# block 1

block_1/pins.png
Pins as bars across the die edge, other pins in grey.
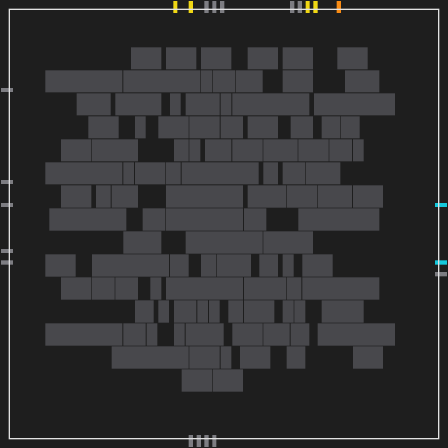

==> config.mk <==
export PLATFORM = sky130hd
export DESIGN_NAME = shift_reg_param
export DESIGN_NICKNAME = d
export VERILOG_FILES = /design/src/rtl/shift_reg_pkg.sv /design/src/rtl/shift_reg_next.sv /design/src/rtl/shift_reg_param.sv
export SDC_FILE = /design/constraint.sdc
export NUM_CORES = 1
export LEC_CHECK = 0
export ABC_CLOCK_PERIOD_IN_PS = 2470
export CAP_MARGIN = 20
export CORE_MARGIN = 4
export CORE_UTILIZATION = 50
export CTS_BUF_LIST = sky130_fd_sc_hd__clkbuf_16
export CTS_CLUSTER_DIAMETER = 100
export DETAILED_ROUTE_END_ITERATION = 7
export PLACE_DENSITY = 0.81
export SYNTH_ARGS = -nofsm -noshare
export SYNTH_HDL_FRONTEND = slang
export SYNTH_SLANG_ARGS = --single-unit
==> constraint.sdc <==
create_clock -name clk_i -period 2.47 [get_ports clk_i]
set_input_delay 0.3705 -clock clk_i [delete_from_list [all_inputs] [get_ports clk_i]]
set_output_delay 0.3705 -clock clk_i [all_outputs]
set_load 0.01 [all_outputs]
==> src/rtl/shift_reg_pkg.sv <==
// Shared encodings and FSM state type for the parametrised shift register.
package shift_reg_pkg;

    localparam logic [1:0] MODO_SHIFT = 2'b00;
    localparam logic [1:0] MODO_ROT   = 2'b01;
    localparam logic [1:0] MODO_LOAD  = 2'b10;
    localparam logic [1:0] MODO_HOLD  = 2'b11;

    localparam logic DIR_RIGHT = 1'b1;
    localparam logic DIR_LEFT  = 1'b0;

    typedef enum logic {IDLE, RUN} state_e;

    // Only shift and rotate move bits and can drive the serial output.
    function automatic logic is_step_mode(input logic [1:0] mode);
        return (mode == MODO_SHIFT) || (mode == MODO_ROT);
    endfunction

endpackage

==> src/rtl/shift_reg_next.sv <==
// Combinational next-value logic: one shift/rotate/load/hold step.
module shift_reg_next
    import shift_reg_pkg::*;
#(
    parameter int unsigned WIDTH = 4
) (
    input  logic [WIDTH-1:0] q_i,
    input  logic [1:0]       mode_i,
    input  logic             dir_i,
    input  logic             s_in_i,
    input  logic [WIDTH-1:0] d_i,
    output logic [WIDTH-1:0] q_next_o,
    output logic             bit_out_o
);

    logic in_bit;

    always_comb begin
        in_bit    = s_in_i;
        q_next_o  = q_i;
        bit_out_o = 1'b0;
        if (dir_i == DIR_RIGHT) begin
            bit_out_o = q_i[0];
            if (mode_i == MODO_ROT) in_bit = q_i[0];
        end else begin
            bit_out_o = q_i[WIDTH-1];
            if (mode_i == MODO_ROT) in_bit = q_i[WIDTH-1];
        end
        unique case (mode_i)
            MODO_SHIFT, MODO_ROT: begin
                if (dir_i == DIR_RIGHT) q_next_o = {in_bit, q_i[WIDTH-1:1]};
                else                    q_next_o = {q_i[WIDTH-2:0], in_bit};
            end
            MODO_LOAD: q_next_o = d_i;
            default:   q_next_o = q_i;
        endcase
    end

endmodule

==> src/rtl/shift_reg_param.sv <==
// Universal shift register with single-step control and an autonomous burst engine.
module shift_reg_param
    import shift_reg_pkg::*;
#(
    parameter int unsigned WIDTH  = 4,
    parameter int unsigned STEP_W = $clog2(WIDTH) + 1
) (
    input  logic              clk_i,
    input  logic              rst_ni,
    input  logic              enb_i,
    input  logic              dir_i,
    input  logic [1:0]        modo_i,
    input  logic              s_in_i,
    input  logic [WIDTH-1:0]  d_i,
    input  logic              start_i,
    input  logic [STEP_W-1:0] steps_i,
    output logic [WIDTH-1:0]  q_o,
    output logic              s_out_o,
    output logic              busy_o,
    output logic              done_o
);

    state_e              state_q, state_d;
    logic [STEP_W-1:0]   cnt_q, cnt_d;
    logic [1:0]          mode_q, mode_d;
    logic                dir_q, dir_d;
    logic [WIDTH-1:0]    q_q, q_d;
    logic                s_out_q, s_out_d;
    logic                busy_q, busy_d;
    logic                done_q, done_d;

    logic [1:0]          step_mode;
    logic                step_dir;
    logic [WIDTH-1:0]    q_next;
    logic                bit_out;

    // During a burst the step logic sees only the controls latched at START.
    assign step_mode = (state_q == RUN) ? mode_q : modo_i;
    assign step_dir  = (state_q == RUN) ? dir_q  : dir_i;

    shift_reg_next #(
        .WIDTH (WIDTH)
    ) u_next (
        .q_i       (q_q),
        .mode_i    (step_mode),
        .dir_i     (step_dir),
        .s_in_i    (s_in_i),
        .d_i       (d_i),
        .q_next_o  (q_next),
        .bit_out_o (bit_out)
    );

    always_comb begin
        state_d = state_q;
        cnt_d   = cnt_q;
        mode_d  = mode_q;
        dir_d   = dir_q;
        q_d     = q_q;
        s_out_d = s_out_q;
        busy_d  = busy_q;
        done_d  = 1'b0;
        unique case (state_q)
            IDLE: begin
                if (start_i) begin
                    if (is_step_mode(modo_i) && (steps_i != '0)) begin
                        state_d = RUN;
                        cnt_d   = steps_i;
                        mode_d  = modo_i;
                        dir_d   = dir_i;
                        busy_d  = 1'b1;
                    end else begin
                        done_d = 1'b1;
                    end
                end else if (enb_i) begin
                    q_d = q_next;
                    if (is_step_mode(modo_i)) s_out_d = bit_out;
                end
            end
            RUN: begin
                if (enb_i) begin
                    q_d     = q_next;
                    s_out_d = bit_out;
                    cnt_d   = cnt_q - STEP_W'(1);
                    if (cnt_q == STEP_W'(1)) begin
                        state_d = IDLE;
                        busy_d  = 1'b0;
                        done_d  = 1'b1;
                    end
                end
            end
            default: state_d = IDLE;
        endcase
    end

    always_ff @(posedge clk_i or negedge rst_ni) begin
        if (!rst_ni) begin
            state_q <= IDLE;
            cnt_q   <= '0;
            mode_q  <= MODO_HOLD;
            dir_q   <= DIR_LEFT;
            q_q     <= '0;
            s_out_q <= 1'b0;
            busy_q  <= 1'b0;
            done_q  <= 1'b0;
        end else begin
            state_q <= state_d;
            cnt_q   <= cnt_d;
            mode_q  <= mode_d;
            dir_q   <= dir_d;
            q_q     <= q_d;
            s_out_q <= s_out_d;
            busy_q  <= busy_d;
            done_q  <= done_d;
        end
    end

    assign q_o     = q_q;
    assign s_out_o = s_out_q;
    assign busy_o  = busy_q;
    assign done_o  = done_q;

endmodule
# block 2

File: src/rtl/lsu_if.sv
// Request/response and memory-bus signals of the load/store unit.
// The slave view is the lsu itself; the master view is the core plus the bus.
interface lsu_if #(
  parameter int ADDR_W = 32,
  parameter int DATA_W = 32
);
  logic                  req_valid;
  logic                  req_ready;
  logic                  req_we;
  logic [1:0]            req_size;
  logic                  req_signed;
  logic [ADDR_W-1:0]     req_addr;
  logic [DATA_W-1:0]     req_wdata;
  logic                  resp_valid;
  logic [DATA_W-1:0]     resp_rdata;
  logic                  resp_err;
  logic [ADDR_W-1:0]     bus_addr;
  logic [DATA_W-1:0]     bus_wdata;
  logic [DATA_W/8-1:0]   bus_wmask;
  logic [DATA_W-1:0]     bus_rdata;
  logic                  bus_wen;
  logic                  bus_ren;
  logic                  bus_done;

  modport slave (
    input  req_valid, req_we, req_size, req_signed, req_addr, req_wdata,
           bus_rdata, bus_done,
    output req_ready, resp_valid, resp_rdata, resp_err,
           bus_addr, bus_wdata, bus_wmask, bus_wen, bus_ren
  );

  modport master (
    output req_valid, req_we, req_size, req_signed, req_addr, req_wdata,
           bus_rdata, bus_done,
    input  req_ready, resp_valid, resp_rdata, resp_err,
           bus_addr, bus_wdata, bus_wmask, bus_wen, bus_ren
  );
endinterface

File: src/rtl/lsu.sv
// Load/store unit: one request at a time, bus-word aligned beats, boundary-crossing
// accesses split into two beats, extended load result or error response.
module lsu #(
  parameter int ADDR_W           = 32,
  parameter int DATA_W           = 32,
  parameter bit ALLOW_MISALIGNED = 1'b1,
  parameter int TIMEOUT          = 0
) (
  input  logic clk,
  input  logic rst,
  lsu_if.slave io
);
  localparam int B  = DATA_W / 8;
  localparam int OW = $clog2(B);
  localparam int TW = (TIMEOUT > 0) ? $clog2(TIMEOUT + 1) : 1;
  localparam logic [TW-1:0] TO_LAST = TW'((TIMEOUT > 0) ? TIMEOUT - 1 : 0);

  typedef enum logic [1:0] {IDLE, BEAT0, BEAT1, RESP} state_e;

  typedef struct packed {
    logic          we;
    logic [1:0]    size;
    logic          sgn;
    logic [OW-1:0] off;
    logic          split;
  } req_t;

  state_e            state_q, state_d;
  req_t              req_q, req_d;
  logic [DATA_W-1:0] wdata_hi_q, wdata_hi_d;
  logic [B-1:0]      wmask_hi_q, wmask_hi_d;
  logic [DATA_W-1:0] buf_lo_q, buf_lo_d;
  logic [TW-1:0]     cnt_q, cnt_d;
  logic              req_ready_q, req_ready_d;
  logic              resp_valid_q, resp_valid_d;
  logic              resp_err_q, resp_err_d;
  logic [DATA_W-1:0] resp_rdata_q, resp_rdata_d;
  logic [ADDR_W-1:0] bus_addr_q, bus_addr_d;
  logic [DATA_W-1:0] bus_wdata_q, bus_wdata_d;
  logic [B-1:0]      bus_wmask_q, bus_wmask_d;
  logic              bus_wen_q, bus_wen_d;
  logic              bus_ren_q, bus_ren_d;

  logic [OW-1:0]       in_off;
  logic [3:0]          in_n;
  logic                in_split;
  logic                in_illegal;
  logic [2*DATA_W-1:0] wide;
  logic [2*B-1:0]      mask2;
  logic [2*DATA_W-1:0] rbuf;
  logic [DATA_W-1:0]   load_res;

  // Keep the low n bytes, then fill the rest with the sign bit or zero.
  function automatic logic [DATA_W-1:0] extend(input logic [2*DATA_W-1:0] b,
                                               input logic [1:0] sz, input logic sgn);
    logic [DATA_W-1:0] r;
    int nb;
    r  = b[DATA_W-1:0];
    nb = 8 << sz;
    if (nb < DATA_W)
      for (int i = 0; i < DATA_W; i++)
        if (i >= nb) r[i] = sgn & b[nb-1];
    return r;
  endfunction

  assign in_off     = io.req_addr[OW-1:0];
  assign in_n       = 4'd1 << io.req_size;
  assign in_split   = (5'(in_off) + 5'(in_n)) > 5'(B);
  assign in_illegal = (io.req_size == 2'd3 && DATA_W == 32) || (in_split && !ALLOW_MISALIGNED);
  assign wide       = {{DATA_W{1'b0}}, io.req_wdata} << {in_off, 3'b000};
  assign mask2      = (2*B)'((16'd1 << in_n) - 16'd1) << in_off;

  // The second beat's read data lands in the upper half; a single beat leaves it zero.
  assign rbuf     = (state_q == BEAT1) ? {io.bus_rdata, buf_lo_q} : {{DATA_W{1'b0}}, io.bus_rdata};
  assign load_res = extend(rbuf >> {req_q.off, 3'b000}, req_q.size, req_q.sgn);

  always_comb begin
    state_d      = state_q;
    req_d        = req_q;
    wdata_hi_d   = wdata_hi_q;
    wmask_hi_d   = wmask_hi_q;
    buf_lo_d     = buf_lo_q;
    cnt_d        = cnt_q;
    req_ready_d  = req_ready_q;
    resp_valid_d = 1'b0;
    resp_err_d   = resp_err_q;
    resp_rdata_d = resp_rdata_q;
    bus_addr_d   = bus_addr_q;
    bus_wdata_d  = bus_wdata_q;
    bus_wmask_d  = bus_wmask_q;
    bus_wen_d    = bus_wen_q;
    bus_ren_d    = bus_ren_q;
    case (state_q)
      IDLE: begin
        req_ready_d = 1'b1;
        if (io.req_valid && req_ready_q) begin
          req_ready_d = 1'b0;
          req_d = '{we: io.req_we, size: io.req_size, sgn: io.req_signed,
                    off: in_off, split: in_split};
          if (in_illegal) begin
            state_d      = RESP;
            resp_valid_d = 1'b1;
            resp_err_d   = 1'b1;
            resp_rdata_d = '0;
          end else begin
            state_d     = BEAT0;
            cnt_d       = '0;
            bus_addr_d  = {io.req_addr[ADDR_W-1:OW], {OW{1'b0}}};
            bus_wen_d   = io.req_we;
            bus_ren_d   = !io.req_we;
            bus_wdata_d = io.req_we ? wide[DATA_W-1:0] : '0;
            bus_wmask_d = io.req_we ? mask2[B-1:0] : '0;
            wdata_hi_d  = io.req_we ? wide[2*DATA_W-1:DATA_W] : '0;
            wmask_hi_d  = io.req_we ? mask2[2*B-1:B] : '0;
          end
        end
      end
      BEAT0, BEAT1: begin
        if (io.bus_done) begin
          if (state_q == BEAT0 && req_q.split) begin
            state_d     = BEAT1;
            cnt_d       = '0;
            buf_lo_d    = io.bus_rdata;
            bus_addr_d  = bus_addr_q + ADDR_W'(B);
            bus_wdata_d = wdata_hi_q;
            bus_wmask_d = wmask_hi_q;
          end else begin
            state_d      = RESP;
            resp_valid_d = 1'b1;
            resp_err_d   = 1'b0;
            resp_rdata_d = req_q.we ? '0 : load_res;
            bus_wen_d    = 1'b0;
            bus_ren_d    = 1'b0;
          end
        end else if (TIMEOUT > 0 && cnt_q == TO_LAST) begin
          // Abandon the beat; an already-completed first write beat stays written.
          state_d      = RESP;
          resp_valid_d = 1'b1;
          resp_err_d   = 1'b1;
          resp_rdata_d = '0;
          bus_wen_d    = 1'b0;
          bus_ren_d    = 1'b0;
        end else begin
          cnt_d = cnt_q + TW'(1);
        end
      end
      RESP: begin
        state_d     = IDLE;
        req_ready_d = 1'b1;
      end
      default: state_d = IDLE;
    endcase
  end

  always_ff @(posedge clk or negedge rst) begin
    if (!rst) begin
      state_q      <= IDLE;
      req_q        <= '0;
      wdata_hi_q   <= '0;
      wmask_hi_q   <= '0;
      buf_lo_q     <= '0;
      cnt_q        <= '0;
      req_ready_q  <= 1'b0;
      resp_valid_q <= 1'b0;
      resp_err_q   <= 1'b0;
      resp_rdata_q <= '0;
      bus_addr_q   <= '0;
      bus_wdata_q  <= '0;
      bus_wmask_q  <= '0;
      bus_wen_q    <= 1'b0;
      bus_ren_q    <= 1'b0;
    end else begin
      state_q      <= state_d;
      req_q        <= req_d;
      wdata_hi_q   <= wdata_hi_d;
      wmask_hi_q   <= wmask_hi_d;
      buf_lo_q     <= buf_lo_d;
      cnt_q        <= cnt_d;
      req_ready_q  <= req_ready_d;
      resp_valid_q <= resp_valid_d;
      resp_err_q   <= resp_err_d;
      resp_rdata_q <= resp_rdata_d;
      bus_addr_q   <= bus_addr_d;
      bus_wdata_q  <= bus_wdata_d;
      bus_wmask_q  <= bus_wmask_d;
      bus_wen_q    <= bus_wen_d;
      bus_ren_q    <= bus_ren_d;
    end
  end

  assign io.req_ready  = req_ready_q;
  assign io.resp_valid = resp_valid_q;
  assign io.resp_err   = resp_err_q;
  assign io.resp_rdata = resp_rdata_q;
  assign io.bus_addr   = bus_addr_q;
  assign io.bus_wdata  = bus_wdata_q;
  assign io.bus_wmask  = bus_wmask_q;
  assign io.bus_wen    = bus_wen_q;
  assign io.bus_ren    = bus_ren_q;
endmodule

File: src/flat_wrapper.sv
// flat-port wrapper written by rule: the top's interface ports become plain ports
module lsu_flat 
#(
  parameter int ADDR_W           = 32,
  parameter int DATA_W           = 32,
  parameter bit ALLOW_MISALIGNED = 1'b1,
  parameter int TIMEOUT          = 0
)
  (clk, rst, io_req_valid, io_req_we, io_req_size, io_req_signed, io_req_addr, io_req_wdata, io_bus_rdata, io_bus_done, io_req_ready, io_resp_valid, io_resp_rdata, io_resp_err, io_bus_addr, io_bus_wdata, io_bus_wmask, io_bus_wen, io_bus_ren);
  lsu_if #(.ADDR_W(ADDR_W), .DATA_W(DATA_W)) io_i ();
  input  logic clk;
  input  logic rst;
  input wire logic [$bits(io_i.req_valid)-1:0] io_req_valid;
  input wire logic [$bits(io_i.req_we)-1:0] io_req_we;
  input wire logic [$bits(io_i.req_size)-1:0] io_req_size;
  input wire logic [$bits(io_i.req_signed)-1:0] io_req_signed;
  input wire logic [$bits(io_i.req_addr)-1:0] io_req_addr;
  input wire logic [$bits(io_i.req_wdata)-1:0] io_req_wdata;
  input wire logic [$bits(io_i.bus_rdata)-1:0] io_bus_rdata;
  input wire logic [$bits(io_i.bus_done)-1:0] io_bus_done;
  output wire logic [$bits(io_i.req_ready)-1:0] io_req_ready;
  output wire logic [$bits(io_i.resp_valid)-1:0] io_resp_valid;
  output wire logic [$bits(io_i.resp_rdata)-1:0] io_resp_rdata;
  output wire logic [$bits(io_i.resp_err)-1:0] io_resp_err;
  output wire logic [$bits(io_i.bus_addr)-1:0] io_bus_addr;
  output wire logic [$bits(io_i.bus_wdata)-1:0] io_bus_wdata;
  output wire logic [$bits(io_i.bus_wmask)-1:0] io_bus_wmask;
  output wire logic [$bits(io_i.bus_wen)-1:0] io_bus_wen;
  output wire logic [$bits(io_i.bus_ren)-1:0] io_bus_ren;
  assign io_i.req_valid = io_req_valid;
  assign io_i.req_we = io_req_we;
  assign io_i.req_size = io_req_size;
  assign io_i.req_signed = io_req_signed;
  assign io_i.req_addr = io_req_addr;
  assign io_i.req_wdata = io_req_wdata;
  assign io_i.bus_rdata = io_bus_rdata;
  assign io_i.bus_done = io_bus_done;
  assign io_req_ready = io_i.req_ready;
  assign io_resp_valid = io_i.resp_valid;
  assign io_resp_rdata = io_i.resp_rdata;
  assign io_resp_err = io_i.resp_err;
  assign io_bus_addr = io_i.bus_addr;
  assign io_bus_wdata = io_i.bus_wdata;
  assign io_bus_wmask = io_i.bus_wmask;
  assign io_bus_wen = io_i.bus_wen;
  assign io_bus_ren = io_i.bus_ren;
  lsu #(.ADDR_W(ADDR_W), .DATA_W(DATA_W), .ALLOW_MISALIGNED(ALLOW_MISALIGNED), .TIMEOUT(TIMEOUT)) u_core (.clk(clk), .rst(rst), .io(io_i));
endmodule
File: config.mk
export PLATFORM = sky130hd
export DESIGN_NAME = lsu_flat
export DESIGN_NICKNAME = d
export VERILOG_FILES = /design/src/rtl/lsu_if.sv /design/src/rtl/lsu.sv /design/src/flat_wrapper.sv
export SDC_FILE = /design/constraint.sdc
export NUM_CORES = 1
export LEC_CHECK = 0
export ABC_AREA = 1
export ABC_CLOCK_PERIOD_IN_PS = 2650
export CORE_AREA = 2 2 163 165
export DETAILED_ROUTE_END_ITERATION = 10
export DIE_AREA = 0 0 165 167
export PLACE_DENSITY = 0.63
export SYNTH_ARGS = -nofsm -noshare
export SYNTH_HDL_FRONTEND = slang
export SYNTH_SLANG_ARGS = --single-unit
export TNS_END_PERCENT = 10
File: constraint.sdc
create_clock -name clk -period 2.65 [get_ports clk]
set_input_delay 0.3975 -clock clk [delete_from_list [all_inputs] [get_ports clk]]
set_output_delay 0.3975 -clock clk [all_outputs]
set_load 0.01 [all_outputs]
# block 3

<file path="config.mk">
export PLATFORM = sky130hd
export DESIGN_NAME = wptr_ctrl
export DESIGN_NICKNAME = d
export VERILOG_FILES = /design/src/rtl/fifo_pkg.sv /design/src/rtl/gray2bin.sv /design/src/rtl/wptr_ctrl.sv
export SDC_FILE = /design/constraint.sdc
export NUM_CORES = 1
export LEC_CHECK = 0
export ABC_AREA = 0
export CAP_MARGIN = 20
export CORE_ASPECT_RATIO = 2
export CORE_UTILIZATION = 50
export DETAILED_ROUTE_END_ITERATION = 12
export DONT_BUFFER_PORTS = 1
export PLACE_DENSITY_LB_ADDON = 0.25
export SLEW_MARGIN = 5
export SYNTH_ARGS = -nofsm -noshare
export SYNTH_HDL_FRONTEND = slang
export SYNTH_SLANG_ARGS = --single-unit
</file>
<file path="constraint.sdc">
create_clock -name wclk -period 3.7 [get_ports wclk]
set_input_delay 0.74 -clock wclk [delete_from_list [all_inputs] [get_ports wclk]]
set_output_delay 0.74 -clock wclk [all_outputs]
set_load 0.02 [all_outputs]
</file>
<file path="src/rtl/fifo_pkg.sv">
// Shared async-FIFO definitions: default address width, pointer type and Gray helpers.
// Used by both the write-side and read-side pointer controllers.
package fifo_pkg;

    localparam int FIFO_ADDR_W = 9;

    typedef logic [FIFO_ADDR_W:0] ptr_t;

    function automatic ptr_t bin2gray(input ptr_t b);
        return (b >> 1) ^ b;
    endfunction

    // Each binary bit is the XOR of all Gray bits at or above it.
    function automatic ptr_t gray2bin(input ptr_t g);
        ptr_t b;
        for (int i = 0; i <= FIFO_ADDR_W; i++) begin
            b[i] = ^(g >> i);
        end
        return b;
    endfunction

endpackage

</file>
<file path="src/rtl/gray2bin.sv">
// Gray-to-binary converter of parametrised width (XOR prefix from the MSB down).
// Latency: purely combinational; backpressure: none.
module gray2bin #(
    parameter int W = 10
) (
    input  logic [W-1:0] gray,
    output logic [W-1:0] bin
);

    always_comb begin
        bin = '0;
        for (int i = 0; i < W; i++) begin
            bin[i] = ^(gray >> i);
        end
    end

endmodule

</file>
<file path="src/rtl/wptr_ctrl.sv">
// Write-domain pointer/flag controller for the async FIFO; sticky overflow built when WPTR_OVF_EN is defined.
// Latency: wen/wr_addr combinational with winc; wptr, full, afull, wlevel registered on the accepting edge.
// Backpressure: writes presented while full are dropped (wen low, pointer holds); flag release lags reads via the synchroniser.
module wptr_ctrl
    import fifo_pkg::*;
#(
    parameter int ADDR_W = FIFO_ADDR_W
) (
    input  logic              wclk,
    input  logic              wrst,
    input  logic              winc,
    input  logic [ADDR_W:0]   rptr_s,
    input  logic [ADDR_W:0]   afull_thresh,
    input  logic              ovf_clr,
    output logic              wen,
    output logic [ADDR_W-1:0] wr_addr,
    output logic [ADDR_W:0]   wptr,
    output logic              full,
    output logic              afull,
    output logic [ADDR_W:0]   wlevel,
    output logic              overflow
);

    logic [ADDR_W:0] wbin;
    logic [ADDR_W:0] wbin_nxt;
    logic [ADDR_W:0] wgray_nxt;
    logic [ADDR_W:0] rbin;
    logic [ADDR_W:0] level_nxt;
    logic            full_nxt;
    logic            afull_nxt;

    gray2bin #(
        .W (ADDR_W + 1)
    ) u_rbin (
        .gray (rptr_s),
        .bin  (rbin)
    );

    assign wen       = winc & ~full;
    assign wr_addr   = wbin[ADDR_W-1:0];
    assign wbin_nxt  = wbin + {{ADDR_W{1'b0}}, wen};
    assign wgray_nxt = (wbin_nxt >> 1) ^ wbin_nxt;

    // Occupancy in binary; modulo wrap of the extra MSB keeps it in 0..2^ADDR_W.
    assign level_nxt = wbin_nxt - rbin;

    // Full when the write pointer is exactly one lap ahead: top two Gray bits inverted.
    assign full_nxt  = (wgray_nxt == {~rptr_s[ADDR_W:ADDR_W-1], rptr_s[ADDR_W-2:0]});
    assign afull_nxt = (afull_thresh != '0) && (level_nxt >= afull_thresh);

    always_ff @(posedge wclk or negedge wrst) begin
        if (!wrst) begin
            wbin   <= '0;
            wptr   <= '0;
            wlevel <= '0;
            full   <= 1'b0;
            afull  <= 1'b0;
        end else begin
            wbin   <= wbin_nxt;
            wptr   <= wgray_nxt;
            wlevel <= level_nxt;
            full   <= full_nxt;
            afull  <= afull_nxt;
        end
    end

`ifdef WPTR_OVF_EN
    logic ovf_q;

    // A dropped write on the same edge as a clear keeps the flag set.
    always_ff @(posedge wclk or negedge wrst) begin
        if (!wrst) begin
            ovf_q <= 1'b0;
        end else if (winc & full) begin
            ovf_q <= 1'b1;
        end else if (ovf_clr) begin
            ovf_q <= 1'b0;
        end
    end

    assign overflow = ovf_q;
`else
    logic unused_ovf_clr;

    assign unused_ovf_clr = ovf_clr;
    assign overflow       = 1'b0;
`endif

endmodule
</file>
block_2/final_clocks.png
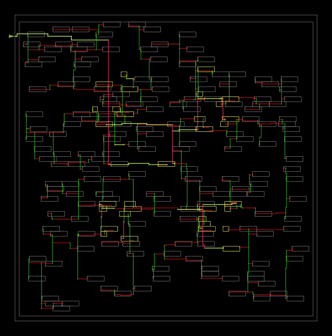
Power Clock: 2.53 mW
Latency at later pin: 0.44 ns
final-layout clock buffer total: 17

==> results.yml, block 2 <==
# yosys + openroad results
status:
  outcome: "completed"
place:
  gp_routability_congestion: 0.871
  postPlaceCellArea_um2: 12500
  dp.cells: 1893
routing:
  drt_iter0_markers: 956
  vias: 10166
  wl_met2_um: 14800
  wl_met1_um: 14100
global_route:
  grt.met1_usage_pct: 32.0
  grt_use_met2_pct: 37.6
  grt_util_all_layers_pct: 23.6
final_timing:
  final.period_utilization_pct: 89.3
  hold_ws_ns: 0.394
  post-route-min-period_ns: 2.37
pwr:
  powerDensity_nw_per_um2: 1220
  clkPwrFrac_pct: 15.8
die:
  ios: 209
  fp.dieH_um: 167
  die_area_um2: 27600
synth:
  ff_type: "dfrtp_1"
  ys_seq_share_pct: 42.4
  ys_warn_count: 0
flow_run:
  cap_violations: 0
  warning_count: 31
worst_hold_path:
  whs_path_depth: 3
worst_setup_path:
  worstPathRequired_ns: 2.97
  crit_chain: "inv_1 > ha_2 > inv_1 > nor2_1 > inv_1 > nand2_1 > nor3_4 > inv_2 > buf_12 > nand2_1 > o21ai_1"
  cp.depth: 11
  slowest_stage: "dfrtp_1"
  r2r-end: "u_core.io.bus_wdata[3]$_DFFE_PN0P_"
  cp_top_family: "buffers and inverters"
  crit_path_start_kind: "flip-flop"
  r2r_cells: 11
clock_network:
  clk_path_buf_depth: 2
  htree_levels: 4
finish:
  comb_cells: 1038
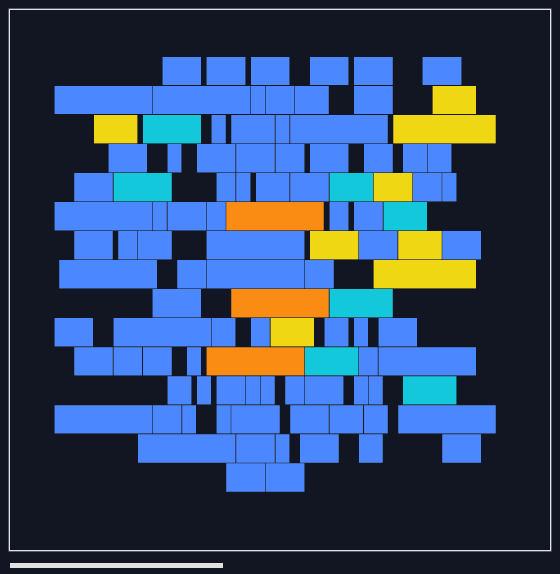
block_1/drive_strength.png
Scale bar: 20 µm.
size	colour	cells
drive 2	yellow	8
drive 6 and up	orange	3
drive 3 to 4	cyan	7
drive 1 or less	blue	88

block_1/final_clocks.png
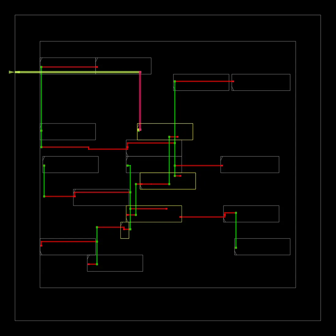
Power Clock: 0.308 mW
Num CTS Buffers: 3
Clock Sink Count: 14
Latency at later pin: 0.24 ns
Max Clock Skew: 0.00349 ns

Notes on block_1/pins.png above:
port	colour	pins	direction	edge
d_i	yellow	4	input	north
modo_i	cyan	2	input	east
rst_ni	orange	1	input	north
all pins by edge	10 north, 5 west, 4 south, 3 east

==> results.yml, block 1 <==
# yosys + openroad results
final_timing:
  slew-limit-headroom_pct: 54.7
  post-route-worst-setup-slack_ns: 0.552
  setup_tns_ns: 0
  setup_viol_count_final: 0
  hold_ws_ns: 0.486
  rsz0062_at_grt: "no"
  post-route-min-period_ns: 1.92
synth:
  mux_share_pct: 13.8
  yosysUniqueCellTypes: 38
  synth-xor-area-share_pct: 0
  syn_inst: 85
  synth_nets: 102
  ys_sh_simple_pct: 19.0
  edf_count: 0
  ys_seq_share_pct: 38.9
  aoi_share_pct: 19.7
  synth_top_cell_by_area: "dfrtp_1"
place:
  place.port_buffers: 21
worst_setup_path:
  crit_chain: "mux2i_1 > mux2_1 > mux2i_1 > o21ai_1"
  crit_fanout: 19
  r2r_cells: 4
  cp-endpoint: "q_o[2]$_DFFE_PN0P_"
  slowest_stage: "dfrtp_1"
  worstPathRequired_ns: 2.58
pwr:
  p_total_mw: 1.34
  p_switching_mw: 0.468
  peakVddDrop_uv: 691
  leakage_nw: 0.507
  powerComb_mw: 0.562
  clkPwrFrac_pct: 23.0
  top_power_group: "combinational logic"
finish:
  num-fill-cells: 123
  fin_nets: 124
  largest_register_ff_count: 4
  seq_area_um2: 353
  num_antenna_cells: 0
  clkCellAreaFrac_pct: 6.62
  fin_util_pct: 68.9
  comb_cells: 63
  biggestCellCategory: "combinational gates"
  buffer_area_share_pct: 17.7
  layout_top_cells: "21 x clkdlybuf4s50_1, 12 x dfrtp_1, 8 x nand2_1, 5 x inv_1, 5 x mux2i_1"
  post-route-cell-area_um2: 1190
  inverters: 4
clock_network:
  htree_levels: 1
  hold_buffers: 0
  post_cts_buffers: 0
worst_hold_path:
  whs_endpoint: "busy_o$_DFFE_PN0P_"
routing:
  wl_per_cell_um: 16.0
  dr.pass1.iters: 4
  wl_met3_um: 71
  wl_met1_um: 1000
global_route:
  grt_most_used_layer: "met1"
  grt.met1_usage_pct: 26.9
  grt_pass1_wl_um: 3590
  grt_overflow: 0
  grt_pass1_vias: 736
die:
  nWellTaps: 25
  die_w_um: 50.6
  fp_util_pct: 52.5
status:
  outcome: "completed"
flow_run:
  cap_violations: 0
block_3/drive_strength.png
Scale bar: 10 µm.
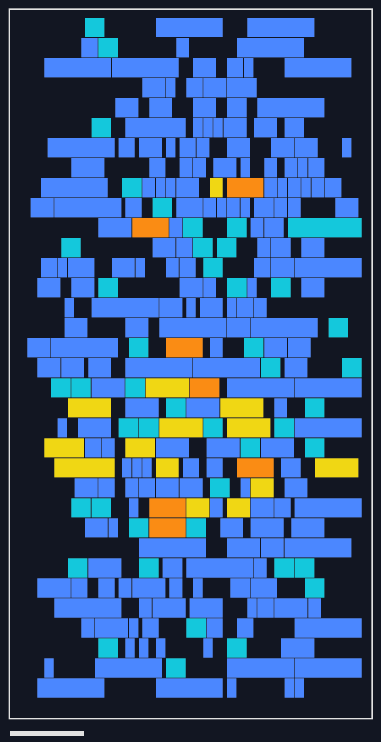
size	colour	cells	most used
drive 6 and up	orange	7	clkbuf_8
drive 3 to 4	cyan	45	buf_4
drive 2	yellow	14	xor2_2
drive 1 or less	blue	204	dfrtp_1

==> results.yml, block 3 <==
# yosys + openroad results
clock_network:
  clk_pin_slew_ns: 0.07
  post_cts_buffers: 4
  clock_latency_ns: 0.28
  clockRootBuffer: "clkbuf_8"
  cts_inserted_buffers: 5
finish:
  post-route-cell-area_um2: 2710
  num_antenna_cells: 0
  num-fill-cells: 381
  biggestCellCategory: "combinational gates"
  largestRegisters: "wbin: 10 flops, wlevel: 10 flops, wptr: 9 flops"
synth:
  yosys_area_um2: 2220
  ys_sh_simple_pct: 12.7
  avgSynthCellArea_um2: 9.69
  synth_top_cell_by_area: "dfrtp_1"
  aoi_share_pct: 12.2
  ys.flops: 31
  async_flop_share_pct: 100
status:
  failed_checks: "negative setup slack"
  outcome: "finished with violations"
pwr:
  leakage_nw: 1.31
  p_clk_mw: 0.272
  peakVddDrop_uv: 592
final_timing:
  tightest_slew_ns: 0.631
  setup_viol_count_final: 1
  post-route-worst-setup-slack_ns: -0.333
die:
  die_w_um: 49.1
global_route:
  grt_most_used_layer: "met2"
  grt_use_met2_pct: 41.9
  grt_util_all_layers_pct: 21.8
place:
  place_ws_ns: -0.693
  postPlaceCellArea_um2: 2540
  gp_routability_congestion: 0.872
worst_setup_path:
  critPathKind: "in2reg"
  arrival_ns: 4.23
  r2r_setup_slack_ns: 0.27
flow_run:
  cap_violations: 0
  warning_count: 30
routing:
  wl_met2_um: 2790
  highest_layer: "met4"
worst_hold_path:
  min_path_type: "in2async"

# block 4

block_4/met4.png
Scale bar: 100 µm.
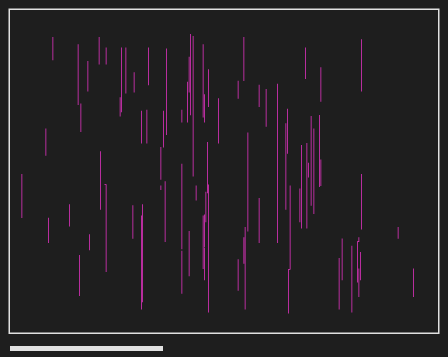

### src/rtl/plane_pwm_controller.sv
// Double-buffered multi-channel PWM plane controller with an 8-bit host command/data bus.
// Build option: define PWM_PHASE_STAGGER_EN to right-align odd channels.
module plane_pwm_controller #(
  parameter int CHANNELS = 64,
  parameter int D_WIDTH  = 8,
  parameter int C_WIDTH  = 5,
  parameter int PRESCALE = 1
) (
  input  logic                clk,
  input  logic                reset,
  input  logic [D_WIDTH-1:0]  dataIn,
  input  logic                dataEn,
  input  logic                rs,
  output logic [CHANNELS-1:0] pwmOut,
  output logic                commitPending
);

  localparam int AW = (CHANNELS > 1) ? $clog2(CHANNELS) : 1;
  localparam int PW = (PRESCALE > 1) ? $clog2(PRESCALE) : 1;
  localparam logic [C_WIDTH-1:0] CNT_MAX   = C_WIDTH'((1 << C_WIDTH) - 2);
  localparam logic [C_WIDTH-1:0] DUTY_FULL = '1;
  localparam logic [PW-1:0]      PRE_MAX   = PW'(PRESCALE - 1);
  localparam logic [AW-1:0]      LAST_CH   = AW'(CHANNELS - 1);

  logic                r_en_q;
  logic [AW-1:0]       r_wptr;
  logic                r_out_en;
  logic                r_auto;
  logic                r_pending;
  logic [PW-1:0]       r_pre;
  logic [C_WIDTH-1:0]  r_cnt;
  logic [C_WIDTH-1:0]  r_shadow [CHANNELS];
  logic [C_WIDTH-1:0]  r_active [CHANNELS];
  logic [CHANNELS-1:0] r_pwm;

  logic                w_write;
  logic                w_cmd;
  logic                w_data;
  logic [1:0]          w_opcode;
  logic [5:0]          w_operand;
  logic                w_addr_ok;
  logic                w_set_addr;
  logic                w_set_ctrl;
  logic                w_commit;
  logic                w_auto_commit;
  logic                w_pre_wrap;
  logic                w_boundary;
  logic                w_swap;
  logic [CHANNELS-1:0] w_on;

  // dataEn is a level strobe: exactly one write is taken on each rising edge,
  // with dataIn/rs sampled in that same cycle.
  assign w_write       = dataEn & ~r_en_q;
  assign w_cmd         = w_write & rs;
  assign w_data        = w_write & ~rs;
  assign w_opcode      = dataIn[7:6];
  assign w_operand     = dataIn[5:0];
  assign w_addr_ok     = int'(w_operand) < CHANNELS;
  assign w_set_addr    = w_cmd && (w_opcode == 2'b00) && w_addr_ok;
  assign w_set_ctrl    = w_cmd && (w_opcode == 2'b01);
  assign w_commit      = w_cmd && (w_opcode == 2'b10);
  assign w_auto_commit = w_data && r_auto && (r_wptr == LAST_CH);

  assign w_pre_wrap = (r_pre == PRE_MAX);
  assign w_boundary = w_pre_wrap && (r_cnt == CNT_MAX);
  assign w_swap     = w_boundary && r_pending;

  always_comb begin
    w_on = '0;
    for (int i = 0; i < CHANNELS; i++) begin
      w_on[i] = (r_active[i] > r_cnt);
`ifdef PWM_PHASE_STAGGER_EN
      if ((i % 2) == 1) w_on[i] = (r_cnt >= (DUTY_FULL - r_active[i]));
`endif
    end
  end

  always_ff @(posedge clk or negedge reset) begin
    if (!reset) begin
      r_en_q    <= 1'b0;
      r_wptr    <= '0;
      r_out_en  <= 1'b1;
      r_auto    <= 1'b0;
      r_pending <= 1'b0;
      r_pre     <= '0;
      r_cnt     <= '0;
      r_pwm     <= '0;
    end else begin
      r_en_q <= dataEn;
      if (w_set_addr) begin
        r_wptr <= w_operand[AW-1:0];
      end else if (w_data) begin
        r_wptr <= (r_wptr == LAST_CH) ? '0 : r_wptr + 1'b1;
      end
      if (w_set_ctrl) begin
        r_out_en <= dataIn[0];
        r_auto   <= dataIn[1];
      end
      // A new request arriving on a swap boundary survives to the next boundary.
      r_pending <= w_commit | w_auto_commit | (r_pending & ~w_boundary);
      r_pre     <= w_pre_wrap ? '0 : r_pre + 1'b1;
      if (w_pre_wrap) r_cnt <= w_boundary ? '0 : r_cnt + 1'b1;
      r_pwm <= r_out_en ? w_on : '0;
    end
  end

  always_ff @(posedge clk or negedge reset) begin
    if (!reset) begin
      for (int i = 0; i < CHANNELS; i++) begin
        r_shadow[i] <= '0;
        r_active[i] <= '0;
      end
    end else begin
      if (w_data) r_shadow[r_wptr] <= dataIn[C_WIDTH-1:0];
      if (w_swap) begin
        for (int i = 0; i < CHANNELS; i++) r_active[i] <= r_shadow[i];
      end
    end
  end

  assign pwmOut        = r_pwm;
  assign commitPending = r_pending;

endmodule

### config.mk
export PLATFORM = sky130hd
export DESIGN_NAME = plane_pwm_controller
export DESIGN_NICKNAME = d
export VERILOG_FILES = /design/src/rtl/plane_pwm_controller.sv
export SDC_FILE = /design/constraint.sdc
export NUM_CORES = 1
export LEC_CHECK = 0
export ABC_AREA = 1
export CAP_MARGIN = 20
export CORE_ASPECT_RATIO = 0.75
export CORE_MARGIN = 2
export CORE_UTILIZATION = 60
export DETAILED_ROUTE_END_ITERATION = 6
export PLACE_DENSITY = 0.84
export SLEW_MARGIN = 10
export SYNTH_ARGS = -nofsm -noshare
export SYNTH_HDL_FRONTEND = slang
export SYNTH_SLANG_ARGS = --single-unit
### constraint.sdc
create_clock -name clk -period 5.6 [get_ports clk]
set_clock_uncertainty 0.2 [all_clocks]
set_input_delay 0.56 -clock clk [delete_from_list [all_inputs] [get_ports clk]]
set_output_delay 0.56 -clock clk [all_outputs]
set_load 0.05 [all_outputs]
# block 5

==> src/rtl/sdram_pkg.sv <==
// Shared encodings for the SDRAM command monitor: command codes, error causes and FSM states.
package sdram_pkg;

    typedef enum logic [3:0] {
        CMD_NOP           = 4'd0,
        CMD_MODE_REG_SET  = 4'd1,
        CMD_ACTIVE        = 4'd2,
        CMD_READ          = 4'd3,
        CMD_WRITE         = 4'd4,
        CMD_AUTO_REFRESH  = 4'd5,
        CMD_PRECHARGE     = 4'd6,
        CMD_PRECHARGE_ALL = 4'd7,
        CMD_BURST_TERM    = 4'd8
    } CmdType;

    typedef enum logic [2:0] {
        ERR_NONE      = 3'd0,
        ERR_ILLEGAL   = 3'd1,
        ERR_NOT_INIT  = 3'd2,
        ERR_TRFC_VIOL = 3'd3,
        ERR_BANK_OPEN = 3'd4,
        ERR_ACT_OPEN  = 3'd5,
        ERR_RW_CLOSED = 3'd6,
        ERR_TRCD_VIOL = 3'd7
    } ErrType;

    typedef enum logic [1:0] {
        ST_UNINIT  = 2'd0,
        ST_READY   = 2'd1,
        ST_REFRESH = 2'd2
    } FsmState;

    function automatic logic is_legal_cmd(input logic [3:0] code);
        return code <= 4'(CMD_BURST_TERM);
    endfunction

endpackage

==> src/rtl/sdram_cmd_monitor_if.sv <==
// Command bus plus monitor status; the controller side is master, the monitor is slave.
interface sdram_cmd_monitor_if #(
    parameter int NUM_BANKS = 4
) ();
    localparam int BW = $clog2(NUM_BANKS);

    logic [3:0]           command;
    logic [BW-1:0]        bank;
    logic [NUM_BANKS-1:0] bank_active;
    logic                 initialized;
    logic                 refresh_busy;
    logic [15:0]          refresh_count;
    logic                 err_valid;
    logic [2:0]           err_code;

    modport master (
        output command, bank,
        input  bank_active, initialized, refresh_busy, refresh_count, err_valid, err_code
    );

    modport slave (
        input  command, bank,
        output bank_active, initialized, refresh_busy, refresh_count, err_valid, err_code
    );
endinterface

==> src/rtl/sdram_cmd_monitor_flex_counter.sv <==
// Up-counter with synchronous clear that wraps to 0 after rollover_val; flag is high at rollover_val.
module flex_counter #(
    parameter int NUM_CNT_BITS = 4
) (
    input  logic                    clk,
    input  logic                    n_rst,
    input  logic                    clear,
    input  logic                    count_enable,
    input  logic [NUM_CNT_BITS-1:0] rollover_val,
    output logic [NUM_CNT_BITS-1:0] count_out,
    output logic                    rollover_flag
);
    always_ff @(posedge clk or negedge n_rst) begin
        if (!n_rst)
            count_out <= '0;
        else if (clear)
            count_out <= '0;
        else if (count_enable)
            count_out <= (count_out == rollover_val) ? '0 : count_out + NUM_CNT_BITS'(1);
    end

    assign rollover_flag = (count_out == rollover_val);
endmodule

==> src/rtl/sdram_cmd_monitor.sv <==
// SDRAM command protocol monitor: bank/refresh tracking with tRCD/tRFC checks.
// Define SDRAM_ERR_STICKY_EN to latch the first error until reset instead of pulsing per error.
module sdram_cmd_monitor
    import sdram_pkg::*;
#(
    parameter int NUM_BANKS = 4,
    parameter int TRFC      = 9,
    parameter int TRCD      = 3
) (
    input logic                clk,
    input logic                n_rst,
    sdram_cmd_monitor_if.slave bus
);
    localparam int TW = (TRCD > 1) ? $clog2(TRCD) : 1;
    localparam int CW = (TRFC > 1) ? $clog2(TRFC) : 1;

    localparam logic [1:0] S_UNINIT  = 2'(ST_UNINIT);
    localparam logic [1:0] S_READY   = 2'(ST_READY);
    localparam logic [1:0] S_REFRESH = 2'(ST_REFRESH);

    logic [1:0]           state, state_next;
    logic [NUM_BANKS-1:0] open_q, open_next;
    logic [NUM_BANKS-1:0] trcd_busy;
    logic                 init_q, init_set;
    logic [15:0]          ref_cnt_q;
    logic                 rfc_start, act_load;
    logic [CW-1:0]        rfc_count;
    logic                 rfc_done;
    logic                 err_valid_q;
    logic [2:0]           err_code_q;
    ErrType               err_now;
    logic                 rw_cmd;

    // Classify the sampled command; the chain is ordered so the lowest error code wins.
    always_comb begin
        err_now = ERR_NONE;
        rw_cmd  = (bus.command == CMD_READ) || (bus.command == CMD_WRITE);
        if (!is_legal_cmd(bus.command))
            err_now = ERR_ILLEGAL;
        else if (state == S_REFRESH) begin
            if (bus.command != CMD_NOP)
                err_now = ERR_TRFC_VIOL;
        end else if (state == S_READY) begin
            if (((bus.command == CMD_AUTO_REFRESH) || (bus.command == CMD_MODE_REG_SET)) && (|open_q))
                err_now = ERR_BANK_OPEN;
            else if ((bus.command == CMD_ACTIVE) && open_q[bus.bank])
                err_now = ERR_ACT_OPEN;
            else if (rw_cmd && !open_q[bus.bank])
                err_now = ERR_RW_CLOSED;
            else if (rw_cmd && trcd_busy[bus.bank])
                err_now = ERR_TRCD_VIOL;
        end else if ((bus.command != CMD_NOP) && (bus.command != CMD_MODE_REG_SET))
            err_now = ERR_NOT_INIT;
    end

    // Erroring commands leave state untouched; the refresh window ages regardless of the command.
    always_comb begin
        state_next = state;
        open_next  = open_q;
        init_set   = 1'b0;
        rfc_start  = 1'b0;
        act_load   = 1'b0;
        case (state)
            S_UNINIT: begin
                if (bus.command == CMD_MODE_REG_SET) begin
                    state_next = S_READY;
                    init_set   = 1'b1;
                end
            end
            S_READY: begin
                if (err_now == ERR_NONE) begin
                    case (bus.command)
                        CMD_AUTO_REFRESH: begin
                            state_next = S_REFRESH;
                            rfc_start  = 1'b1;
                        end
                        CMD_ACTIVE: begin
                            open_next[bus.bank] = 1'b1;
                            act_load            = 1'b1;
                        end
                        CMD_PRECHARGE:     open_next[bus.bank] = 1'b0;
                        CMD_PRECHARGE_ALL: open_next = '0;
                        default: ;
                    endcase
                end
            end
            S_REFRESH: begin
                if ((bus.command == CMD_NOP) && rfc_done)
                    state_next = S_READY;
            end
            default: state_next = S_UNINIT;
        endcase
    end

    flex_counter #(.NUM_CNT_BITS(CW)) u_rfc_counter (
        .clk          (clk),
        .n_rst        (n_rst),
        .clear        (rfc_start),
        .count_enable ((state == S_REFRESH) && (rfc_count != CW'(TRFC - 1))),
        .rollover_val (CW'(TRFC - 1)),
        .count_out    (rfc_count),
        .rollover_flag(rfc_done)
    );

    for (genvar i = 0; i < NUM_BANKS; i++) begin : g_trcd
        logic [TW-1:0] trcd_cnt;

        always_ff @(posedge clk or negedge n_rst) begin
            if (!n_rst)
                trcd_cnt <= '0;
            else if (act_load && (bus.bank == ($bits(bus.bank))'(i)))
                trcd_cnt <= TW'(TRCD - 1);
            else if (trcd_cnt != '0)
                trcd_cnt <= trcd_cnt - TW'(1);
        end

        assign trcd_busy[i] = (trcd_cnt != '0);
    end

    always_ff @(posedge clk or negedge n_rst) begin
        if (!n_rst) begin
            state     <= S_UNINIT;
            open_q    <= '0;
            init_q    <= 1'b0;
            ref_cnt_q <= '0;
        end else begin
            state  <= state_next;
            open_q <= open_next;
            if (init_set)
                init_q <= 1'b1;
            if (rfc_start)
                ref_cnt_q <= ref_cnt_q + 16'd1;
        end
    end

    always_ff @(posedge clk or negedge n_rst) begin
        if (!n_rst) begin
            err_valid_q <= 1'b0;
            err_code_q  <= '0;
        end else begin
`ifdef SDRAM_ERR_STICKY_EN
            if (!err_valid_q && (err_now != ERR_NONE)) begin
                err_valid_q <= 1'b1;
                err_code_q  <= err_now;
            end
`else
            err_valid_q <= (err_now != ERR_NONE);
            err_code_q  <= err_now;
`endif
        end
    end

    assign bus.bank_active   = open_q;
    assign bus.initialized   = init_q;
    assign bus.refresh_busy  = (state == S_REFRESH);
    assign bus.refresh_count = ref_cnt_q;
    assign bus.err_valid     = err_valid_q;
    assign bus.err_code      = err_code_q;
endmodule
==> src/flat_wrapper.sv <==
// flat-port wrapper written by rule: the top's interface ports become plain ports
module sdram_cmd_monitor_flat import sdram_pkg::*;
#(
    parameter int NUM_BANKS = 4,
    parameter int TRFC      = 9,
    parameter int TRCD      = 3
)
  (clk, n_rst, bus_command, bus_bank, bus_bank_active, bus_initialized, bus_refresh_busy, bus_refresh_count, bus_err_valid, bus_err_code);
  sdram_cmd_monitor_if #(.NUM_BANKS(NUM_BANKS)) bus_i ();
  input logic clk;
  input logic n_rst;
  input wire logic [$bits(bus_i.command)-1:0] bus_command;
  input wire logic [$bits(bus_i.bank)-1:0] bus_bank;
  output wire logic [$bits(bus_i.bank_active)-1:0] bus_bank_active;
  output wire logic [$bits(bus_i.initialized)-1:0] bus_initialized;
  output wire logic [$bits(bus_i.refresh_busy)-1:0] bus_refresh_busy;
  output wire logic [$bits(bus_i.refresh_count)-1:0] bus_refresh_count;
  output wire logic [$bits(bus_i.err_valid)-1:0] bus_err_valid;
  output wire logic [$bits(bus_i.err_code)-1:0] bus_err_code;
  assign bus_i.command = bus_command;
  assign bus_i.bank = bus_bank;
  assign bus_bank_active = bus_i.bank_active;
  assign bus_initialized = bus_i.initialized;
  assign bus_refresh_busy = bus_i.refresh_busy;
  assign bus_refresh_count = bus_i.refresh_count;
  assign bus_err_valid = bus_i.err_valid;
  assign bus_err_code = bus_i.err_code;
  sdram_cmd_monitor #(.NUM_BANKS(NUM_BANKS), .TRFC(TRFC), .TRCD(TRCD)) u_core (.clk(clk), .n_rst(n_rst), .bus(bus_i));
endmodule
==> config.mk <==
export PLATFORM = sky130hd
export DESIGN_NAME = sdram_cmd_monitor_flat
export DESIGN_NICKNAME = d
export VERILOG_FILES = /design/src/rtl/sdram_pkg.sv /design/src/rtl/sdram_cmd_monitor_if.sv /design/src/rtl/sdram_cmd_monitor_flex_counter.sv /design/src/rtl/sdram_cmd_monitor.sv /design/src/flat_wrapper.sv
export SDC_FILE = /design/constraint.sdc
export NUM_CORES = 1
export LEC_CHECK = 0
export CORE_ASPECT_RATIO = 0.7
export CORE_MARGIN = 2
export CORE_UTILIZATION = 32
export DETAILED_ROUTE_END_ITERATION = 12
export GPL_TIMING_DRIVEN = 0
export PLACE_DENSITY = 0.48
export SKIP_LAST_GASP = 1
export SYNTH_ARGS = -nofsm -noshare
export SYNTH_HDL_FRONTEND = slang
export SYNTH_SLANG_ARGS = --single-unit
==> constraint.sdc <==
create_clock -name clk -period 3.3 [get_ports clk]
set_input_delay 0.66 -clock clk [delete_from_list [all_inputs] [get_ports clk]]
set_output_delay 0.66 -clock clk [all_outputs]
set_load 0.02 [all_outputs]
# block 6

File: src/rtl/shift_feed_pkg.sv
// shift_feed_pkg -- shared constants and state encoding for the serial feed controller.
// Revision 1.0
`default_nettype none

package shift_feed_pkg;

  localparam int DEFAULT_WIDTH = 8;

  // Downstream shift-register mode encodings; 2'b11 is never produced.
  localparam logic [1:0] HOLD = 2'b00;
  localparam logic [1:0] SHR  = 2'b01;
  localparam logic [1:0] SHL  = 2'b10;

  typedef enum logic [1:0] {
    ST_IDLE  = 2'd0,
    ST_SHIFT = 2'd1,
    ST_DONE  = 2'd2
  } state_t;

  function automatic logic [1:0] dir_mode(input logic dir);
    return dir ? SHL : SHR;
  endfunction

endpackage

`default_nettype wire

File: src/rtl/shift_feed_fifo.sv
// shift_feed_fifo -- small circular FIFO with occupancy count and flush.
// Revision 1.0
`default_nettype none

module shift_feed_fifo
  import shift_feed_pkg::*;
#(
  parameter int WIDTH = DEFAULT_WIDTH,
  parameter int DEPTH = 2
) (
  input  logic                       clk_i,
  input  logic                       rst_i,
  input  logic                       flush_i,
  input  logic                       push_i,
  input  logic [WIDTH-1:0]           push_data_i,
  input  logic                       pop_i,
  output logic [WIDTH-1:0]           head_o,
  output logic [$clog2(DEPTH+1)-1:0] level_o
);

  localparam int LW = $clog2(DEPTH + 1);
  localparam int PW = (DEPTH > 1) ? $clog2(DEPTH) : 1;

  logic [WIDTH-1:0] mem_q [DEPTH];
  logic [PW-1:0]    rd_ptr_q;
  logic [PW-1:0]    wr_ptr_q;
  logic [LW-1:0]    level_q;

  // Pointers wrap explicitly so non-power-of-two depths work.
  function automatic logic [PW-1:0] ptr_inc(input logic [PW-1:0] p);
    return (p == PW'(DEPTH - 1)) ? '0 : p + 1'b1;
  endfunction

  always_ff @(posedge clk_i) begin
    if (push_i) begin
      mem_q[wr_ptr_q] <= push_data_i;
    end
  end

  always_ff @(posedge clk_i) begin
    if (rst_i || flush_i) begin
      rd_ptr_q <= '0;
      wr_ptr_q <= '0;
      level_q  <= '0;
    end else begin
      if (push_i) begin
        wr_ptr_q <= ptr_inc(wr_ptr_q);
      end
      if (pop_i) begin
        rd_ptr_q <= ptr_inc(rd_ptr_q);
      end
      case ({push_i, pop_i})
        2'b10:   level_q <= level_q + 1'b1;
        2'b01:   level_q <= level_q - 1'b1;
        default: level_q <= level_q;
      endcase
    end
  end

  assign head_o  = mem_q[rd_ptr_q];
  assign level_o = level_q;

endmodule

`default_nettype wire

File: src/rtl/shift_feed_ctrl.sv
// shift_feed_ctrl -- buffers bytes and serialises each one into a downstream
// shift register, LSB-first for shift-right or MSB-first for shift-left.
// Revision 1.0
`default_nettype none

module shift_feed_ctrl
  import shift_feed_pkg::*;
#(
  parameter int WIDTH = DEFAULT_WIDTH,
  parameter int DEPTH = 2
) (
  input  logic                       clk,
  input  logic                       Re,
  input  logic [WIDTH-1:0]           in_data,
  input  logic                       in_valid,
  output logic                       in_ready,
  input  logic                       dir,
  input  logic                       flush,
  output logic                       sIn,
  output logic [1:0]                 mode,
  output logic                       busy,
  output logic                       done,
  output logic [$clog2(DEPTH+1)-1:0] level
);

  localparam int LW = $clog2(DEPTH + 1);
  localparam int CW = (WIDTH > 1) ? $clog2(WIDTH) : 1;

  state_t           state_q, state_d;
  logic [CW-1:0]    cnt_q, cnt_d;
  logic [WIDTH-1:0] data_q, data_d;
  logic             dir_q, dir_d;
  logic             sin_q, sin_d;
  logic [1:0]       mode_q, mode_d;
  logic             busy_q, busy_d;
  logic             done_q, done_d;

  logic             push;
  logic             pop;
  logic             load;
  logic [WIDTH-1:0] fifo_head;
  logic [CW-1:0]    idx_d;

  assign in_ready = (level < LW'(DEPTH)) && !flush && !Re;
  assign push     = in_valid && in_ready;

  shift_feed_fifo #(
    .WIDTH (WIDTH),
    .DEPTH (DEPTH)
  ) u_fifo (
    .clk_i       (clk),
    .rst_i       (Re),
    .flush_i     (flush),
    .push_i      (push),
    .push_data_i (in_data),
    .pop_i       (pop),
    .head_o      (fifo_head),
    .level_o     (level)
  );

  always_comb begin
    state_d = state_q;
    cnt_d   = cnt_q;
    data_d  = data_q;
    dir_d   = dir_q;
    load    = 1'b0;

    if (flush) begin
      state_d = ST_IDLE;
      cnt_d   = '0;
    end else begin
      case (state_q)
        ST_IDLE: begin
          load = (level != '0);
        end
        ST_SHIFT: begin
          if (cnt_q == CW'(WIDTH - 1)) begin
            state_d = ST_DONE;
          end else begin
            cnt_d = cnt_q + 1'b1;
          end
        end
        ST_DONE: begin
          if (level != '0) begin
            load = 1'b1;
          end else begin
            state_d = ST_IDLE;
          end
        end
        default: state_d = ST_IDLE;
      endcase

      // Direction is captured with the byte so later dir changes cannot corrupt it.
      if (load) begin
        data_d  = fifo_head;
        dir_d   = dir;
        cnt_d   = '0;
        state_d = ST_SHIFT;
      end
    end

    pop = load;

    // Outputs are registered from next-state so they carry no input-to-output path.
    idx_d  = dir_d ? (CW'(WIDTH - 1) - cnt_d) : cnt_d;
    sin_d  = (state_d == ST_SHIFT) && data_d[idx_d];
    mode_d = (state_d == ST_SHIFT) ? dir_mode(dir_d) : HOLD;
    busy_d = (state_d != ST_IDLE);
    done_d = (state_d == ST_DONE);
  end

  always_ff @(posedge clk) begin
    if (Re) begin
      state_q <= ST_IDLE;
      cnt_q   <= '0;
      data_q  <= '0;
      dir_q   <= 1'b0;
      sin_q   <= 1'b0;
      mode_q  <= HOLD;
      busy_q  <= 1'b0;
      done_q  <= 1'b0;
    end else begin
      state_q <= state_d;
      cnt_q   <= cnt_d;
      data_q  <= data_d;
      dir_q   <= dir_d;
      sin_q   <= sin_d;
      mode_q  <= mode_d;
      busy_q  <= busy_d;
      done_q  <= done_d;
    end
  end

  assign sIn  = sin_q;
  assign mode = mode_q;
  assign busy = busy_q;
  assign done = done_q;

endmodule

`default_nettype wire
File: config.mk
export PLATFORM = sky130hd
export DESIGN_NAME = shift_feed_ctrl
export DESIGN_NICKNAME = d
export VERILOG_FILES = /design/src/rtl/shift_feed_pkg.sv /design/src/rtl/shift_feed_fifo.sv /design/src/rtl/shift_feed_ctrl.sv
export SDC_FILE = /design/constraint.sdc
export NUM_CORES = 1
export LEC_CHECK = 0
export ABC_AREA = 0
export CORE_ASPECT_RATIO = 1.2
export CORE_MARGIN = 2
export CORE_UTILIZATION = 35
export DETAILED_ROUTE_END_ITERATION = 8
export HOLD_SLACK_MARGIN = 0.1
export SYNTH_ARGS = -nofsm -noshare
export SYNTH_HDL_FRONTEND = slang
export SYNTH_HIERARCHICAL = 1
export SYNTH_SLANG_ARGS = --single-unit
File: constraint.sdc
create_clock -name clk -period 3.7 [get_ports clk]
set_input_delay 0.74 -clock clk [delete_from_list [all_inputs] [get_ports clk]]
set_output_delay 0.74 -clock clk [all_outputs]
set_load 0.02 [all_outputs]
# block 7

$ cat src/rtl/mips_pkg.sv
// Shared encodings for the multicycle MIPS control path: FSM states, opcodes,
// funct codes, ALU op classes and ALU control codes.
package mips_pkg;

  typedef enum logic [3:0] {
    S_FETCH    = 4'd0,
    S_DECODE   = 4'd1,
    S_MEMADR   = 4'd2,
    S_MEMRD    = 4'd3,
    S_MEMWB    = 4'd4,
    S_MEMWR    = 4'd5,
    S_EXECUTE  = 4'd6,
    S_ALUWB    = 4'd7,
    S_BRANCH   = 4'd8,
    S_ADDIEXEC = 4'd9,
    S_ADDIWB   = 4'd10,
    S_JUMP     = 4'd11
  } state_t;

  localparam logic [5:0] OP_RTYPE = 6'b000000;
  localparam logic [5:0] OP_LW    = 6'b100011;
  localparam logic [5:0] OP_SW    = 6'b101011;
  localparam logic [5:0] OP_BEQ   = 6'b000100;
  localparam logic [5:0] OP_ADDI  = 6'b001000;
  localparam logic [5:0] OP_J     = 6'b000010;

  localparam logic [5:0] FN_ADD = 6'b100000;
  localparam logic [5:0] FN_SUB = 6'b100010;
  localparam logic [5:0] FN_AND = 6'b100100;
  localparam logic [5:0] FN_OR  = 6'b100101;
  localparam logic [5:0] FN_SLT = 6'b101010;

  localparam logic [1:0] ALUOP_ADD   = 2'b00;
  localparam logic [1:0] ALUOP_SUB   = 2'b01;
  localparam logic [1:0] ALUOP_FUNCT = 2'b10;

  localparam logic [2:0] ALUC_AND = 3'b000;
  localparam logic [2:0] ALUC_OR  = 3'b001;
  localparam logic [2:0] ALUC_ADD = 3'b010;
  localparam logic [2:0] ALUC_SUB = 3'b110;
  localparam logic [2:0] ALUC_SLT = 3'b111;

  typedef struct packed {
    logic       pcwrite;
    logic       branch;
    logic       iord;
    logic       memwrite;
    logic       irwrite;
    logic       regdst;
    logic       memtoreg;
    logic       regwrite;
    logic       alusrca;
    logic [1:0] alusrcb;
    logic [1:0] pcsrc;
    logic [1:0] aluop;
  } ctrl_t;

endpackage

$ cat src/rtl/aludec.sv
// ALU decoder: maps the FSM's ALU op class plus the R-type funct field to
// the 3-bit ALU control code.
module aludec
  import mips_pkg::*;
(
  input  logic [1:0] aluop,
  input  logic [5:0] funct,
  output logic [2:0] alucontrol
);

  // Unknown functs and the unused aluop 11 fall back to add.
  always_comb begin
    alucontrol = ALUC_ADD;
    case (aluop)
      ALUOP_SUB: alucontrol = ALUC_SUB;
      ALUOP_FUNCT: begin
        case (funct)
          FN_ADD:  alucontrol = ALUC_ADD;
          FN_SUB:  alucontrol = ALUC_SUB;
          FN_AND:  alucontrol = ALUC_AND;
          FN_OR:   alucontrol = ALUC_OR;
          FN_SLT:  alucontrol = ALUC_SLT;
          default: alucontrol = ALUC_ADD;
        endcase
      end
      default: alucontrol = ALUC_ADD;
    endcase
  end

endmodule

$ cat src/rtl/controller.sv
// Multicycle MIPS Moore controller: state register, next-state logic,
// per-state control word and the ALU decoder.
module controller
  import mips_pkg::*;
(
  input  logic       clk,
  input  logic       reset,
  input  logic [5:0] op,
  input  logic [5:0] funct,
  input  logic       zero,
  output logic       pcEn,
  output logic       IorD,
  output logic       memwrite,
  output logic       IRwrite,
  output logic       regdst,
  output logic       memtoreg,
  output logic       regwrite,
  output logic       alusrcA,
  output logic [1:0] alusrcB,
  output logic [1:0] pcsrc,
  output logic [2:0] alucontrol,
  output logic [3:0] state
);

  state_t cur, nxt;
  ctrl_t  ctrl;

  always_ff @(posedge clk or negedge reset) begin
    if (!reset) cur <= S_FETCH;
    else        cur <= nxt;
  end

  // op is only looked at in DECODE and MEMADR, so it may change freely elsewhere.
  always_comb begin
    nxt = S_FETCH;
    case (cur)
      S_FETCH: nxt = S_DECODE;
      S_DECODE: begin
        case (op)
          OP_LW, OP_SW: nxt = S_MEMADR;
          OP_RTYPE:     nxt = S_EXECUTE;
          OP_BEQ:       nxt = S_BRANCH;
          OP_ADDI:      nxt = S_ADDIEXEC;
          OP_J:         nxt = S_JUMP;
          default:      nxt = S_FETCH;
        endcase
      end
      S_MEMADR:   nxt = (op == OP_LW) ? S_MEMRD : S_MEMWR;
      S_MEMRD:    nxt = S_MEMWB;
      S_EXECUTE:  nxt = S_ALUWB;
      S_ADDIEXEC: nxt = S_ADDIWB;
      default:    nxt = S_FETCH;
    endcase
  end

  always_comb begin
    ctrl = '0;
    case (cur)
      S_FETCH: begin
        ctrl.irwrite = 1'b1;
        ctrl.pcwrite = 1'b1;
        ctrl.alusrcb = 2'b01;
      end
      S_DECODE: ctrl.alusrcb = 2'b11;
      S_MEMADR, S_ADDIEXEC: begin
        ctrl.alusrca = 1'b1;
        ctrl.alusrcb = 2'b10;
      end
      S_MEMRD: ctrl.iord = 1'b1;
      S_MEMWB: begin
        ctrl.memtoreg = 1'b1;
        ctrl.regwrite = 1'b1;
      end
      S_MEMWR: begin
        ctrl.iord     = 1'b1;
        ctrl.memwrite = 1'b1;
      end
      S_EXECUTE: begin
        ctrl.alusrca = 1'b1;
        ctrl.aluop   = ALUOP_FUNCT;
      end
      S_ALUWB: begin
        ctrl.regdst   = 1'b1;
        ctrl.regwrite = 1'b1;
      end
      S_BRANCH: begin
        ctrl.alusrca = 1'b1;
        ctrl.aluop   = ALUOP_SUB;
        ctrl.pcsrc   = 2'b01;
        ctrl.branch  = 1'b1;
      end
      S_ADDIWB: ctrl.regwrite = 1'b1;
      S_JUMP: begin
        ctrl.pcsrc   = 2'b10;
        ctrl.pcwrite = 1'b1;
      end
      default: ctrl = '0;
    endcase
  end

  aludec u_aludec (
    .aluop      (ctrl.aluop),
    .funct      (funct),
    .alucontrol (alucontrol)
  );

  // Write strobes are gated by reset so nothing is committed while held in reset.
  assign pcEn     = reset & (ctrl.pcwrite | (ctrl.branch & zero));
  assign IRwrite  = reset & ctrl.irwrite;
  assign regwrite = reset & ctrl.regwrite;
  assign memwrite = reset & ctrl.memwrite;
  assign IorD     = ctrl.iord;
  assign regdst   = ctrl.regdst;
  assign memtoreg = ctrl.memtoreg;
  assign alusrcA  = ctrl.alusrca;
  assign alusrcB  = ctrl.alusrcb;
  assign pcsrc    = ctrl.pcsrc;
  assign state    = cur;

endmodule

$ cat config.mk
export PLATFORM = sky130hd
export DESIGN_NAME = controller
export DESIGN_NICKNAME = d
export VERILOG_FILES = /design/src/rtl/mips_pkg.sv /design/src/rtl/aludec.sv /design/src/rtl/controller.sv
export SDC_FILE = /design/constraint.sdc
export NUM_CORES = 1
export LEC_CHECK = 0
export CELL_PAD_IN_SITES_DETAIL_PLACEMENT = 1
export CELL_PAD_IN_SITES_GLOBAL_PLACEMENT = 1
export CORE_MARGIN = 8
export CORE_UTILIZATION = 23
export CTS_CLUSTER_DIAMETER = 150
export DETAILED_ROUTE_END_ITERATION = 7
export HOLD_SLACK_MARGIN = 0.08
export MAX_ROUTING_LAYER = met4
export PLACE_DENSITY = 0.8
export SLEW_MARGIN = 20
export SYNTH_ARGS = -nofsm -noshare
export SYNTH_HDL_FRONTEND = slang
export SYNTH_SLANG_ARGS = --single-unit
$ cat constraint.sdc
create_clock -name clk -period 2.6 [get_ports clk]
set_input_delay 0.52 -clock clk [delete_from_list [all_inputs] [get_ports clk]]
set_output_delay 0.52 -clock clk [all_outputs]
set_load 0.02 [all_outputs]
block_6/pins.png
Pins as bars across the die edge, other pins in grey.
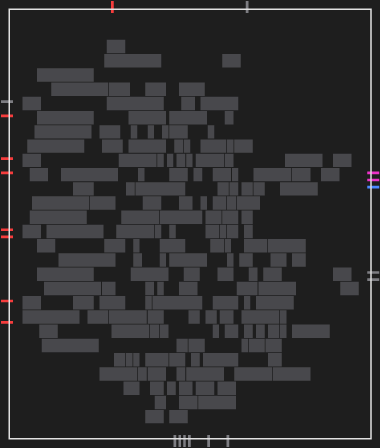
port	colour	pins	direction	edge
mode	magenta	2	output	east
sIn	blue	1	output	east
in_data	red	8	input	7 west, 1 north
all pins by edge	8 west, 6 south, 5 east, 2 north

==> results.yml, block 6 <==
# yosys + openroad results
final_timing:
  hold_ws_ns: 0.479
  drv_slew: 0
place:
  place_ws_ns: 0.617
  place.port_buffers: 20
  dp_hpwl_um: 2240
worst_setup_path:
  arrival_ns: 2.25
  cp.depth: 3
  cp_num_buf_inv: 2
  crit_fanout: 11
  crit_chain: "clkdlybuf4s50_1 > nor3_1 > clkdlybuf4s50_1"
global_route:
  antenna_found_initial: 0
  grt.met1_usage_pct: 16.1
  grt_overflow: 0
synth:
  synthTopLogicFamily: "multiplexers"
  yosys_area_um2: 1760
  ys_warn_count: 6
  area_leaders: "dfxtp_1 27%, edfxtp_1 27%, mux2_2 5.7%"
  aoi_share_pct: 10.9
pwr:
  internal_power_mw: 0.621
  leakage_nw: 0.720
worst_hold_path:
  hp-start: "data_q[6]$_SDFF_PP0_"
  min_path_type: "reg2reg"
finish:
  largestRegisters: "u_fifo/mem_q: 16 flops, data_q: 8 flops, cnt_q: 3 flops"
  buffer_area_share_pct: 10.2
  biggestCellCategory: "flip-flops and latches"
  inverters: 2
  buffers: 22
status:
  outcome: "completed"
routing:
  totalWireLength_um: 3070
  highest_layer: "met4"
die:
  die_w_um: 68.8
  coreArea_um2: 4900
block_5/cell_classes.png
Scale bar: 20 µm.
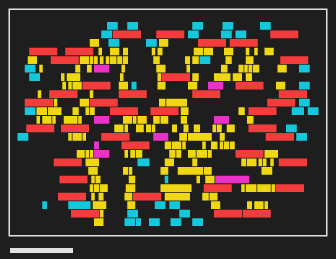
class	colour	cells	share of their area
all other logic	yellow	159	43%
flip-flops	red	39	38%
other buffers and delay cells	cyan	37	14%
clock drivers and dummy loads	magenta	8	4.6%

==> results.yml, block 5 <==
# yosys + openroad results
worst_setup_path:
  r2r_cells: 8
  r2r-end: "u_core.g_trcd[1].trcd_cnt[1]$_DFFE_PN0P_"
  critPathKind: "in2reg"
  slowest_stage: "clkdlybuf4s50_1"
  worstPathRequired_ns: 3.47
  crit_fanout: 10
  worstSetupEndpointType: "flip-flop"
  crit-reg2reg-launch: "u_core.g_trcd[3].trcd_cnt[0]$_DFFE_PN0P_"
  crit_chain: "clkdlybuf4s50_1 > mux4_2 > a21oi_1 > o2111ai_1 > and2_1 > buf_6 > a221o_1"
  r2r_setup_slack_ns: 1.04
  arrival_ns: 2.81
die:
  fp_util_pct: 33.4
  fp.dieH_um: 71.7
  coreArea_um2: 6280
synth:
  synth.top_cell.area_share_pct: 46.6
  synth_nets: 218
  yosys_cells: 203
  common_cells: "39 x dfrtp_1, 20 x nand2_1, 17 x nor2_1, 14 x xor2_1, 13 x inv_1"
  ys_seq_share_pct: 46.6
  syn_inst: 203
  yosysUniqueCellTypes: 47
  ys.flops: 39
  synth_top_cell_by_area: "dfrtp_1"
  async_flop_share_pct: 100
  ys_sh_simple_pct: 20.7
global_route:
  antenna_found_initial: 0
  grt_most_used_layer: "met1"
  grt_pass1_vias: 1546
finish:
  layout_top_cell: "dfrtp_1"
  area_growth_pct: 25.8
  buffers: 37
  fin_nets: 257
  num_antenna_cells: 0
  sh_seq_area_pct: 37.0
  seq_area_um2: 976
  post-route-cell-area_um2: 2640
  fin_util_pct: 42.0
  clkCellAreaFrac_pct: 4.46
  drive_gt1_share_pct: 9.47
  inverters: 13
pwr:
  p_switching_mw: 0.544
  pwr-share-comb_pct: 33.9
  top_power_group: "sequential cells"
  peakVddDrop_uv: 365
  powerComb_mw: 0.560
  pwr-share-seq_pct: 40.8
  swShare_pct: 33.0
flow_run:
  cap_violations: 0
  warning_count: 27
routing:
  dr.pass1.iters: 4
  wl_met3_um: 122
  totalWireLength_um: 4520
  wl_met1_um: 2570
final_timing:
  final.period_utilization_pct: 79.8
clock_network:
  hold_buffers: 0
  cts_tree: "done"
  clk_pin_slew_ns: 0.08
status:
  outcome: "completed"
block_4/final_clocks.png
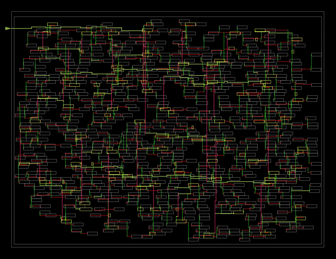
final-layout clock buffer total: 103
Latency at later pin: 0.62 ns
Power Clock: 4.68 mW

About block_4/met4.png:
longest straight run	104 µm
nets with wire on the layer	46
share of all routed wire	3.1%
main direction	vertical
wire length on this layer	2610 µm

==> results.yml, block 4 <==
# yosys + openroad results
worst_setup_path:
  cp_top_family: "buffers and inverters"
  crit_chain: "clkinv_2 > nor2_1 > nand2_1 > inv_8 > nand2_4 > buf_12 > nand2_1 > nand2_1"
  worstSetupEndpointType: "flip-flop"
  arrival_ns: 3.88
  r2r_setup_slack_ns: 2.02
final_timing:
  rsz0062_at_grt: "no"
  post-route-worst-setup-slack_ns: 2.02
  hold_ws_ns: 0.269
place:
  place_ws_ns: 2.13
  postPlaceCellArea_um2: 35700
global_route:
  grt.met1_usage_pct: 39.3
  grt_pass1_wl_um: 138000
clock_network:
  clk_path_buf_depth: 3
  htree_levels: 3
synth:
  top_cell: "nand2_1"
  common_cells: "1279 x nand2_1, 718 x dfrtp_1, 406 x nand3_1, 323 x ha_1, 301 x o21ai_0"
die:
  coreArea_um2: 56300
status:
  outcome: "completed"
routing:
  highest_layer: "met4"
  wl_per_cell_um: 18.0
block_7/cell_classes.png
Scale bar: 20 µm.
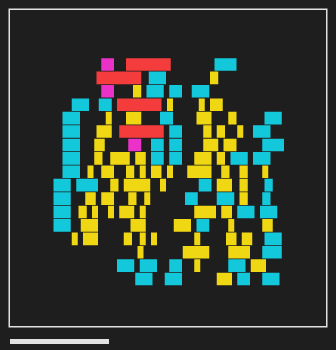
class	colour	cells	share of their area
other buffers and delay cells	cyan	46	43%
all other logic	yellow	67	44%
flip-flops	red	4	10%
cells driving clock nets	magenta	3	2.3%

==> results.yml, block 7 <==
# yosys + openroad results
status:
  outcome: "completed"
worst_setup_path:
  cp-endpoint: "alucontrol[1]"
  arrival_ns: 2.02
  cpPeakStageDelay_ns: 0.38
  r2r-end: "state[2]$_DFF_PN0_"
  crit-reg2reg-launch: "state[2]$_DFF_PN0_"
synth:
  common_cells: "9 x nor2_1, 6 x nand3_1, 5 x a21oi_1, 5 x inv_1, 5 x nor3_1"
  aoi_share_pct: 21.4
  ys_seq_share_pct: 18.8
  yosysUniqueCellTypes: 34
  ys.flops: 4
  syn-cell-area_um2: 532
  ys_sh_simple_pct: 42.6
  syn_inst: 75
pwr:
  p_clk_mw: 0.0742
  powerDensity_nw_per_um2: 551
  swShare_pct: 44.6
routing:
  drc: 0
  wl_met3_um: 153
finish:
  seq_area_um2: 100
  largest_register_ff_count: 4
  buffers: 46
  clkCellAreaFrac_pct: 2.21
  comb_area_share_pct: 40.0
final_timing:
  setup_viol_count_final: 0
  final.period_utilization_pct: 97.7
die:
  fp.dieH_um: 64.1
  nWellTaps: 28
  std_cell_rows: 17
flow_run:
  warning_count: 28
place:
  dp.cells: 145
global_route:
  antenna_found_initial: 0
  grt_util_all_layers_pct: 11.2
  grt_overflow: 0
clock_network:
  cts_repair_resize_count: 10

==> layout pictures side by side <==
Routed clock nets over the placement.
shot_01.png
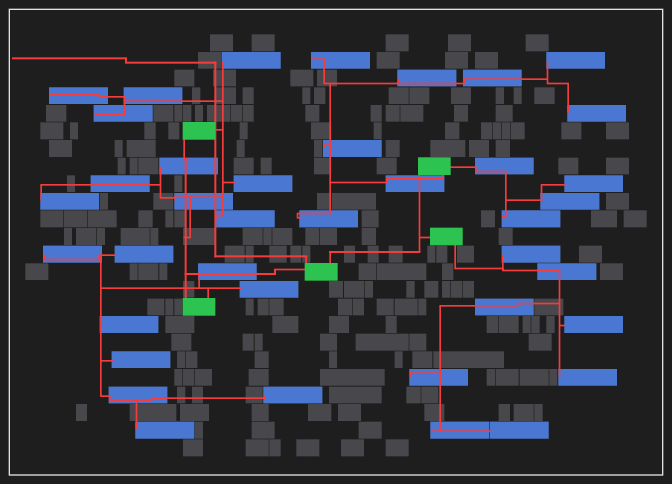
shot_02.png
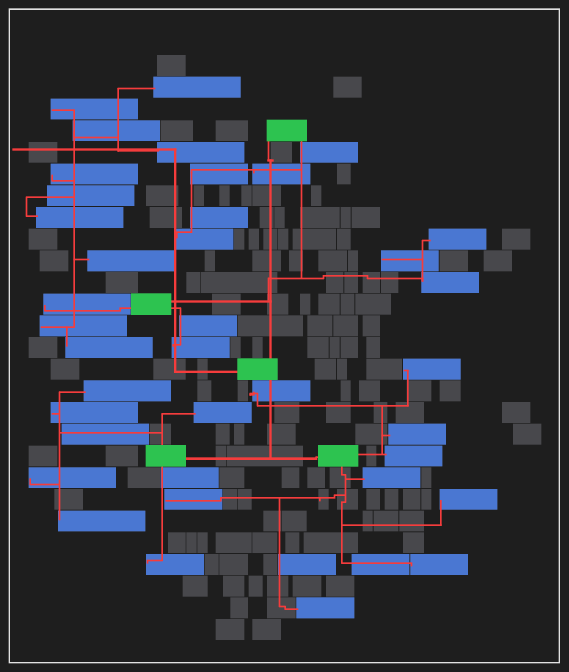
shot_03.png
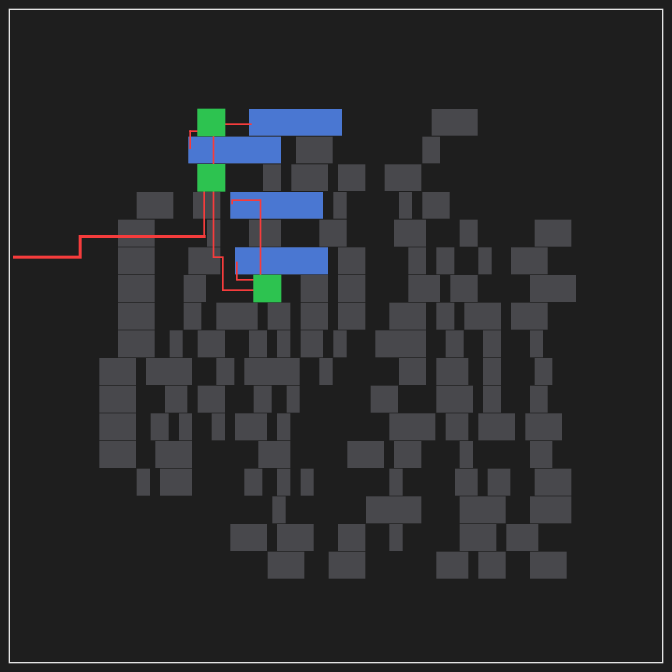
shot_04.png
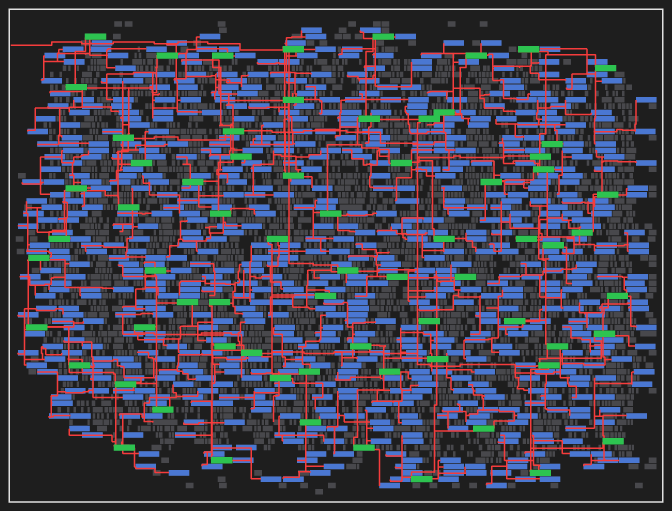
block 5 -> shot_01.png
block 7 -> shot_03.png
block 4 -> shot_04.png
block 6 -> shot_02.png

Key to shot_02.png:
[flip-flops] blue | count: 40
[clock wires] red | length: 499 µm
[cells driving clock nets] green | count: 5
flops lie	all over the die
routed clock nets	6



==> notes/layouts.md <==
Pictures saved along the way, in no particular order.

Sizing map.
(a)
Scale bar: 20 µm.
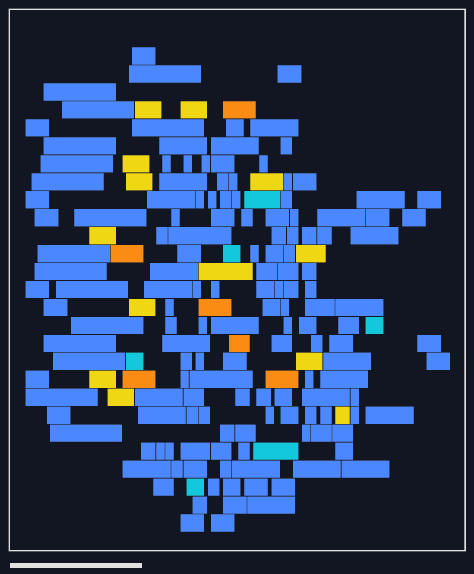
(b)
Scale bar: 100 µm.
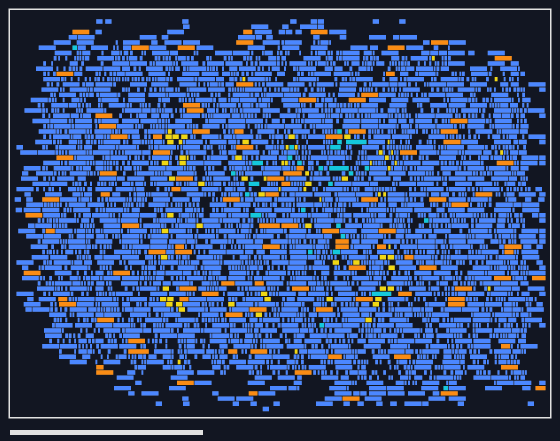
(c)
Scale bar: 50 µm.
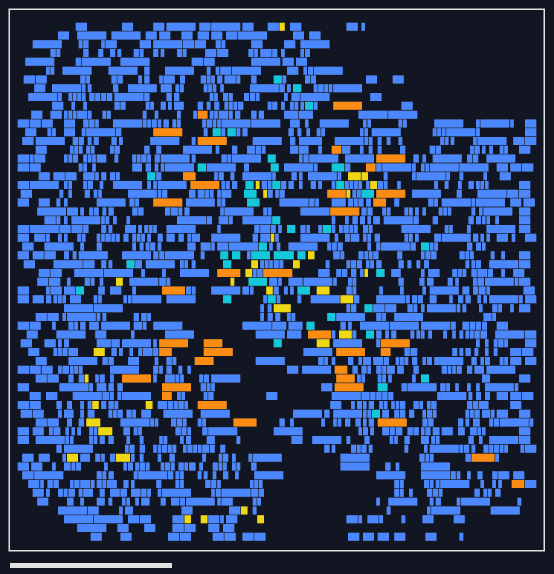
(d)
Scale bar: 20 µm.
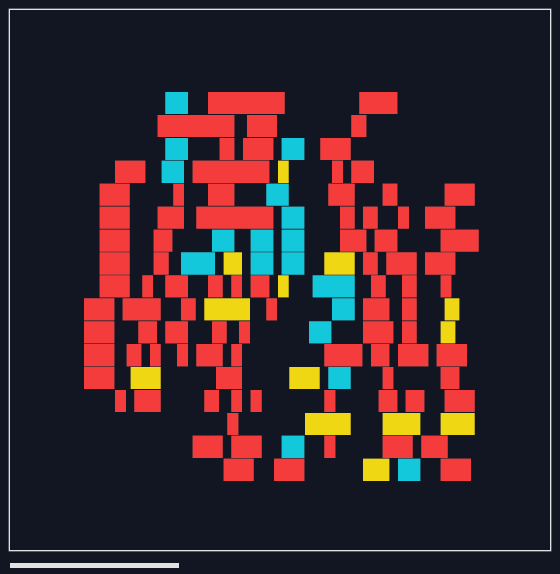
(e)
Scale bar: 20 µm.
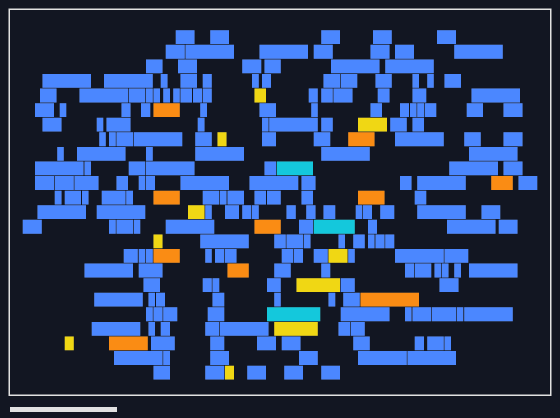
Of these, most cells: (b)
Of these, largest die: (b)
| picture | from |
|---|---|
| (c) | block 2 |
| (e) | block 5 |
| (b) | block 4 |
| (a) | block 6 |
| (d) | block 7 |


==> notes/layouts.md <==
Pictures saved along the way, in no particular order.

Routed clock nets over the placement.
picture 1
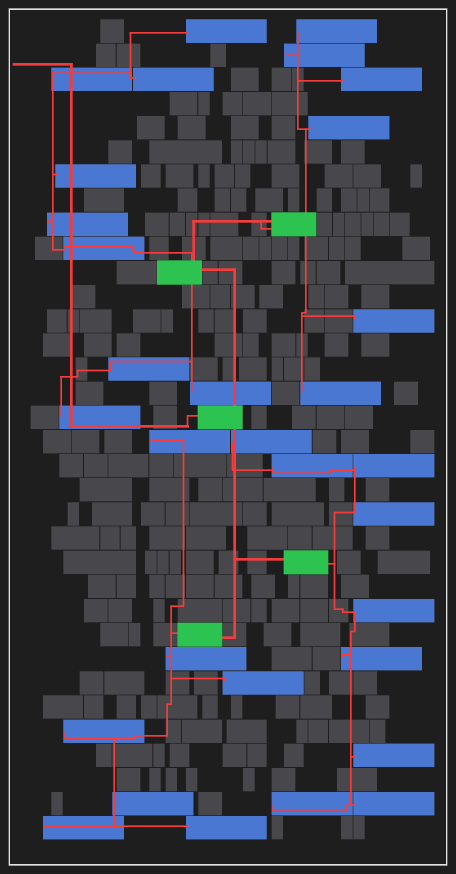
picture 2
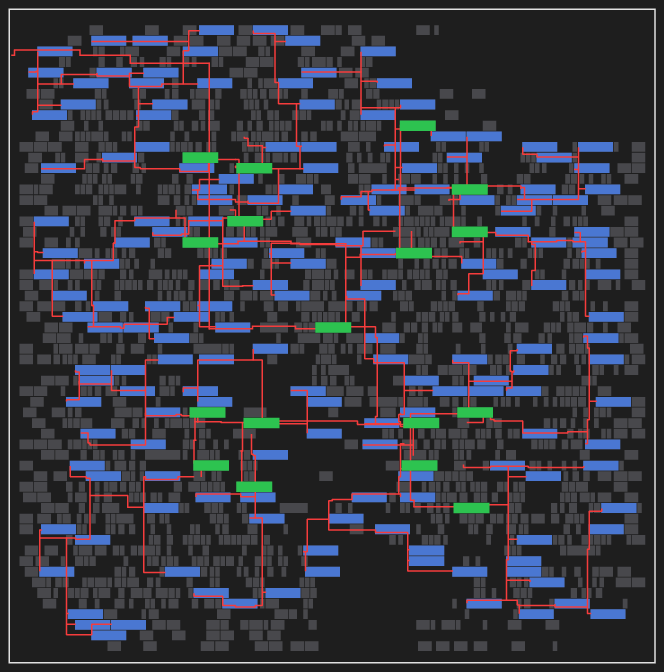
picture 3
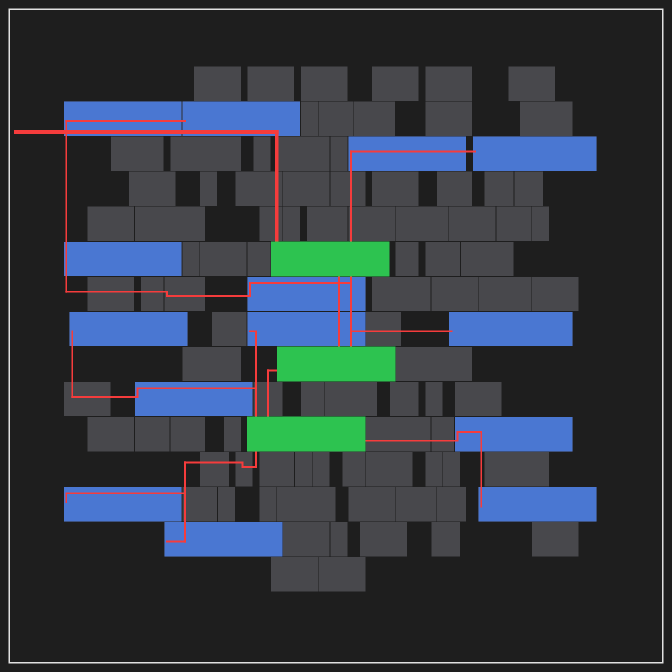
block 1 -> picture 3
block 3 -> picture 1
block 2 -> picture 2

Key to picture 1:
[cells driving clock nets] green | count: 5
[clock wires] red | length: 462 µm
[flip-flops] blue | count: 31
routed clock nets	6

Power figures rest on the tool's default switching activity, not on a simulated workload.
